# ---- block 1 ----
==> block_1/m3.png <==
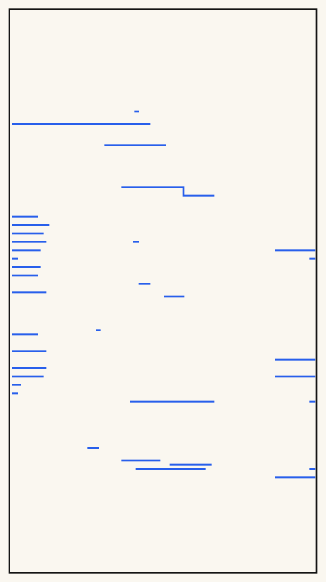

==> src/rtl/serial_subtractor_pkg.sv <==
// rtl/serial_subtractor_pkg.sv - shared constants for the bit-serial subtractor
package serial_subtractor_pkg;

  // Default operand/result width
  localparam int DEFAULT_WIDTH = 8;

  // FSM state encodings, kept as plain constants for legacy tools
  typedef logic [1:0] state_t;
  localparam state_t ST_IDLE = 2'd0;
  localparam state_t ST_RUN  = 2'd1;
  localparam state_t ST_DONE = 2'd2;

endpackage

==> src/rtl/serial_subtractor_if.sv <==
// rtl/serial_subtractor_if.sv - start/busy/done operand and result bundle
interface serial_subtractor_if
  import serial_subtractor_pkg::*;
#(
  parameter int WIDTH = DEFAULT_WIDTH
);

  logic             start;
  logic [WIDTH-1:0] a;
  logic [WIDTH-1:0] b;
  logic             busy;
  logic             done;
  logic [WIDTH-1:0] diff;
  logic             borrow_out;
  logic             overflow;

  // Requester side: issues operands, observes status and result
  modport master (
    output start, a, b,
    input  busy, done, diff, borrow_out, overflow
  );

  // Subtractor side
  modport slave (
    input  start, a, b,
    output busy, done, diff, borrow_out, overflow
  );

endinterface

==> src/rtl/full_subtractor.sv <==
// rtl/full_subtractor.sv - 1-bit combinational full subtractor cell
module full_subtractor (
  input  logic a,
  input  logic b,
  input  logic b_in,
  output logic diff,
  output logic b_out
);

  logic hs1_diff;
  logic hs1_borrow;
  logic hs2_borrow;

  // First half-subtractor stage: a - b
  assign hs1_diff   = a ^ b;
  assign hs1_borrow = ~a & b;

  // Second half-subtractor stage: (a - b) - b_in
  assign diff       = hs1_diff ^ b_in;
  assign hs2_borrow = ~hs1_diff & b_in;

  // A borrow from either stage propagates out
  assign b_out = hs1_borrow | hs2_borrow;

endmodule

==> src/rtl/serial_subtractor.sv <==
// rtl/serial_subtractor.sv - bit-serial two's-complement subtractor, LSB first
module serial_subtractor
  import serial_subtractor_pkg::*;
#(
  parameter int WIDTH = DEFAULT_WIDTH
)(
  input  logic               clk,
  input  logic               rst_n,
  serial_subtractor_if.slave bus
);

  localparam int CW = $clog2(WIDTH);
  localparam logic [CW-1:0] LAST_BIT = CW'(WIDTH - 1);

  state_t           state_q,      state_d;
  logic [WIDTH-1:0] a_sr_q,       a_sr_d;
  logic [WIDTH-1:0] b_sr_q,       b_sr_d;
  logic [WIDTH-1:0] diff_sr_q,    diff_sr_d;
  logic             borrow_q,     borrow_d;
  logic [CW-1:0]    cnt_q,        cnt_d;
  logic [WIDTH-1:0] diff_q,       diff_d;
  logic             borrow_out_q, borrow_out_d;
  logic             overflow_q,   overflow_d;

  logic cell_diff;
  logic cell_borrow;

  full_subtractor u_cell (
    .a     (a_sr_q[0]),
    .b     (b_sr_q[0]),
    .b_in  (borrow_q),
    .diff  (cell_diff),
    .b_out (cell_borrow)
  );

  // Next-state logic: capture on start, one bit per cycle in RUN, publish on the last bit
  always_comb begin
    state_d      = state_q;
    a_sr_d       = a_sr_q;
    b_sr_d       = b_sr_q;
    diff_sr_d    = diff_sr_q;
    borrow_d     = borrow_q;
    cnt_d        = cnt_q;
    diff_d       = diff_q;
    borrow_out_d = borrow_out_q;
    overflow_d   = overflow_q;

    case (state_q)
      ST_IDLE: begin
        if (bus.start) begin
          a_sr_d   = bus.a;
          b_sr_d   = bus.b;
          borrow_d = 1'b0;
          cnt_d    = '0;
          state_d  = ST_RUN;
        end
      end

      ST_RUN: begin
        diff_sr_d = {cell_diff, diff_sr_q[WIDTH-1:1]};
        a_sr_d    = a_sr_q >> 1;
        b_sr_d    = b_sr_q >> 1;
        borrow_d  = cell_borrow;
        cnt_d     = cnt_q + 1'b1;
        if (cnt_q == LAST_BIT) begin
          // borrow_q is the borrow into the MSB cell on this cycle
          diff_d       = diff_sr_d;
          borrow_out_d = cell_borrow;
          overflow_d   = borrow_q ^ cell_borrow;
          cnt_d        = '0;
          state_d      = ST_DONE;
        end
      end

      ST_DONE: begin
        state_d = ST_IDLE;
      end

      default: begin
        state_d = ST_IDLE;
      end
    endcase
  end

  // State and datapath registers, cleared asynchronously
  always_ff @(posedge clk or negedge rst_n) begin
    if (!rst_n) begin
      state_q      <= ST_IDLE;
      a_sr_q       <= '0;
      b_sr_q       <= '0;
      diff_sr_q    <= '0;
      borrow_q     <= 1'b0;
      cnt_q        <= '0;
      diff_q       <= '0;
      borrow_out_q <= 1'b0;
      overflow_q   <= 1'b0;
    end else begin
      state_q      <= state_d;
      a_sr_q       <= a_sr_d;
      b_sr_q       <= b_sr_d;
      diff_sr_q    <= diff_sr_d;
      borrow_q     <= borrow_d;
      cnt_q        <= cnt_d;
      diff_q       <= diff_d;
      borrow_out_q <= borrow_out_d;
      overflow_q   <= overflow_d;
    end
  end

  assign bus.busy       = (state_q == ST_RUN);
  assign bus.done       = (state_q == ST_DONE);
  assign bus.diff       = diff_q;
  assign bus.borrow_out = borrow_out_q;
  assign bus.overflow   = overflow_q;

endmodule

==> src/flat_wrapper.sv <==
// flat-port wrapper written by rule: the top's interface ports become plain ports
module serial_subtractor_flat import serial_subtractor_pkg::*;
#(
  parameter int WIDTH = DEFAULT_WIDTH
)
  (clk, rst_n, bus_start, bus_a, bus_b, bus_busy, bus_done, bus_diff, bus_borrow_out, bus_overflow);
  serial_subtractor_if #(.WIDTH(WIDTH)) bus_i ();
  input  logic clk;
  input  logic rst_n;
  input wire logic [$bits(bus_i.start)-1:0] bus_start;
  input wire logic [$bits(bus_i.a)-1:0] bus_a;
  input wire logic [$bits(bus_i.b)-1:0] bus_b;
  output wire logic [$bits(bus_i.busy)-1:0] bus_busy;
  output wire logic [$bits(bus_i.done)-1:0] bus_done;
  output wire logic [$bits(bus_i.diff)-1:0] bus_diff;
  output wire logic [$bits(bus_i.borrow_out)-1:0] bus_borrow_out;
  output wire logic [$bits(bus_i.overflow)-1:0] bus_overflow;
  assign bus_i.start = bus_start;
  assign bus_i.a = bus_a;
  assign bus_i.b = bus_b;
  assign bus_busy = bus_i.busy;
  assign bus_done = bus_i.done;
  assign bus_diff = bus_i.diff;
  assign bus_borrow_out = bus_i.borrow_out;
  assign bus_overflow = bus_i.overflow;
  serial_subtractor #(.WIDTH(WIDTH)) u_core (.clk(clk), .rst_n(rst_n), .bus(bus_i));
endmodule
==> config.mk <==
export PLATFORM = sky130hd
export DESIGN_NAME = serial_subtractor_flat
export DESIGN_NICKNAME = d
export VERILOG_FILES = /design/src/rtl/serial_subtractor_pkg.sv /design/src/rtl/serial_subtractor_if.sv /design/src/rtl/full_subtractor.sv /design/src/rtl/serial_subtractor.sv /design/src/flat_wrapper.sv
export SDC_FILE = /design/constraint.sdc
export NUM_CORES = 1
export LEC_CHECK = 0
export CAP_MARGIN = 20
export CORE_ASPECT_RATIO = 2
export CORE_MARGIN = 4
export CORE_UTILIZATION = 50
export CTS_BUF_LIST = sky130_fd_sc_hd__clkbuf_4 sky130_fd_sc_hd__clkbuf_8
export CTS_CLUSTER_DIAMETER = 40
export DETAILED_ROUTE_END_ITERATION = 6
export PLACE_DENSITY = 0.77
export SLEW_MARGIN = 25
export SYNTH_ARGS = -nofsm -noshare
export SYNTH_HDL_FRONTEND = slang
export SYNTH_SLANG_ARGS = --single-unit
export TNS_END_PERCENT = 20
==> constraint.sdc <==
create_clock -name clk -period 1.8 [get_ports clk]
set_input_delay 0.36 -clock clk [delete_from_list [all_inputs] [get_ports clk]]
set_output_delay 0.36 -clock clk [all_outputs]
set_load 0.02 [all_outputs]
# ---- block 2 ----
## config.mk

```make
export PLATFORM = sky130hd
export DESIGN_NAME = result_bus_arbiter
export DESIGN_NICKNAME = d
export VERILOG_FILES = /design/src/rtl/ppc_types.sv /design/src/rtl/result_fifo.sv /design/src/rtl/result_bus_arbiter.sv
export SDC_FILE = /design/constraint.sdc
export NUM_CORES = 1
export LEC_CHECK = 0
export CAP_MARGIN = 25
export CORE_UTILIZATION = 35
export DETAILED_ROUTE_END_ITERATION = 8
export GPL_TIMING_DRIVEN = 1
export SYNTH_ARGS = -nofsm -noshare
export SYNTH_HDL_FRONTEND = slang
export SYNTH_SLANG_ARGS = --single-unit
```

## constraint.sdc

```tcl
create_clock -name clk -period 3.2 [get_ports clk]
set_input_delay 0.64 -clock clk [delete_from_list [all_inputs] [get_ports clk]]
set_output_delay 0.64 -clock clk [all_outputs]
set_load 0.05 [all_outputs]
```

## src/rtl/ppc_types.sv

```systemverilog
// Shared processor types: result-bus entry layout and default datapath widths.
package ppc_types;

  localparam int unsigned PPC_OPERAND_WIDTH = 32;
  localparam int unsigned PPC_RS_ID_WIDTH   = 5;

  typedef struct packed {
    logic [PPC_RS_ID_WIDTH-1:0]   rs_id;
    logic [PPC_OPERAND_WIDTH-1:0] value;
  } result_entry_t;

endpackage

```

## src/rtl/result_fifo.sv

```systemverilog
// Single-clock FIFO buffering one execution unit's results ahead of the bus.
// Push is ignored when full and pop is ignored when empty.
module result_fifo #(
  parameter int unsigned WIDTH = 37,
  parameter int unsigned DEPTH = 2
) (
  input  logic                       clk,
  input  logic                       rst,
  input  logic                       push,
  input  logic                       pop,
  input  logic [WIDTH-1:0]           din,
  output logic [WIDTH-1:0]           dout,
  output logic [$clog2(DEPTH):0]     count,
  output logic                       full,
  output logic                       empty
);

  localparam int unsigned PW = $clog2(DEPTH);
  localparam int unsigned CW = PW + 1;

  logic [WIDTH-1:0] mem [DEPTH];
  logic [PW-1:0]    rd_ptr;
  logic [PW-1:0]    wr_ptr;
  logic             do_push;
  logic             do_pop;

  assign full    = (count == CW'(DEPTH));
  assign empty   = (count == '0);
  assign do_push = push & ~full;
  assign do_pop  = pop & ~empty;
  assign dout    = mem[rd_ptr];

  // Pointer and occupancy tracking; pointers wrap naturally at the power-of-2 depth.
  always_ff @(posedge clk or posedge rst) begin
    if (rst) begin
      rd_ptr <= '0;
      wr_ptr <= '0;
      count  <= '0;
    end else begin
      if (do_push) wr_ptr <= wr_ptr + PW'(1);
      if (do_pop)  rd_ptr <= rd_ptr + PW'(1);
      case ({do_push, do_pop})
        2'b10:   count <= count + CW'(1);
        2'b01:   count <= count - CW'(1);
        default: count <= count;
      endcase
    end
  end

  // Storage array; contents need no reset since count gates visibility.
  always_ff @(posedge clk) begin
    if (do_push) mem[wr_ptr] <= din;
  end

endmodule

```

## src/rtl/result_bus_arbiter.sv

```systemverilog
// Result broadcast bus: per-unit FIFOs, one grant per cycle, registered
// broadcast replicated on every operand lane.
// Define RESULT_BUS_RR_EN for round-robin arbitration; otherwise fixed
// priority (lowest unit index wins).
module result_bus_arbiter
  import ppc_types::*;
#(
  parameter int unsigned UNITS         = 4,
  parameter int unsigned OPERANDS      = 2,
  parameter int unsigned OPERAND_WIDTH = PPC_OPERAND_WIDTH,
  parameter int unsigned RS_ID_WIDTH   = PPC_RS_ID_WIDTH,
  parameter int unsigned BUF_DEPTH     = 2
) (
  input  logic                     clk,
  input  logic                     rst,
  input  logic                     unit_valid      [0:UNITS-1],
  output logic                     unit_ready      [0:UNITS-1],
  input  logic [RS_ID_WIDTH-1:0]   unit_rs_id      [0:UNITS-1],
  input  logic [OPERAND_WIDTH-1:0] unit_value      [0:UNITS-1],
  output logic                     operand_valid   [0:OPERANDS-1],
  output logic [RS_ID_WIDTH-1:0]   update_op_rs_id [0:OPERANDS-1],
  output logic [OPERAND_WIDTH-1:0] update_op_value [0:OPERANDS-1],
  output logic [$clog2(UNITS)-1:0] grant_unit
);

  localparam int unsigned UW = $clog2(UNITS);
  localparam int unsigned CW = $clog2(BUF_DEPTH) + 1;

  typedef struct packed {
    logic [RS_ID_WIDTH-1:0]   rs_id;
    logic [OPERAND_WIDTH-1:0] value;
  } entry_t;

  entry_t          push_data [UNITS];
  entry_t          head      [UNITS];
  logic            full      [UNITS];
  logic            empty     [UNITS];
  logic            pop       [UNITS];
  logic [CW-1:0]   count     [UNITS];

  logic            grant_valid;
  logic [UW-1:0]   grant_idx;

  logic            out_valid;
  entry_t          out_entry;

  for (genvar u = 0; u < UNITS; u++) begin : g_unit
    assign push_data[u] = {unit_rs_id[u], unit_value[u]};
    assign unit_ready[u] = ~full[u];
    assign pop[u]        = grant_valid && (grant_idx == UW'(u));

    result_fifo #(
      .WIDTH ($bits(entry_t)),
      .DEPTH (BUF_DEPTH)
    ) u_fifo (
      .clk   (clk),
      .rst   (rst),
      .push  (unit_valid[u]),
      .pop   (pop[u]),
      .din   (push_data[u]),
      .dout  (head[u]),
      .count (count[u]),
      .full  (full[u]),
      .empty (empty[u])
    );
  end

`ifdef RESULT_BUS_RR_EN
  logic [UW-1:0] rr;
  logic [UW-1:0] cand;

  // Round-robin pick: first non-empty FIFO at or after rr, wrapping.
  always_comb begin
    grant_valid = 1'b0;
    grant_idx   = '0;
    cand        = '0;
    for (int unsigned i = 0; i < UNITS; i++) begin
      cand = UW'((32'(rr) + i) % UNITS);
      if (!grant_valid && !empty[cand]) begin
        grant_valid = 1'b1;
        grant_idx   = cand;
      end
    end
  end

  // Priority pointer moves just past the most recent winner.
  always_ff @(posedge clk or posedge rst) begin
    if (rst) begin
      rr <= '0;
    end else if (grant_valid) begin
      rr <= (grant_idx == UW'(UNITS - 1)) ? '0 : grant_idx + UW'(1);
    end
  end
`else
  // Fixed priority: scan downward so the lowest non-empty index is the last write.
  always_comb begin
    grant_valid = 1'b0;
    grant_idx   = '0;
    for (int unsigned i = UNITS; i > 0; i--) begin
      if (!empty[i-1]) begin
        grant_valid = 1'b1;
        grant_idx   = UW'(i - 1);
      end
    end
  end
`endif

  // Broadcast register: loads the winner's head entry; tag/value/grant hold when idle.
  always_ff @(posedge clk or posedge rst) begin
    if (rst) begin
      out_valid  <= 1'b0;
      out_entry  <= '0;
      grant_unit <= '0;
    end else begin
      out_valid <= grant_valid;
      if (grant_valid) begin
        out_entry  <= head[grant_idx];
        grant_unit <= grant_idx;
      end
    end
  end

  for (genvar l = 0; l < OPERANDS; l++) begin : g_lane
    assign operand_valid[l]   = out_valid;
    assign update_op_rs_id[l] = out_entry.rs_id;
    assign update_op_value[l] = out_entry.value;
  end

endmodule
```


==> screenshots <==
Where the registers sit.
Other sequential cells in the stronger grey, the rest of the logic in the fainter grey.
Plate I
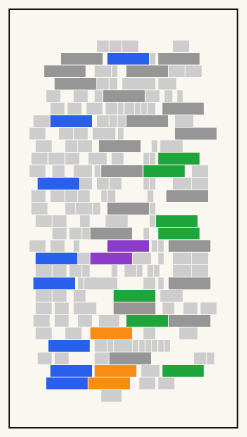
Plate II
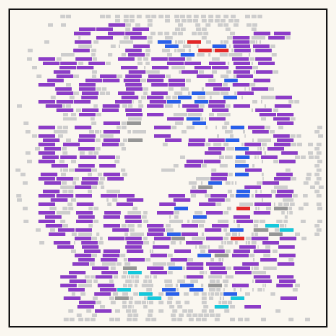
- most sequential cells: Plate II
- most cells: Plate II
For block 2, see Plate II.
For block 1, see Plate I.

Key to Plate I:
| colour | name in the netlist | sequential cells |
|---|---|---|
| blue | u_core.b_sr_q | 8 |
| purple | u_core.state_q | 2 |
| orange | u_core.cnt_q | 3 |
| green | u_core.diff_sr_q | 7 |

==> block_2/pinout.png <==
Pins as bars across the die edge, other pins in grey.
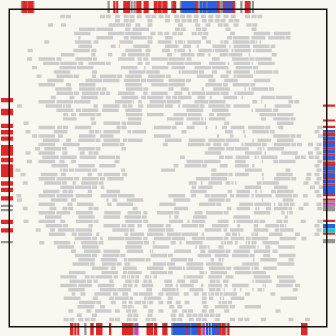
| colour | port | pins | direction | edge |
|---|---|---|---|---|
| red | unit_value | 128 | input | 40 south, 37 north, 34 west, 17 east |
| magenta | unit_ready | 4 | output | 3 south, 1 east |
| cyan | operand_valid | 2 | output | east |
| blue | update_op_value | 64 | output | 23 north, 21 east, 20 south |
all pins by edge: 79 north, 72 south, 48 east, 37 west

==> reports/results.ini, block 2 <==
[routing]
dr_wl_met2_um = 14700
drt_iter0_markers = 402

[hold_path]
min_path_cells = 1
holdPathEnd = g_unit[2].u_fifo.count[1]

[setup_path]
critical_register_to_register_path_startpoint = g_unit[0].u_fifo.count[0]
crit-reg2reg-capture = g_unit[1].u_fifo.count[1]
critPathTopFamily = buffers and inverters

[synthesis]
topCellsByArea = sky130_fd_sc_hd__edfxtp_1 64%, sky130_fd_sc_hd__mux2i_1 11%, sky130_fd_sc_hd__dfrtp_1 10%, sky130_fd_sc_hd__o221ai_2 3.2%, sky130_fd_sc_hd__buf_4 2.5%
fp_nets = 948
number_of_synthesized_flops_with_an_enable_pin = 296

[run_status]
outcome = completed

[global_routing]
grt_max_degree = 51
gr-usage-met1 = 0.216
grt-ovfl-total = 0

[timing]
timing.fmax_mhz = 376
accumulated_negative_setup_slack_ns = 0

[finish]
max_flop_register = g_unit.u_fifo.mem
final_layout_size_suffix_gt1_frac = 0.116

[cts]
cts.repair_timing.setup_buffer_count = 0

[run]
warnings = 26

[power_and_ir_drop]
p_leak_nw = 6.31

[die]
die_w_um = 201

-- block 2: through the flow --
stage               hold WS, ns  utilization  std cells  power [mW]  area [um^2]
CTS                       0.524        0.455       1550        18.5        17700
global placement          0.496        0.427       1486        14.6        16600
detailed placement        0.509        0.427       1486        14.7        16600
global route              0.526        0.455       1550        19.2        17700
finish                    0.515        0.455       1551        18.3        17700
floorplan                 0.460            -        790        12.4        13900
-- block 2: kinds of logic after synthesis --
kind of cell | count (synthesis) | share of synthesized area
multiplexers | 148 | 0.107
buffers and inverters | 83 | 0.0385
XOR/XNOR | 20 | 0.0126
adder cells (fa/ha/maj) | 4 | 0.00360
flip-flops | 352 | 0.740
AND-OR/OR-AND | 117 | 0.0760
AND/OR/NAND/NOR | 66 | 0.0223
-- block 2: power groups by stage --
| stage | combinational (mW) | sequential (mW) | clock (mW) |
|---|---|---|---|
| finish | 7.25 | 7.22 | 3.85 |
| global route | 7.67 | 7.37 | 4.11 |
| CTS | 7.33 | 7.25 | 3.94 |
| detailed placement | 7.31 | 7.34 | 0 |
| global placement | 7.28 | 7.29 | 0 |
| floorplan | 4.59 | 7.77 | 0 |
==> block_1/pinout.png <==
Pins as bars across the die edge, other pins in grey.
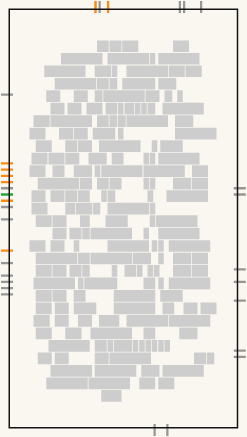
| colour | port | pins | direction | edge |
|---|---|---|---|---|
| green | bus_done | 1 | output | west |
| orange | bus_a | 8 | input | 6 west, 2 north |
all pins by edge: 16 west, 7 east, 6 north, 2 south

## Picture notes: block_1/m3.png
longest straight run: 22.1 um
nets with wire on the layer: 30
share of all routed wire: 5.2%
wire length on this layer: 179 um

==> reports/results.ini, block 1 <==
[finish]
most_common_library_cell_in_the_layout_ignoring_fill_and_taps = sky130_fd_sc_hd__dfrtp_1
fillers = 248

[setup_path]
cp.buffers_inverters = 2
critical_register_to_register_path_startpoint = u_core.cnt_q[0]
crit_path_start_kind = register

[synthesis]
synth_flops = 39
common_cells = 39 x sky130_fd_sc_hd__dfrtp_1, 29 x sky130_fd_sc_hd__nand2_1, 18 x sky130_fd_sc_hd__o22a_1
synth_seq_share = 0.569

[power_and_ir_drop]
power.clock.fraction = 0.156
p_seq_frac = 0.414
fin_total_pwr_mw = 3.74

[place]
detailedPlace.worstSlack_ns = 0.0411

[run_status]
outcome = completed

[routing]
post_drt_via_cell_ratio = 5.84

[die]
fp.coreArea_um2 = 3230

[timing]
setup_viol_count_final = 0

[global_routing]
grt_antenna_before_repair = 0

[block 1: sequential cells by signal, indices dropped and copies added (netlist names)]
name,count
u_core.bus.overflow,1
u_core.cnt_q,3
u_core.borrow_q,1
u_core.bus.borrow_out,1
u_core.bus.diff,8
u_core.a_sr_q,8
u_core.diff_sr_q,7
u_core.state_q,2
u_core.b_sr_q,8
[block 1: area by class of cell]
cell class                      instances  area [um^2]  share of cell area
Sequential cell                        39          976               0.456
Multi-Input combinational cell         93          663               0.310
Timing Repair Buffer                   38          357               0.166
Clock buffer                            7         83.8              0.0391
Tap cell                               31         38.8              0.0181
Inverter                                5         18.8             0.00876
Clock inverter                          1         5.00             0.00234
[block 1: routing by layer]
| metal | track usage | part of all wire | vias up |
|---|---|---|---|
| li1 | - | - | 583 |
| met2 | 0.317 | 0.57 | 40 |
| met3 | 0.0413 | 0.052 | 9 |
| met4 | 0.0901 | 0.029 | 0 |
| met5 | 0 | 0 | - |
| met1 | 0.161 | 0.35 | 618 |
[block 1: what timing repair did]
action                     4_1_cts  5_1_grt
hold buffers                     0        0
gates resized                    3        0
setup endpoints to repair        2        0

# ---- block 3 ----
### config.mk
export PLATFORM = sky130hd
export DESIGN_NAME = move_sequencer
export DESIGN_NICKNAME = d
export VERILOG_FILES = /design/src/rtl/chess_pkg.sv /design/src/rtl/board_square_lookup.sv /design/src/rtl/move_sequencer.sv
export SDC_FILE = /design/constraint.sdc
export NUM_CORES = 1
export LEC_CHECK = 0
export CAP_MARGIN = 10
export CORE_AREA = 10 10 120 122
export CTS_CLUSTER_DIAMETER = 60
export DETAILED_ROUTE_END_ITERATION = 6
export DIE_AREA = 0 0 130 132
export PLACE_DENSITY = 0.8
export SYNTH_ARGS = -nofsm -noshare
export SYNTH_HDL_FRONTEND = slang
export SYNTH_SLANG_ARGS = --single-unit
### constraint.sdc
create_clock -name clk -period 2.8 [get_ports clk]
set_input_delay 0.28 -clock clk [delete_from_list [all_inputs] [get_ports clk]]
set_output_delay 0.28 -clock clk [all_outputs]
set_load 0.01 [all_outputs]
### src/rtl/chess_pkg.sv
// Shared chess definitions: piece codes, square type and the move sequencer state encoding.
package chess_pkg;

    localparam logic [3:0] PIECE_EMPTY = 4'h0;
    localparam logic [3:0] WHITE_FIRST = 4'h1;
    localparam logic [3:0] WHITE_LAST  = 4'h6;
    localparam logic [3:0] BLACK_FIRST = 4'h7;
    localparam logic [3:0] BLACK_LAST  = 4'hC;
    localparam logic [3:0] HIGHLIGHT   = 4'hD;

    typedef logic [5:0] square_t;

    typedef enum logic [2:0] {
        SEQ_IDLE,
        SEQ_CHECK,
        SEQ_PICK,
        SEQ_GAP,
        SEQ_PLACE,
        SEQ_DONE
    } seq_state_t;

endpackage

### src/rtl/board_square_lookup.sv
// Returns the 4-bit piece code stored at one square of the flattened board.
module board_square_lookup #(
    parameter int SQ_W = 6
) (
    input  logic [255:0]    board_flat,
    input  logic [SQ_W-1:0] square,
    output logic [3:0]      code
);

    assign code = board_flat[{square, 2'b00} +: 4];

endmodule

### src/rtl/move_sequencer.sv
// Turns one accepted remote move into pick/place pulses for chess_board;
// passes the mouse commands straight through while idle.
module move_sequencer #(
    parameter int GAP_CYCLES = 1,
    parameter int SQ_W       = 6
) (
    input  logic            clk,
    input  logic            rst,
    input  logic            move_valid,
    output logic            move_ready,
    input  logic [SQ_W-1:0] move_from,
    input  logic [SQ_W-1:0] move_to,
    input  logic [255:0]    board_flat,
    input  logic [SQ_W-1:0] local_pos,
    input  logic            local_pick,
    input  logic            local_place,
    output logic [SQ_W-1:0] figure_position,
    output logic            pick_piece,
    output logic            place_piece,
    output logic [3:0]      captured_code,
    output logic            move_done,
    output logic            move_err
);
    import chess_pkg::*;

    localparam int CNT_W = (GAP_CYCLES > 1) ? $clog2(GAP_CYCLES) : 1;

    seq_state_t      state;
    seq_state_t      next_state;
    logic [SQ_W-1:0] from_sq;
    logic [SQ_W-1:0] to_sq;
    logic [3:0]      from_code;
    logic [3:0]      to_code;
    logic [CNT_W-1:0] gap_cnt;
    logic            gap_last;
    logic            accept;
    logic            move_bad;

    board_square_lookup #(.SQ_W(SQ_W)) u_from_lookup (
        .board_flat (board_flat),
        .square     (from_sq),
        .code       (from_code)
    );

    board_square_lookup #(.SQ_W(SQ_W)) u_to_lookup (
        .board_flat (board_flat),
        .square     (to_sq),
        .code       (to_code)
    );

    assign accept   = move_valid && (state == SEQ_IDLE);
    assign move_bad = (from_sq == to_sq) || (from_code == PIECE_EMPTY);
    assign gap_last = (gap_cnt == CNT_W'(GAP_CYCLES - 1));

    always_ff @(posedge clk or negedge rst) begin
        if (!rst) begin
            state <= SEQ_IDLE;
        end else begin
            state <= next_state;
        end
    end

    // Move operands, capture result, reject pulse and the pick-to-place spacing counter.
    always_ff @(posedge clk or negedge rst) begin
        if (!rst) begin
            from_sq       <= '0;
            to_sq         <= '0;
            captured_code <= '0;
            move_err      <= 1'b0;
            gap_cnt       <= '0;
        end else begin
            if (accept) begin
                from_sq <= move_from;
                to_sq   <= move_to;
            end
            if (state == SEQ_CHECK && !move_bad) begin
                captured_code <= to_code;
            end
            move_err <= (state == SEQ_CHECK) && move_bad;
            if (state == SEQ_GAP) begin
                gap_cnt <= gap_cnt + 1'b1;
            end else begin
                gap_cnt <= '0;
            end
        end
    end

    always_comb begin
        next_state = state;
        case (state)
            SEQ_IDLE:  if (accept) next_state = SEQ_CHECK;
            SEQ_CHECK: next_state = move_bad ? SEQ_IDLE : SEQ_PICK;
            SEQ_PICK:  next_state = SEQ_GAP;
            SEQ_GAP:   if (gap_last) next_state = SEQ_PLACE;
            SEQ_PLACE: next_state = SEQ_DONE;
            SEQ_DONE:  next_state = SEQ_IDLE;
            default:   next_state = SEQ_IDLE;
        endcase
    end

    // Outside IDLE the move owns the board, so mouse requests are dropped.
    always_comb begin
        move_ready      = 1'b0;
        figure_position = '0;
        pick_piece      = 1'b0;
        place_piece     = 1'b0;
        move_done       = 1'b0;
        case (state)
            SEQ_IDLE: begin
                move_ready      = 1'b1;
                figure_position = local_pos;
                pick_piece      = local_pick;
                place_piece     = local_place;
            end
            SEQ_PICK: begin
                figure_position = from_sq;
                pick_piece      = 1'b1;
            end
            SEQ_GAP: begin
                figure_position = from_sq;
            end
            SEQ_PLACE: begin
                figure_position = to_sq;
                place_piece     = 1'b1;
            end
            SEQ_DONE: begin
                move_done = 1'b1;
            end
            default: begin
                move_ready = 1'b0;
            end
        endcase
    end

endmodule

# ---- block 4 ----
[src/rtl/vga_tile_renderer.sv]
// vga_tile_renderer: 640x480@60 VGA timing with a 40x30 map of 16x16 tiles.
// Tile words come from video RAM port B and a player marker is overlaid.
// Ports:
//   clk, rst                  pixel clock (25 MHz), synchronous active-high reset
//   player_tx/ty/color        player tile position and colour, latched per frame
//   addrb / doutb             video RAM port-B word address / read data
//   hs, vs                    active-low sync outputs
//   red, green, blue          4:4:4 pixel colour
//   frame_start               high while the counters sit at (0,0)
module vga_tile_renderer #(
   parameter int          H_VIS    = 640,
   parameter int          H_FP     = 16,
   parameter int          H_SYNC   = 96,
   parameter int          H_BP     = 48,
   parameter int          V_VIS    = 480,
   parameter int          V_FP     = 10,
   parameter int          V_SYNC   = 2,
   parameter int          V_BP     = 33,
   parameter logic [13:0] MAP_BASE = 14'h0
) (
   input  logic        clk,
   input  logic        rst,
   input  logic [5:0]  player_tx,
   input  logic [4:0]  player_ty,
   input  logic [11:0] player_color,
   output logic [13:0] addrb,
   input  logic [31:0] doutb,
   output logic        hs,
   output logic        vs,
   output logic [3:0]  red,
   output logic [3:0]  green,
   output logic [3:0]  blue,
   output logic        frame_start
);

   localparam logic [9:0] H_MAX  = 10'(H_VIS + H_FP + H_SYNC + H_BP - 1);
   localparam logic [9:0] V_MAX  = 10'(V_VIS + V_FP + V_SYNC + V_BP - 1);
   localparam logic [9:0] H_VISC = 10'(H_VIS);
   localparam logic [9:0] V_VISC = 10'(V_VIS);
   localparam logic [9:0] HS_BEG = 10'(H_VIS + H_FP);
   localparam logic [9:0] HS_END = 10'(H_VIS + H_FP + H_SYNC - 1);
   localparam logic [9:0] VS_BEG = 10'(V_VIS + V_FP);
   localparam logic [9:0] VS_END = 10'(V_VIS + V_FP + V_SYNC - 1);

   // counters
   logic [9:0]  h_q, h_d;
   logic [9:0]  v_q, v_d;
   // per-frame player latch
   logic [5:0]  ptx_q, ptx_d;
   logic [4:0]  pty_q, pty_d;
   logic [11:0] pcol_q, pcol_d;
   // stage 1
   logic [13:0] addr_q, addr_d;
   logic        de1_q, de1_d;
   logic        hs1_q, hs1_d;
   logic        vs1_q, vs1_d;
   logic [3:0]  px1_q, px1_d;
   logic [3:0]  py1_q, py1_d;
   logic        hit1_q, hit1_d;
   // stage 2
   logic        hs_q, hs_d;
   logic        vs_q, vs_d;
   logic [11:0] rgb_q, rgb_d;

   logic [5:0]  tx;
   logic [4:0]  ty;
   logic [3:0]  px;
   logic [3:0]  py;
   logic [13:0] ty_w;
   logic        p_in_range;
   logic        unused_bits;

   assign unused_bits = ^doutb[31:13];

   always_comb begin
      h_d         = h_q;
      v_d         = v_q;
      ptx_d       = ptx_q;
      pty_d       = pty_q;
      pcol_d      = pcol_q;
      frame_start = 1'b0;

      if (!rst && h_q == 10'd0 && v_q == 10'd0) begin
         frame_start = 1'b1;
      end

      if (h_q == H_MAX) begin
         h_d = 10'd0;
         v_d = (v_q == V_MAX) ? 10'd0 : v_q + 10'd1;
      end else begin
         h_d = h_q + 10'd1;
      end

      // player inputs are only taken at the top of a frame, so no tearing
      if (frame_start) begin
         ptx_d  = player_tx;
         pty_d  = player_ty;
         pcol_d = player_color;
      end
   end

   always_comb begin
      tx   = h_q[9:4];
      ty   = v_q[8:4];
      px   = h_q[3:0];
      py   = v_q[3:0];
      ty_w = {9'd0, ty};

      // ty*40 as (ty<<5)+(ty<<3); wraps mod 2^14
      addr_d = MAP_BASE + (ty_w << 5) + (ty_w << 3) + {8'd0, tx};

      de1_d = (h_q < H_VISC) && (v_q < V_VISC);
      hs1_d = !((h_q >= HS_BEG) && (h_q <= HS_END));
      vs1_d = !((v_q >= VS_BEG) && (v_q <= VS_END));
      px1_d = px;
      py1_d = py;

      p_in_range = (ptx_q < 6'd40) && (pty_q < 5'd30);
      hit1_d     = p_in_range && (tx == ptx_q) && (ty == pty_q)
                && (px >= 4'd2) && (px <= 4'd13)
                && (py >= 4'd2) && (py <= 4'd13);
   end

   always_comb begin
      hs_d  = hs1_q;
      vs_d  = vs1_q;
      rgb_d = doutb[11:0];
      if (!de1_q) begin
         rgb_d = 12'h000;
      end else if (hit1_q) begin
         rgb_d = pcol_q;
      end else if (doutb[12] && (px1_q == 4'd0 || py1_q == 4'd0)) begin
         rgb_d = 12'hFFF;
      end
   end

   always_ff @(posedge clk) begin
      if (rst) begin
         h_q    <= 10'd0;
         v_q    <= 10'd0;
         ptx_q  <= 6'h3F;
         pty_q  <= 5'h1F;
         pcol_q <= 12'h000;
         addr_q <= MAP_BASE;
         de1_q  <= 1'b0;
         hs1_q  <= 1'b1;
         vs1_q  <= 1'b1;
         px1_q  <= 4'd0;
         py1_q  <= 4'd0;
         hit1_q <= 1'b0;
         hs_q   <= 1'b1;
         vs_q   <= 1'b1;
         rgb_q  <= 12'h000;
      end else begin
         h_q    <= h_d;
         v_q    <= v_d;
         ptx_q  <= ptx_d;
         pty_q  <= pty_d;
         pcol_q <= pcol_d;
         addr_q <= addr_d;
         de1_q  <= de1_d;
         hs1_q  <= hs1_d;
         vs1_q  <= vs1_d;
         px1_q  <= px1_d;
         py1_q  <= py1_d;
         hit1_q <= hit1_d;
         hs_q   <= hs_d;
         vs_q   <= vs_d;
         rgb_q  <= rgb_d;
      end
   end

   assign addrb = addr_q;
   assign hs    = hs_q;
   assign vs    = vs_q;
   assign red   = rgb_q[11:8];
   assign green = rgb_q[7:4];
   assign blue  = rgb_q[3:0];

endmodule

[config.mk]
export PLATFORM = sky130hd
export DESIGN_NAME = vga_tile_renderer
export DESIGN_NICKNAME = d
export VERILOG_FILES = /design/src/rtl/vga_tile_renderer.sv
export SDC_FILE = /design/constraint.sdc
export NUM_CORES = 1
export LEC_CHECK = 0
export ABC_AREA = 1
export CAP_MARGIN = 20
export CORE_UTILIZATION = 45
export DETAILED_ROUTE_END_ITERATION = 12
export GPL_TIMING_DRIVEN = 0
export PLACE_DENSITY = 0.73
export REMOVE_ABC_BUFFERS = 1
export SLEW_MARGIN = 20
export SYNTH_ARGS = -nofsm -noshare
export SYNTH_HDL_FRONTEND = slang
export SYNTH_SLANG_ARGS = --single-unit
[constraint.sdc]
create_clock -name clk -period 1.96 [get_ports clk]
set_clock_uncertainty 0.05 [all_clocks]
set_input_delay 0.392 -clock clk [delete_from_list [all_inputs] [get_ports clk]]
set_output_delay 0.392 -clock clk [all_outputs]
set_load 0.05 [all_outputs]
==> block_4/congestion_map.png <==
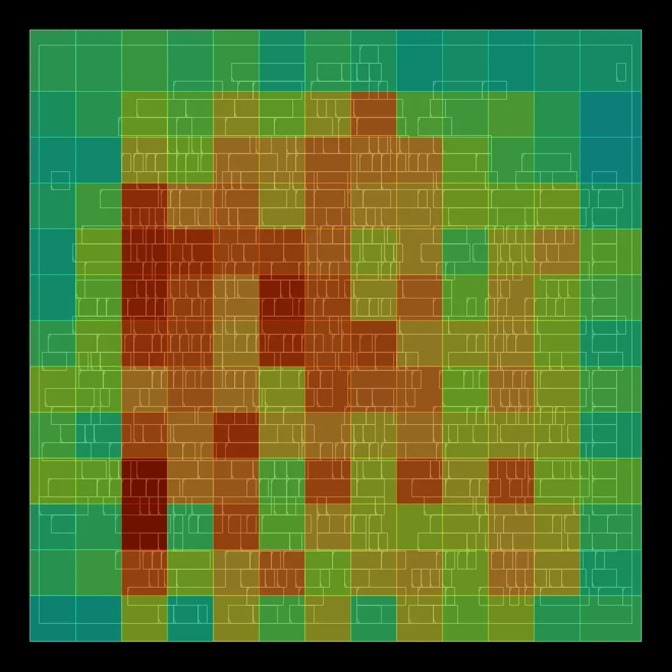
Overall Global Routing Usage: 0.222
Util after Layout: 0.637
average wire length per cell after detail routing: 13.9 um

==> reports/results.ini, block 4 <==
[routing]
drtAntennaViolNets = 0

[finish]
flop-count = 80
combAreaFraction = 0.378
fillers = 666

[place]
finalWeightedCongestion = 0.852
place.detailed.instances = 632

[synthesis]
post_synth_inst_count = 485
synth-main-ff-cell = sky130_fd_sc_hd__dfxtp_1
synthDistinctLibCells = 34
synth_flops = 80

[cts]
cts_tree = done

[timing]
timing.final.ws_setup_ns = -0.0213
setup_viol_count_final = 1

[setup_path]
critical_register_to_register_path_startpoint = v_q[4]

[run_status]
outcome = finished, violations left
violations = negative setup slack

[power_and_ir_drop]
fin_total_pwr_mw = 3.65

block 4: cells by family (layout without fill, tap and decap cells):
group	Yosys count	in the layout	share of synthesized area
buffers and inverters	75	159	0.0857
AND/OR/NAND/NOR	232	233	0.278
flip-flops	80	80	0.439
XOR/XNOR	13	13	0.0312
AND-OR/OR-AND	66	66	0.0991
adder cells (fa/ha/maj)	18	18	0.0658
other	1	3	0.00103
block 4: timing repair:
action | 4_1_cts | 5_1_grt
setup endpoints to repair | 59 | 5
gates resized | 65 | 20
pin swaps | 9 | 11
gates cloned | 2 | 0
buffers inserted | 17 | 7
hold endpoints to repair | 0 | 0
block 4: where the power goes:
part | total, mW | internal, mW | switching [mW]
registers | 1.73 | 1.68 | 0.0435
clock network | 1.47 | 0.856 | 0.618
logic | 0.446 | 0.194 | 0.253
block 4: layer usage:
metal	wire length, um	share of wire	up-vias	global-route usage
met5	0	0	-	0
met3	506	0.054	19	0.0357
met1	4060	0.43	1598	0.268
li1	-	-	1709	-
met2	4600	0.49	127	0.389
met4	200	0.021	0	0.0911
block 4: registers in the layout, indices dropped and copies added (netlist names), 5 cells and up:
signal	cells
rgb_q	12
pcol_q	12
addrb	11
v_q	10
h_q	10
ptx_q	6
pty_q	5
==> block_3/m3.png <==
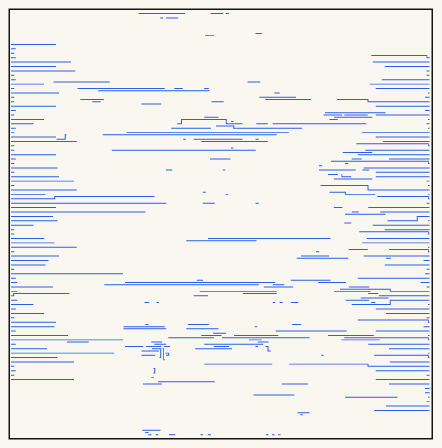
nets with wire on the layer: 252
main direction: horizontal
share of all routed wire: 13%
longest straight run: 53.4 um
wire length on this layer: 2,990 um

==> reports/results.ini, block 3 <==
[run_status]
outcome = completed

[setup_path]
crit_path_max_fanout = 11
setup.worst_path.class = register to register
worst_r2r_path_depth = 7
crit-reg2reg-capture = move_err
critPathCaptureType = register

[synthesis]
fp_nets = 734
asyncSetResetFlopFracSynth = 1.00
topCellsByArea = sky130_fd_sc_hd__mux4_2 33%, sky130_fd_sc_hd__dfrtp_1 12%, sky130_fd_sc_hd__nor2_1 5.3%, sky130_fd_sc_hd__mux4_1 4.7%, sky130_fd_sc_hd__a22oi_1 3.3%
synth_seq_share = 0.117
yosysWarnings = 0

[global_routing]
gr-usage-met1 = 0.276

[die]
num_io_pins = 294
initial_core_util = 0.378

[finish]
final_area_um2 = 7660

[power_and_ir_drop]
power-per-cell-area_nw_per_um2 = 815

[timing]
setup_viol_count_final = 0

[routing]
firstDrtPassIters = 6
dr_wl_met2_um = 11600

[cts]
path_clk_slew_ns = 0.06

==> block 3: area by class of cell <==
type / count / share of cell area
sequential: 21 / 0.0696
inverter: 2 / 0.000980
timing repair buffer: 314 / 0.413
clock buffer: 3 / 0.00980
clock inverter: 1 / 0.000980
antenna: 2 / 0.000653
tap: 147 / 0.0240
multi-input combinational: 384 / 0.481
==> block 3: registers in the layout, summed over array words and instances, names as in the netlist <==
register,count
captured_code,4
from_sq,6
gap_cnt,1
move_err,1
state,3
to_sq,6
==> block 3: critical path, stage by stage (launching register included) <==
cell and delay, ns:
sky130_fd_sc_hd__dfrtp_1 0.38, sky130_fd_sc_hd__inv_1 0.44, sky130_fd_sc_hd__nor4_1 0.14, sky130_fd_sc_hd__nor4_1 0.59, sky130_fd_sc_hd__nand3_1 0.23, sky130_fd_sc_hd__o2111ai_1 0.25, sky130_fd_sc_hd__nand3_1 0.17, sky130_fd_sc_hd__a2111oi_2 0.41
==> block 3: power by group <==
group / leakage [nW] / switching (mW) / internal, mW
Sequential: 0.253 / 0.272 / 0.461
Combinational: 2.41 / 2.50 / 2.69
Clock: 0.0371 / 0.122 / 0.194

# ---- block 5 ----
==> block_5/congestion_map.png <==
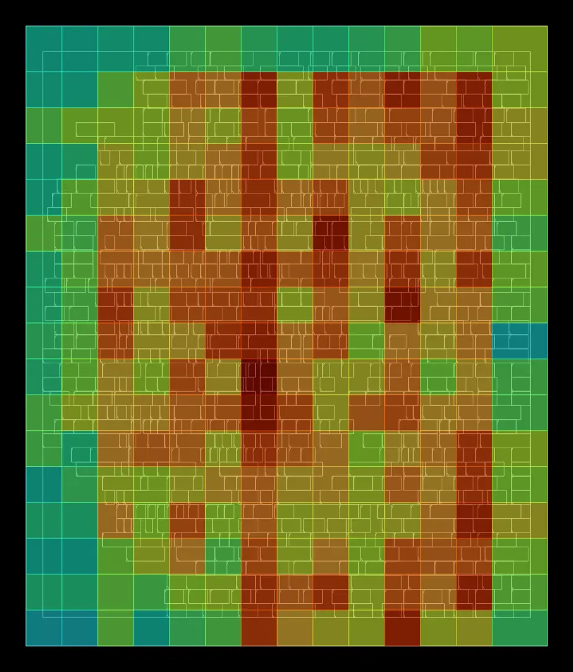

`config.mk`:
```
export PLATFORM = sky130hd
export DESIGN_NAME = packet_assembler
export DESIGN_NICKNAME = d
export VERILOG_FILES = /design/src/rtl/packet_assembler_pkg.sv /design/src/rtl/packet_assembler_bch_ecc_accumulator.sv /design/src/rtl/packet_assembler.sv
export SDC_FILE = /design/constraint.sdc
export NUM_CORES = 1
export LEC_CHECK = 0
export CORE_ASPECT_RATIO = 1.2
export CORE_MARGIN = 3
export CORE_UTILIZATION = 43
export CTS_BUF_LIST = sky130_fd_sc_hd__clkbuf_8
export DETAILED_ROUTE_END_ITERATION = 8
export PLACE_DENSITY = 0.86
export RECOVER_POWER = 100
export SETUP_SLACK_MARGIN = 0.1
export SKIP_CTS_REPAIR_TIMING = 1
export SLEW_MARGIN = 20
export SYNTH_ARGS = -nofsm -noshare
export SYNTH_HDL_FRONTEND = slang
export SYNTH_SLANG_ARGS = --single-unit
```
`constraint.sdc`:
```
create_clock -name clk_pixel -period 5.9 [get_ports clk_pixel]
set_input_delay 1.475 -clock clk_pixel [delete_from_list [all_inputs] [get_ports clk_pixel]]
set_output_delay 1.475 -clock clk_pixel [all_outputs]
set_load 0.01 [all_outputs]
```
`src/rtl/packet_assembler_pkg.sv`:
```
// Shared constants and the BCH step used by the HDMI data-island packet assembler.
// The step is the LSB-first LFSR form of the generator polynomial 0x83.
package packet_assembler_pkg;

  localparam logic [7:0] BCH_POLY    = 8'h83;
  localparam int         PACKET_LEN  = 32;
  localparam int         HEADER_BITS = 24;
  localparam int         SUB_BITS    = 56;

  function automatic logic [7:0] bch_step(input logic [7:0] ecc, input logic b);
    bch_step = (ecc >> 1) ^ ((ecc[0] ^ b) ? BCH_POLY : 8'h00);
  endfunction

endpackage

```
`src/rtl/packet_assembler_bch_ecc_accumulator.sv`:
```
// 8-bit BCH parity register that absorbs one or two message bits per pixel.
// In two-bit mode the even bit is folded in before the odd bit.
module bch_ecc_accumulator
  import packet_assembler_pkg::*;
#(
  parameter bit TWO_BITS = 1'b0
) (
  input  logic       clk_pixel,
  input  logic       reset,
  input  logic       clear,
  input  logic       enable,
  input  logic       bit_even,
  input  logic       bit_odd,
  output logic [7:0] ecc
);

  logic [7:0] ecc_next;

  always_comb begin
    ecc_next = bch_step(ecc, bit_even);
    if (TWO_BITS) begin
      ecc_next = bch_step(ecc_next, bit_odd);
    end
  end

  // Clear wins over enable so the end-of-packet wipe is never lost.
  always_ff @(posedge clk_pixel) begin
    if (reset || clear) begin
      ecc <= 8'h00;
    end else if (enable) begin
      ecc <= ecc_next;
    end
  end

endmodule

```
`src/rtl/packet_assembler.sv`:
```
// Serialises one 32-pixel HDMI data-island packet (header + four subpackets)
// and appends BCH parity computed while the payload bits stream out.
module packet_assembler
  import packet_assembler_pkg::*;
(
  input  logic         clk_pixel,
  input  logic         reset,
  input  logic         data_island_period,
  input  logic [23:0]  header,
  input  logic [223:0] sub,
  output logic [8:0]   packet_data,
  output logic [4:0]   counter
);

  logic        last_pos;
  logic        ecc_clear;
  logic        hdr_en;
  logic        sub_en;
  logic [7:0]  hdr_ecc;
  logic [55:0] sub_word [4];
  logic [7:0]  sub_ecc  [4];
  logic [5:0]  even_idx;
  logic [5:0]  odd_idx;

  assign last_pos  = (counter == 5'(PACKET_LEN - 1));
  assign ecc_clear = ~data_island_period | last_pos;
  assign hdr_en    = data_island_period & (counter < 5'(HEADER_BITS));
  assign sub_en    = data_island_period & (counter < 5'(SUB_BITS / 2));
  assign even_idx  = {counter, 1'b0};
  assign odd_idx   = {counter, 1'b1};

  // Wraps 31->0 naturally through the 5-bit width.
  always_ff @(posedge clk_pixel) begin
    if (reset || !data_island_period) begin
      counter <= 5'd0;
    end else begin
      counter <= counter + 5'd1;
    end
  end

  bch_ecc_accumulator #(.TWO_BITS(1'b0)) u_hdr_ecc (
    .clk_pixel (clk_pixel),
    .reset     (reset),
    .clear     (ecc_clear),
    .enable    (hdr_en),
    .bit_even  (header[counter]),
    .bit_odd   (1'b0),
    .ecc       (hdr_ecc)
  );

  for (genvar g = 0; g < 4; g++) begin : g_sub
    assign sub_word[g] = sub[SUB_BITS*g +: SUB_BITS];

    bch_ecc_accumulator #(.TWO_BITS(1'b1)) u_sub_ecc (
      .clk_pixel (clk_pixel),
      .reset     (reset),
      .clear     (ecc_clear),
      .enable    (sub_en),
      .bit_even  (sub_word[g][even_idx]),
      .bit_odd   (sub_word[g][odd_idx]),
      .ecc       (sub_ecc[g])
    );
  end

  // For c>=24 the header parity index is c-24 == c[2:0]; for c>=28 the
  // subpacket parity pair index is c-28 == c[1:0].
  always_comb begin
    packet_data = '0;
    if (counter < 5'(HEADER_BITS)) begin
      packet_data[0] = header[counter];
    end else begin
      packet_data[0] = hdr_ecc[counter[2:0]];
    end
    for (int i = 0; i < 4; i++) begin
      if (counter < 5'(SUB_BITS / 2)) begin
        packet_data[1+i] = sub_word[i][even_idx];
        packet_data[5+i] = sub_word[i][odd_idx];
      end else begin
        packet_data[1+i] = sub_ecc[i][{counter[1:0], 1'b0}];
        packet_data[5+i] = sub_ecc[i][{counter[1:0], 1'b1}];
      end
    end
  end

endmodule

```
# ---- block 6 ----
`config.mk`:
```
export PLATFORM = sky130hd
export DESIGN_NAME = led_pattern_gen
export DESIGN_NICKNAME = d
export VERILOG_FILES = /design/src/rtl/led_pattern_gen.sv
export SDC_FILE = /design/constraint.sdc
export NUM_CORES = 1
export LEC_CHECK = 0
export ABC_AREA = 1
export ABC_CLOCK_PERIOD_IN_PS = 2600
export CAP_MARGIN = 20
export CORE_UTILIZATION = 45
export DETAILED_ROUTE_END_ITERATION = 6
export HOLD_SLACK_MARGIN = 0.05
export PLACE_DENSITY = 0.57
export SETUP_SLACK_MARGIN = 0.02
export SYNTH_ARGS = -nofsm -noshare
export SYNTH_HDL_FRONTEND = slang
export SYNTH_SLANG_ARGS = --single-unit
```
`constraint.sdc`:
```
create_clock -name clk50m -period 2.6 [get_ports clk50m]
set_input_delay 0.65 -clock clk50m [delete_from_list [all_inputs] [get_ports clk50m]]
set_output_delay 0.65 -clock clk50m [all_outputs]
set_load 0.05 [all_outputs]
```
`src/rtl/led_pattern_gen.sv`:
```
// Multi-channel LED pattern generator: per-channel OFF / ON / BLINK / counted BURST
// with programmable half-period, a config write port and a global phase-align strobe.
module led_pattern_gen #(
  parameter int unsigned NUM_CH       = 4,
  parameter int unsigned CNT_W        = 28,
  parameter int unsigned HALF_DEFAULT = 49999999,
  parameter logic [1:0]  RESET_MODE   = 2'b10,
  localparam int unsigned CH_W        = (NUM_CH > 1) ? $clog2(NUM_CH) : 1
) (
  input  logic              clk50m,
  input  logic              reset_n,
  input  logic              cfg_we,
  input  logic [CH_W-1:0]   cfg_ch,
  input  logic [1:0]        cfg_mode,
  input  logic [CNT_W-1:0]  cfg_half,
  input  logic [7:0]        cfg_burst,
  input  logic              sync,
  output logic [NUM_CH-1:0] led,
  output logic [NUM_CH-1:0] burst_done
);

  localparam logic [1:0] MODE_OFF   = 2'b00;
  localparam logic [1:0] MODE_ON    = 2'b01;
  localparam logic [1:0] MODE_BLINK = 2'b10;
  localparam logic [1:0] MODE_BURST = 2'b11;

  for (genvar i = 0; i < NUM_CH; i++) begin : g_ch
    logic [1:0]       mode_q, mode_d;
    logic [CNT_W-1:0] half_q, half_d;
    logic [CNT_W-1:0] cnt_q, cnt_d;
    logic [7:0]       remain_q, remain_d;
    logic             led_q, led_d;
    logic             done_q, done_d;
    logic             wr_hit_c;
    logic             sync_hit_c;

    // Channel indices never exceed NUM_CH-1, so out-of-range writes match nothing.
    assign wr_hit_c   = cfg_we && (32'(cfg_ch) == i);
    assign sync_hit_c = sync && ((mode_q == MODE_BLINK) || ((mode_q == MODE_BURST) && !done_q));

    // Next-state: write beats sync, sync beats normal counting.
    always_comb begin
      mode_d   = mode_q;
      half_d   = half_q;
      cnt_d    = cnt_q;
      remain_d = remain_q;
      led_d    = led_q;
      done_d   = done_q;
      if (wr_hit_c) begin
        mode_d = cfg_mode;
        half_d = cfg_half;
        cnt_d  = cfg_half;
        done_d = 1'b0;
        case (cfg_mode)
          MODE_OFF:   led_d = 1'b0;
          MODE_ON:    led_d = 1'b1;
          MODE_BLINK: led_d = 1'b1;
          default: begin
            if (cfg_burst == 8'd0) begin
              led_d    = 1'b0;
              done_d   = 1'b1;
              remain_d = 8'd0;
            end else begin
              led_d    = 1'b1;
              remain_d = cfg_burst;
            end
          end
        endcase
      end else if (sync_hit_c) begin
        cnt_d = half_q;
        led_d = 1'b1;
      end else begin
        case (mode_q)
          MODE_OFF: led_d = 1'b0;
          MODE_ON:  led_d = 1'b1;
          MODE_BLINK: begin
            if (cnt_q == CNT_W'(0)) begin
              cnt_d = half_q;
              led_d = ~led_q;
            end else begin
              cnt_d = cnt_q - CNT_W'(1);
            end
          end
          default: begin
            if (done_q) begin
              led_d = 1'b0;
            end else if (cnt_q == CNT_W'(0)) begin
              cnt_d = half_q;
              led_d = ~led_q;
              // A falling edge consumes one pulse; the last one ends the burst.
              if (led_q) begin
                if (remain_q <= 8'd1) begin
                  remain_d = 8'd0;
                  done_d   = 1'b1;
                end else begin
                  remain_d = remain_q - 8'd1;
                end
              end
            end else begin
              cnt_d = cnt_q - CNT_W'(1);
            end
          end
        endcase
      end
    end

    always_ff @(posedge clk50m or negedge reset_n) begin
      if (!reset_n) begin
        mode_q   <= RESET_MODE;
        half_q   <= CNT_W'(HALF_DEFAULT);
        cnt_q    <= '0;
        remain_q <= '0;
        led_q    <= 1'b0;
        done_q   <= 1'b0;
      end else begin
        mode_q   <= mode_d;
        half_q   <= half_d;
        cnt_q    <= cnt_d;
        remain_q <= remain_d;
        led_q    <= led_d;
        done_q   <= done_d;
      end
    end

    assign led[i]        = led_q;
    assign burst_done[i] = done_q;
  end

endmodule

```
# ---- block 7 ----
$ cat config.mk
export PLATFORM = sky130hd
export DESIGN_NAME = ppu_tile_engine
export DESIGN_NICKNAME = d
export VERILOG_FILES = /design/src/rtl/ppu_pkg.sv /design/src/rtl/ppu_tile_pixel_sel.sv /design/src/rtl/ppu_tile_engine.sv
export SDC_FILE = /design/constraint.sdc
export NUM_CORES = 1
export LEC_CHECK = 0
export CAP_MARGIN = 15
export CORE_ASPECT_RATIO = 0.8
export CORE_MARGIN = 2
export CORE_UTILIZATION = 47
export CTS_CLUSTER_DIAMETER = 30
export CTS_CLUSTER_SIZE = 30
export DETAILED_ROUTE_END_ITERATION = 16
export PLACE_DENSITY = 0.87
export SKIP_LAST_GASP = 1
export SLEW_MARGIN = 20
export SYNTH_ARGS = -nofsm -noshare
export SYNTH_HDL_FRONTEND = slang
export SYNTH_SLANG_ARGS = --single-unit
$ cat constraint.sdc
create_clock -name clk -period 5.66 [get_ports clk]
set_input_delay 1.698 -clock clk [delete_from_list [all_inputs] [get_ports clk]]
set_output_delay 1.698 -clock clk [all_outputs]
set_load 0.005 [all_outputs]
$ cat src/rtl/ppu_pkg.sv
// ppu_pkg: shared types and constants for the PPU background tile path.
// Holds the tile-map entry layout, the row-RAM pixel type and the
// per-tile FSM state encoding used by ppu_tile_engine.
package ppu_pkg;

    // Screen and map geometry
    localparam int SCREEN_W  = 320;
    localparam int SCREEN_H  = 240;
    localparam int TILE_DIM  = 8;
    localparam int MAP_TILES = 64;

    // Row-RAM pixel: {layer, palette[4:0], color[3:0]}
    typedef logic [9:0] pixel_t;

    // One 16-bit tile-map entry; four of these are packed per tile RAM word
    typedef struct packed {
        logic       hflip;
        logic [4:0] palette;
        logic [9:0] pattern;
    } tile_entry_t;

    // Per-tile fetch/emit sequence
    typedef enum logic [2:0] {
        ST_IDLE    = 3'd0,
        ST_FETCH_T = 3'd1,
        ST_WAIT_T  = 3'd2,
        ST_FETCH_P = 3'd3,
        ST_WAIT_P  = 3'd4,
        ST_EMIT    = 3'd5,
        ST_DONE    = 3'd6
    } tile_state_e;

    // Map column for tile k of the line; the 6-bit sum wraps the 64-wide map
    function automatic logic [5:0] map_col(input logic [5:0] base_col,
                                           input logic [5:0] k);
        return base_col + k;
    endfunction

endpackage

$ cat src/rtl/ppu_tile_pixel_sel.sv
// ppu_tile_pixel_sel: picks one 4-bit color out of a 64-bit pattern word.
// The word holds two 8-pixel rows; fy[0] chooses the upper or lower half.
// Optional macro PPU_TILE_HFLIP_EN: when defined, a set hflip mirrors the
// pixel order within the row; when undefined, hflip is ignored.
module ppu_tile_pixel_sel
    import ppu_pkg::*;
(
    input  logic [63:0] i_pat_word,
    input  logic        i_fy_lo,
    input  logic [2:0]  i_px_idx,
    input  logic        i_hflip,
    output logic [3:0]  o_color
);

`ifdef PPU_TILE_HFLIP_EN
    localparam logic HFLIP_ON = 1'b1;
`else
    localparam logic HFLIP_ON = 1'b0;
`endif

    logic [31:0] w_row;
    logic [2:0]  w_idx;

    // Odd fine rows live in the upper half of the word
    assign w_row = i_fy_lo ? i_pat_word[63:32] : i_pat_word[31:0];

    // Mirroring 0..7 is just inverting the 3-bit index
    assign w_idx = i_px_idx ^ {3{i_hflip & HFLIP_ON}};

    // Pixel n occupies nibble n of the selected row
    assign o_color = w_row[{w_idx, 2'b00} +: 4];

endmodule

$ cat src/rtl/ppu_tile_engine.sv
// ppu_tile_engine: per-scanline background renderer for one layer.
// For each of TILES_PER_LINE tile columns it reads a tile-map word, then a
// pattern row, then emits eight pixels into the back row RAM. Pixels that
// fall left of the screen (fine X scroll) or right of SCREEN_W are dropped,
// so every row address 0..SCREEN_W-1 is written exactly once, ascending.
// Horizontal flip is gated by macro PPU_TILE_HFLIP_EN (in ppu_tile_pixel_sel).
//
// Handshake: line_start is a one-cycle request that is accepted only while
// idle (busy low); busy stays high from the cycle after acceptance until the
// cycle line_done pulses, which follows the final row-RAM write. Requests
// while busy are dropped, not queued.
module ppu_tile_engine
    import ppu_pkg::*;
#(
    parameter int LAYER          = 0,
    parameter int SCREEN_W       = 320,
    parameter int TILES_PER_LINE = 41
) (
    input  logic        clk,
    input  logic        rst_n,
    input  logic        line_start,
    input  logic [7:0]  line_num,
    input  logic [8:0]  scroll_x,
    input  logic [8:0]  scroll_y,
    output logic        busy,
    output logic        line_done,
    output logic [10:0] tilram_addr,
    input  logic [63:0] tilram_rddata,
    output logic [11:0] patram_addr,
    input  logic [63:0] patram_rddata,
    output logic [8:0]  rr_wraddr,
    output logic [9:0]  rr_wrdata,
    output logic        rr_wren
);

    localparam logic              LAYER_BIT = 1'(LAYER);
    localparam logic [5:0]        LAST_K    = 6'(TILES_PER_LINE - 1);
    localparam logic signed [9:0] POS_LIMIT = 10'(SCREEN_W);

    tile_state_e r_state;
    logic        r_busy;
    logic        r_line_done;
    logic [10:0] r_tilram_addr;
    logic [11:0] r_patram_addr;
    logic [8:0]  r_rr_wraddr;
    pixel_t      r_rr_wrdata;
    logic        r_rr_wren;

    logic [8:0]  r_sx;       // latched horizontal scroll
    logic [8:0]  r_y;        // latched map row in pixels (line + scroll_y)
    logic [5:0]  r_k;        // tile index within the line
    logic [2:0]  r_i;        // pixel index within the tile
    logic [1:0]  r_ent_sel;  // which of the four entries in the tile word
    logic [4:0]  r_palette;
    logic        r_hflip;

    logic [5:0]        w_col;
    tile_entry_t       w_entry;
    logic signed [9:0] w_pos;
    logic              w_pos_ok;
    logic [3:0]        w_color;

    // Map column for the current tile, wrapping around the 64-tile map
    assign w_col = map_col(r_sx[8:3], r_k);

    // Entry col[1:0] of the returned tile word
    assign w_entry = tilram_rddata[{r_ent_sel, 4'b0000} +: 16];

    // Screen position of the current pixel; negative while fine scroll eats pixels
    assign w_pos    = $signed({1'b0, r_k, r_i}) - $signed({7'd0, r_sx[2:0]});
    assign w_pos_ok = ~w_pos[9] && (w_pos < POS_LIMIT);

    ppu_tile_pixel_sel u_pixel_sel (
        .i_pat_word (patram_rddata),
        .i_fy_lo    (r_y[0]),
        .i_px_idx   (r_i),
        .i_hflip    (r_hflip),
        .o_color    (w_color)
    );

    // Tile fetch/emit sequencer; every output is registered here
    always_ff @(posedge clk) begin
        if (!rst_n) begin
            r_state       <= ST_IDLE;
            r_busy        <= 1'b0;
            r_line_done   <= 1'b0;
            r_tilram_addr <= '0;
            r_patram_addr <= '0;
            r_rr_wraddr   <= '0;
            r_rr_wrdata   <= '0;
            r_rr_wren     <= 1'b0;
            r_sx          <= '0;
            r_y           <= '0;
            r_k           <= '0;
            r_i           <= '0;
            r_ent_sel     <= '0;
            r_palette     <= '0;
            r_hflip       <= 1'b0;
        end else begin
            r_line_done <= 1'b0;
            r_rr_wren   <= 1'b0;
            case (r_state)
                ST_IDLE: begin
                    if (line_start) begin
                        r_sx    <= scroll_x;
                        r_y     <= {1'b0, line_num} + scroll_y;
                        r_k     <= '0;
                        r_i     <= '0;
                        r_busy  <= 1'b1;
                        r_state <= ST_FETCH_T;
                    end
                end
                ST_FETCH_T: begin
                    r_tilram_addr <= {LAYER_BIT, r_y[8:3], w_col[5:2]};
                    r_ent_sel     <= w_col[1:0];
                    r_state       <= ST_WAIT_T;
                end
                ST_WAIT_T: begin
                    r_state <= ST_FETCH_P;
                end
                ST_FETCH_P: begin
                    r_patram_addr <= {w_entry.pattern, r_y[2:1]};
                    r_palette     <= w_entry.palette;
                    r_hflip       <= w_entry.hflip;
                    r_state       <= ST_WAIT_P;
                end
                ST_WAIT_P: begin
                    r_i     <= '0;
                    r_state <= ST_EMIT;
                end
                ST_EMIT: begin
                    // Color 0 is written too; transparency is resolved downstream
                    if (w_pos_ok) begin
                        r_rr_wren   <= 1'b1;
                        r_rr_wraddr <= w_pos[8:0];
                        r_rr_wrdata <= {LAYER_BIT, r_palette, w_color};
                    end
                    r_i <= r_i + 3'd1;
                    if (r_i == 3'd7) begin
                        if (r_k == LAST_K) begin
                            r_state <= ST_DONE;
                        end else begin
                            r_k     <= r_k + 6'd1;
                            r_state <= ST_FETCH_T;
                        end
                    end
                end
                ST_DONE: begin
                    r_busy      <= 1'b0;
                    r_line_done <= 1'b1;
                    r_state     <= ST_IDLE;
                end
                default: begin
                    r_state <= ST_IDLE;
                end
            endcase
        end
    end

    assign busy        = r_busy;
    assign line_done   = r_line_done;
    assign tilram_addr = r_tilram_addr;
    assign patram_addr = r_patram_addr;
    assign rr_wraddr   = r_rr_wraddr;
    assign rr_wrdata   = r_rr_wrdata;
    assign rr_wren     = r_rr_wren;

endmodule
==> block_7/ff_map.png <==
Other sequential cells in the stronger grey, the rest of the logic in the fainter grey.
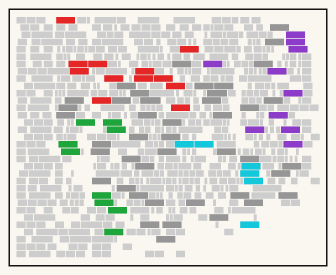
| colour | name in the netlist | sequential cells |
|---|---|---|
| green | rr_wrdata | 9 |
| purple | tilram_addr | 10 |
| cyan | r_k | 6 |
| red | patram_addr | 12 |
not coloured: 43

==> reports/results.ini, block 7 <==
[finish]
nNetsFinal = 874
final_layout_size_suffix_gt1_frac = 0.0916
most_common_library_cell_in_the_layout_ignoring_fill_and_taps = sky130_fd_sc_hd__clkdlybuf4s50_1
nMultiInputCombCells = 391
fillers = 763
area.share.sequential = 0.223

[cts]
clock_latency_ns = 0.34
cts_hold_buffers = 0

[timing]
layout_worst_path_cycle_share = 0.652
hold_viol_final = 0
timing.final.ws_setup_ns = 1.97
final_max_slew_viol_count = 0

[run_status]
outcome = completed

[die]
taps = 140
die.size.y_um = 94.9

[synthesis]
synthesis.area_per_instance_um2 = 9.33
ys_chip_area_um2 = 4850
asyncSetResetFlopFracSynth = 0
yosysWarnings = 0
synthDistinctLibCells = 56

[place]
finalWeightedCongestion = 0.845

[setup_path]
worstPathRequired_ns = 5.86

[power_and_ir_drop]
fin_total_pwr_mw = 1.63

[routing]
met3WireLength_um = 1030

[global_routing]
track_usage = 0.252

[block 7: critical path, stage by stage]
cell and delay (ns):
sky130_fd_sc_hd__clkdlybuf4s50_1 0.41, sky130_fd_sc_hd__ha_1 0.23, sky130_fd_sc_hd__fa_1 0.42, sky130_fd_sc_hd__a21o_1 0.19, sky130_fd_sc_hd__a21oi_1 0.25, sky130_fd_sc_hd__nor2_1 0.13
sky130_fd_sc_hd__o311ai_0 0.43, sky130_fd_sc_hd__o211ai_1 0.14
[block 7: registers in the layout, indices dropped and copies added (netlist names)]
signal and count:
r_sx 9, r_palette 5, r_state 3, r_y 9
r_k 6, line_done 1, rr_wraddr 9, patram_addr 12
rr_wren 1, busy 1, rr_wrdata 9, r_i 3
tilram_addr 10, r_ent_sel 2
[block 7: final timing paths]
check	startpoint	end	depth (start not counted)
worst max-delay path	line_num[0]	r_y[6]	8
worst min-delay path	tilram_addr[6]	tilram_addr[6]	2
worst max register to register	r_i[1]	rr_wraddr[7]	7
worst min register to register	tilram_addr[6]	tilram_addr[6]	2
[block 7: report_power, final]
part	switching, mW	total [mW]	internal, mW
Clock	0.241	0.641	0.401
Combinational	0.142	0.360	0.218
Sequential	0.0367	0.628	0.591
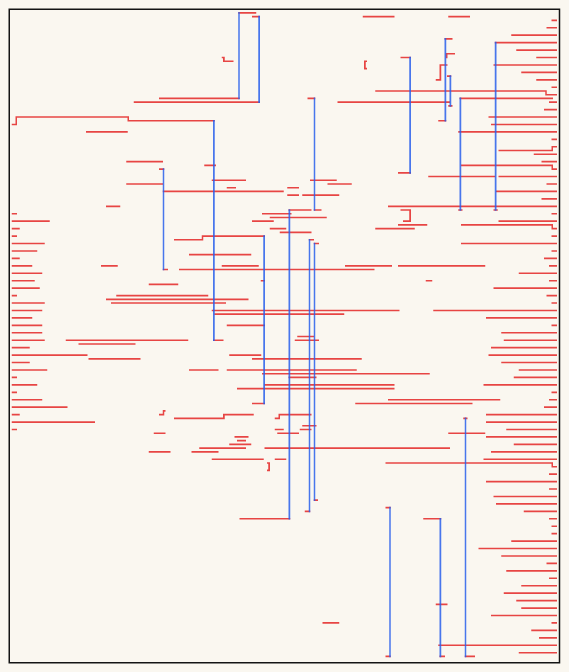
(block_5/layers.png)
Only two layers are drawn.
| colour | layer | wire length |
|---|---|---|
| red | M3 | 1,710 um |
| blue | M4 | 482 um |

About block_5/congestion_map.png:
global-route met1 utilization: 0.390
met3 demand-to-capacity share in global routing: 0.0592
Overall Global Routing Usage: 0.312
met2 Resource Use GR: 0.546
global route hottest layer: met2

==> reports/results.ini, block 5 <==
[timing]
accumulated_negative_setup_slack_ns = 0
final_max_slew_viol_count = 37
setup_viol_count_final = 0

[cts]
htree_levels = 2

[finish]
nNetsFinal = 966
dominant_cells = logic gates

[run_status]
outcome = finished, violations left
violations = max-capacitance violations, max-slew violations

[setup_path]
cp.buffers_inverters = 2

[global_routing]
grt_antenna_before_repair = 0
first_global_vias = 5171

[hold_path]
min_path_cells = 2

[power_and_ir_drop]
power.combinational.total_mw = 0.380
p_seq_frac = 0.353

[die]
num_io_pins = 265

[run]
maxCapViolCount = 1

-- block 5: kinds of logic (layout without fill, tap and decap cells) --
group	count (synthesis)	after routing	share of synthesized area
AND-OR/OR-AND	102	102	0.153
multiplexers	105	105	0.388
flip-flops	45	45	0.196
AND/OR/NAND/NOR	161	161	0.168
adder cells (fa/ha/maj)	2	2	0.00545
XOR/XNOR	13	13	0.0248
buffers and inverters	47	286	0.0646
-- block 5: worst min-delay path: stages (launching register included) --
cell,delay [ns]
sky130_fd_sc_hd__dfxtp_1,0.32
sky130_fd_sc_hd__nand2_1,0.05
sky130_fd_sc_hd__a21oi_1,0.05
-- block 5: worst paths after layout --
path,start,endpoint
min,g_sub[1].u_sub_ecc.ecc[4],g_sub[1].u_sub_ecc.ecc[2]
min reg2reg,g_sub[1].u_sub_ecc.ecc[4],g_sub[1].u_sub_ecc.ecc[2]
max,header[16],packet_data[0]
max reg2reg,counter[0],g_sub[1].u_sub_ecc.ecc[1]
-- block 5: state kept, by name, indices dropped and copies added, names as in the netlist --
name and flops:
counter 5, u_hdr_ecc.ecc 8, g_sub.u_sub_ecc.ecc 32
==> block_6/pinout.png <==
Pins as bars across the die edge, other pins in grey.
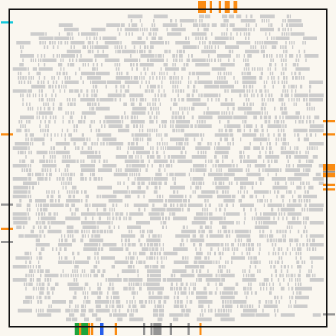
| colour | port | pins | direction | edge |
|---|---|---|---|---|
| green | cfg_burst | 8 | input | south |
| blue | cfg_mode | 2 | input | south |
| orange | cfg_half | 28 | input | 12 north, 9 east, 5 south, 2 west |
| cyan | clk50m | 1 | input | west |
all pins by edge: 24 south, 12 north, 11 east, 5 west

==> reports/results.ini, block 6 <==
[synthesis]
synthesis.area_per_instance_um2 = 7.01
ys_sh_simple = 0.335
logic_family = simple AND/OR/NAND/NOR gates
topCellsByArea = sky130_fd_sc_hd__dfrtp_1 29%, sky130_fd_sc_hd__nand2_1 16%, sky130_fd_sc_hd__dfstp_2 12%, sky130_fd_sc_hd__nor2_1 9.0%, sky130_fd_sc_hd__inv_1 5.1%

[die]
fp.coreArea_um2 = 36800

[finish]
final_layout_size_suffix_gt1_frac = 0.111
layout_top_cells = 728 x sky130_fd_sc_hd__nand2_1, 403 x sky130_fd_sc_hd__nor2_1, 228 x sky130_fd_sc_hd__inv_1, 196 x sky130_fd_sc_hd__dfrtp_1, 153 x sky130_fd_sc_hd__o21ai_0

[run_status]
outcome = completed

[timing]
final_max_slew_viol_count = 0

[setup_path]
cp.buffers_inverters = 1
worstPathRequired_ns = 1.95
cp_num_cells = 1
worstSetupStartpoint = g_ch[3].done_q

[place]
detailedPlace.worstSlack_ns = -0.0123

[power_and_ir_drop]
p_leak_nw = 9.43
ir_worst_vdd_mv = 0.701

[cts]
cts_tree = done
cts-buffers-inserted = 34

block 6: layer usage:
metal  global-route usage  vias to the layer above  wire length [um]
met5                    0                        -                 0
li1                     -                     7839                 -
met4                0.112                        0              1860
met3               0.0382                      108              2250
met2                0.456                      317             24200
met1                0.381                     7466             24100
block 6: logic make-up after synthesis:
| logic type | after synthesis |
|---|---|
| adders and majority gates | 17 |
| and+or+nand+nor | 1376 |
| buffers and inverters | 322 |
| xor gates and xnor gates | 76 |
| DFF | 272 |
| AOI/OAI and AO/OA | 347 |
block 6: cell type report:
class / instances / area share
inverters: 238 / 0.0460
multi-input cells: 1816 / 0.442
repair buffers: 129 / 0.0702
clock buffers: 55 / 0.0522
flip-flops and latches: 272 / 0.355
well taps: 468 / 0.0301
clock inverters: 7 / 0.00438
block 6: power breakdown:
part           internal, mW  switching [mW]  leakage (nW)  total, mW
logic                  3.10            4.88          5.69       7.98
clock network          2.87            1.89         0.537       4.75
registers              5.72            1.43          3.20       7.15
block 6: registers in the layout, summed over array words and instances, names as in the netlist:
register       count
g_ch.cnt_q       112
g_ch.done_q        4
g_ch.half_q      112
g_ch.led_q         4
g_ch.mode_q        8
g_ch.remain_q     32


==> notes/layouts.md <==
Pictures saved along the way, in no particular order.

Routing congestion map.
picture 1
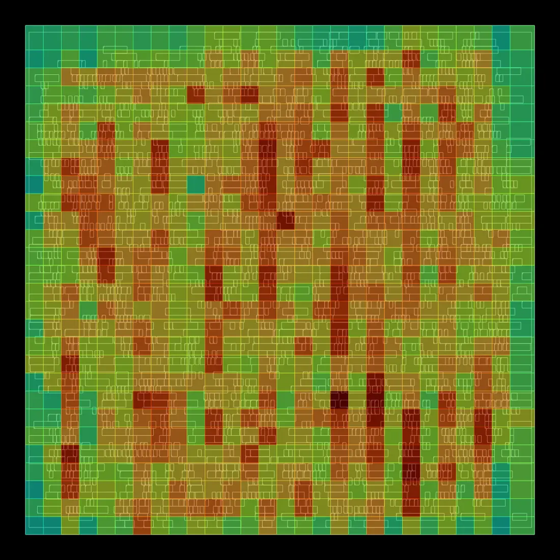
picture 2
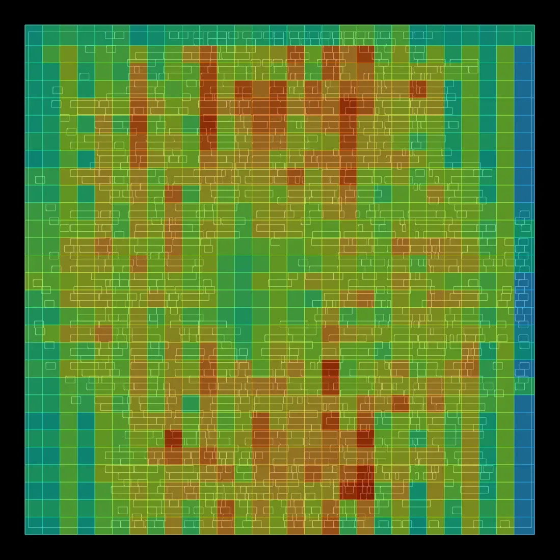
picture 3
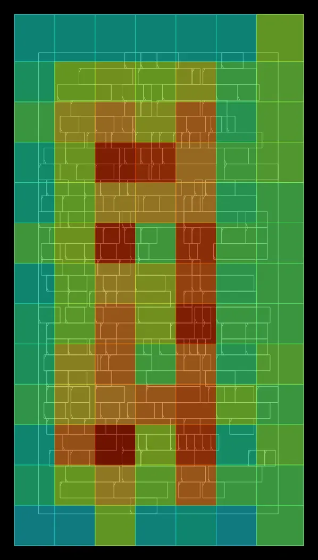
picture 4
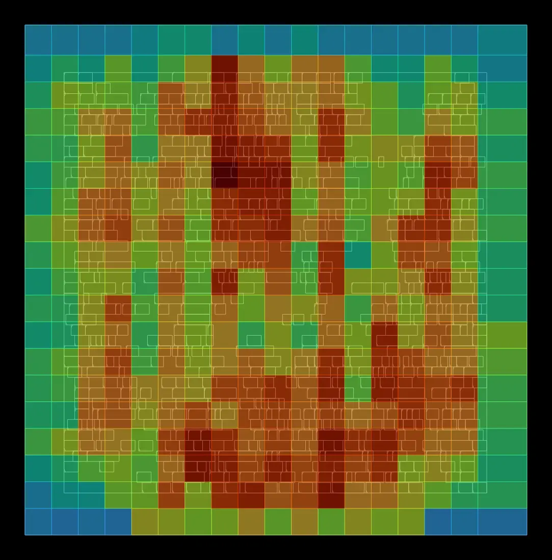
picture 5
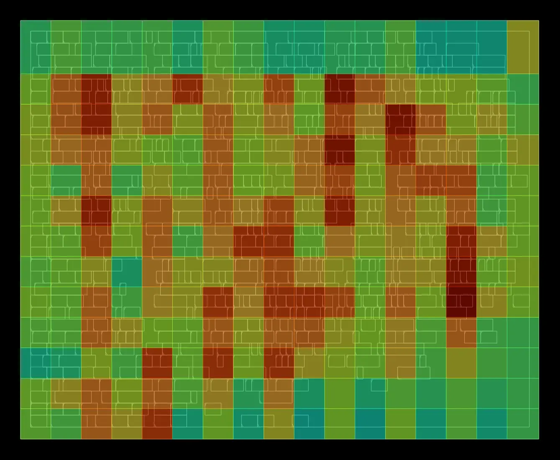
| picture | from |
|---|---|
| picture 2 | block 2 |
| picture 1 | block 6 |
| picture 3 | block 1 |
| picture 4 | block 3 |
| picture 5 | block 7 |
Of these, most wire per cell: picture 4


## Gallery

Metal layers overlaid.
Only two layers are drawn.
panel A
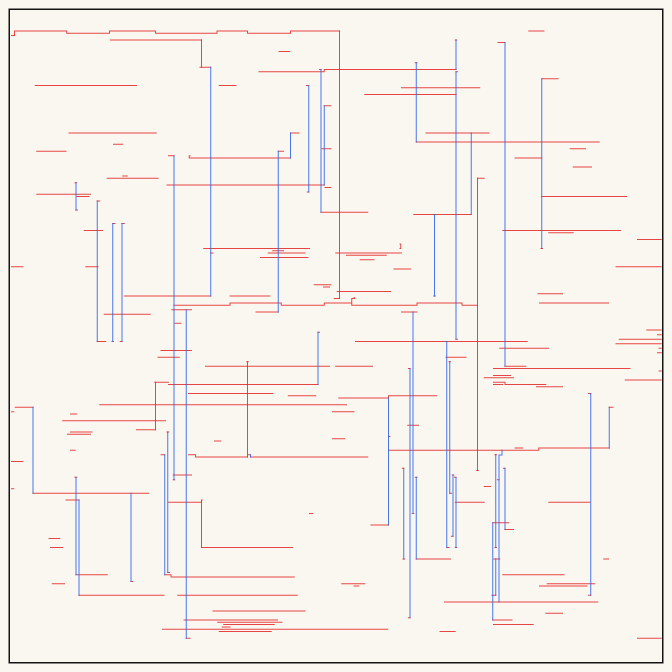
panel B
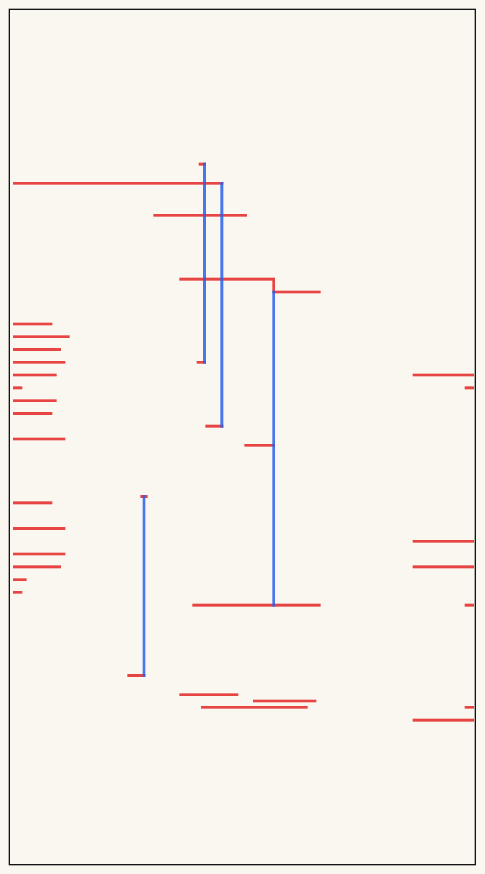
panel C
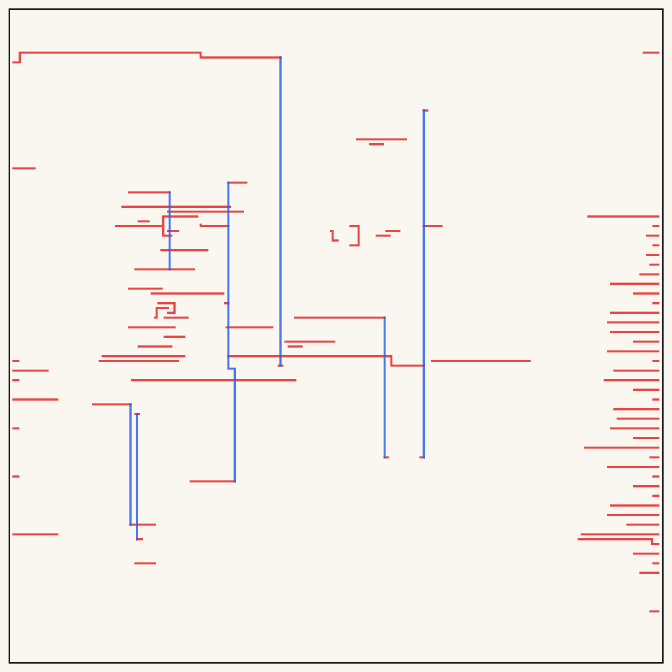
panel D
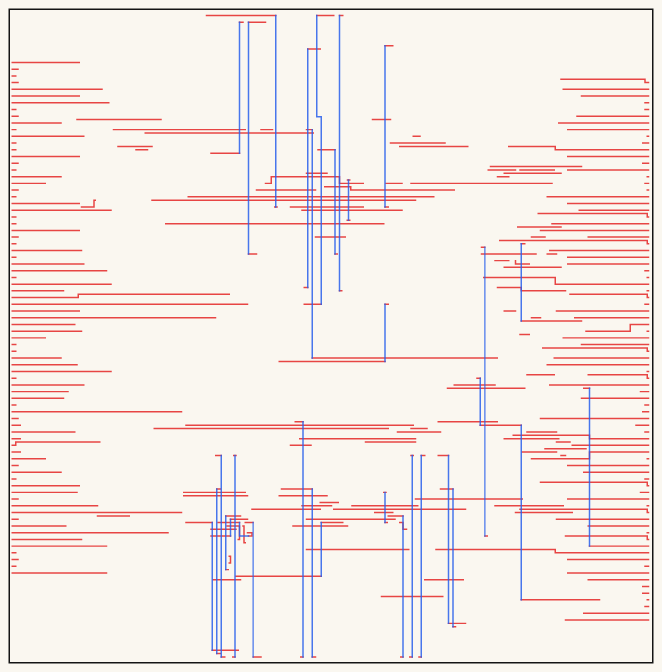
panel E
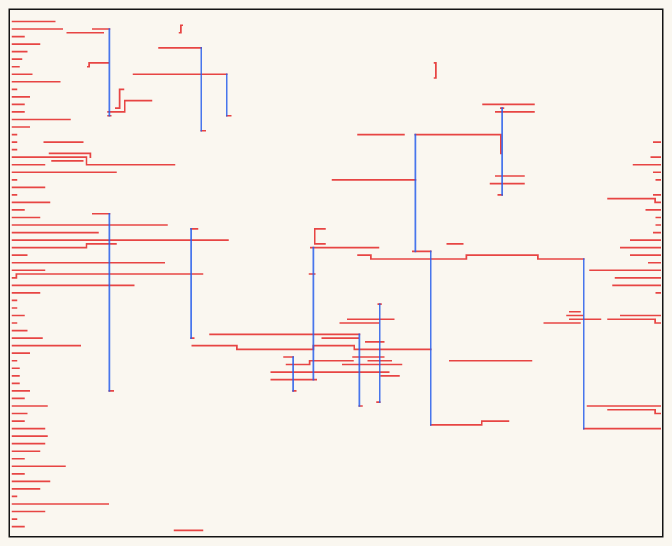
- panel A = block 6
- panel C = block 4
- panel E = block 7
- panel B = block 1
- panel D = block 3
Of these, most wire: panel A
Of these, least wire: panel B

Key to panel A:
| colour | layer | wire length |
|---|---|---|
| red | M3 | 2,250 um |
| blue | M4 | 1,860 um |

No activity file was given, so power comes from the tool's default toggle rates.
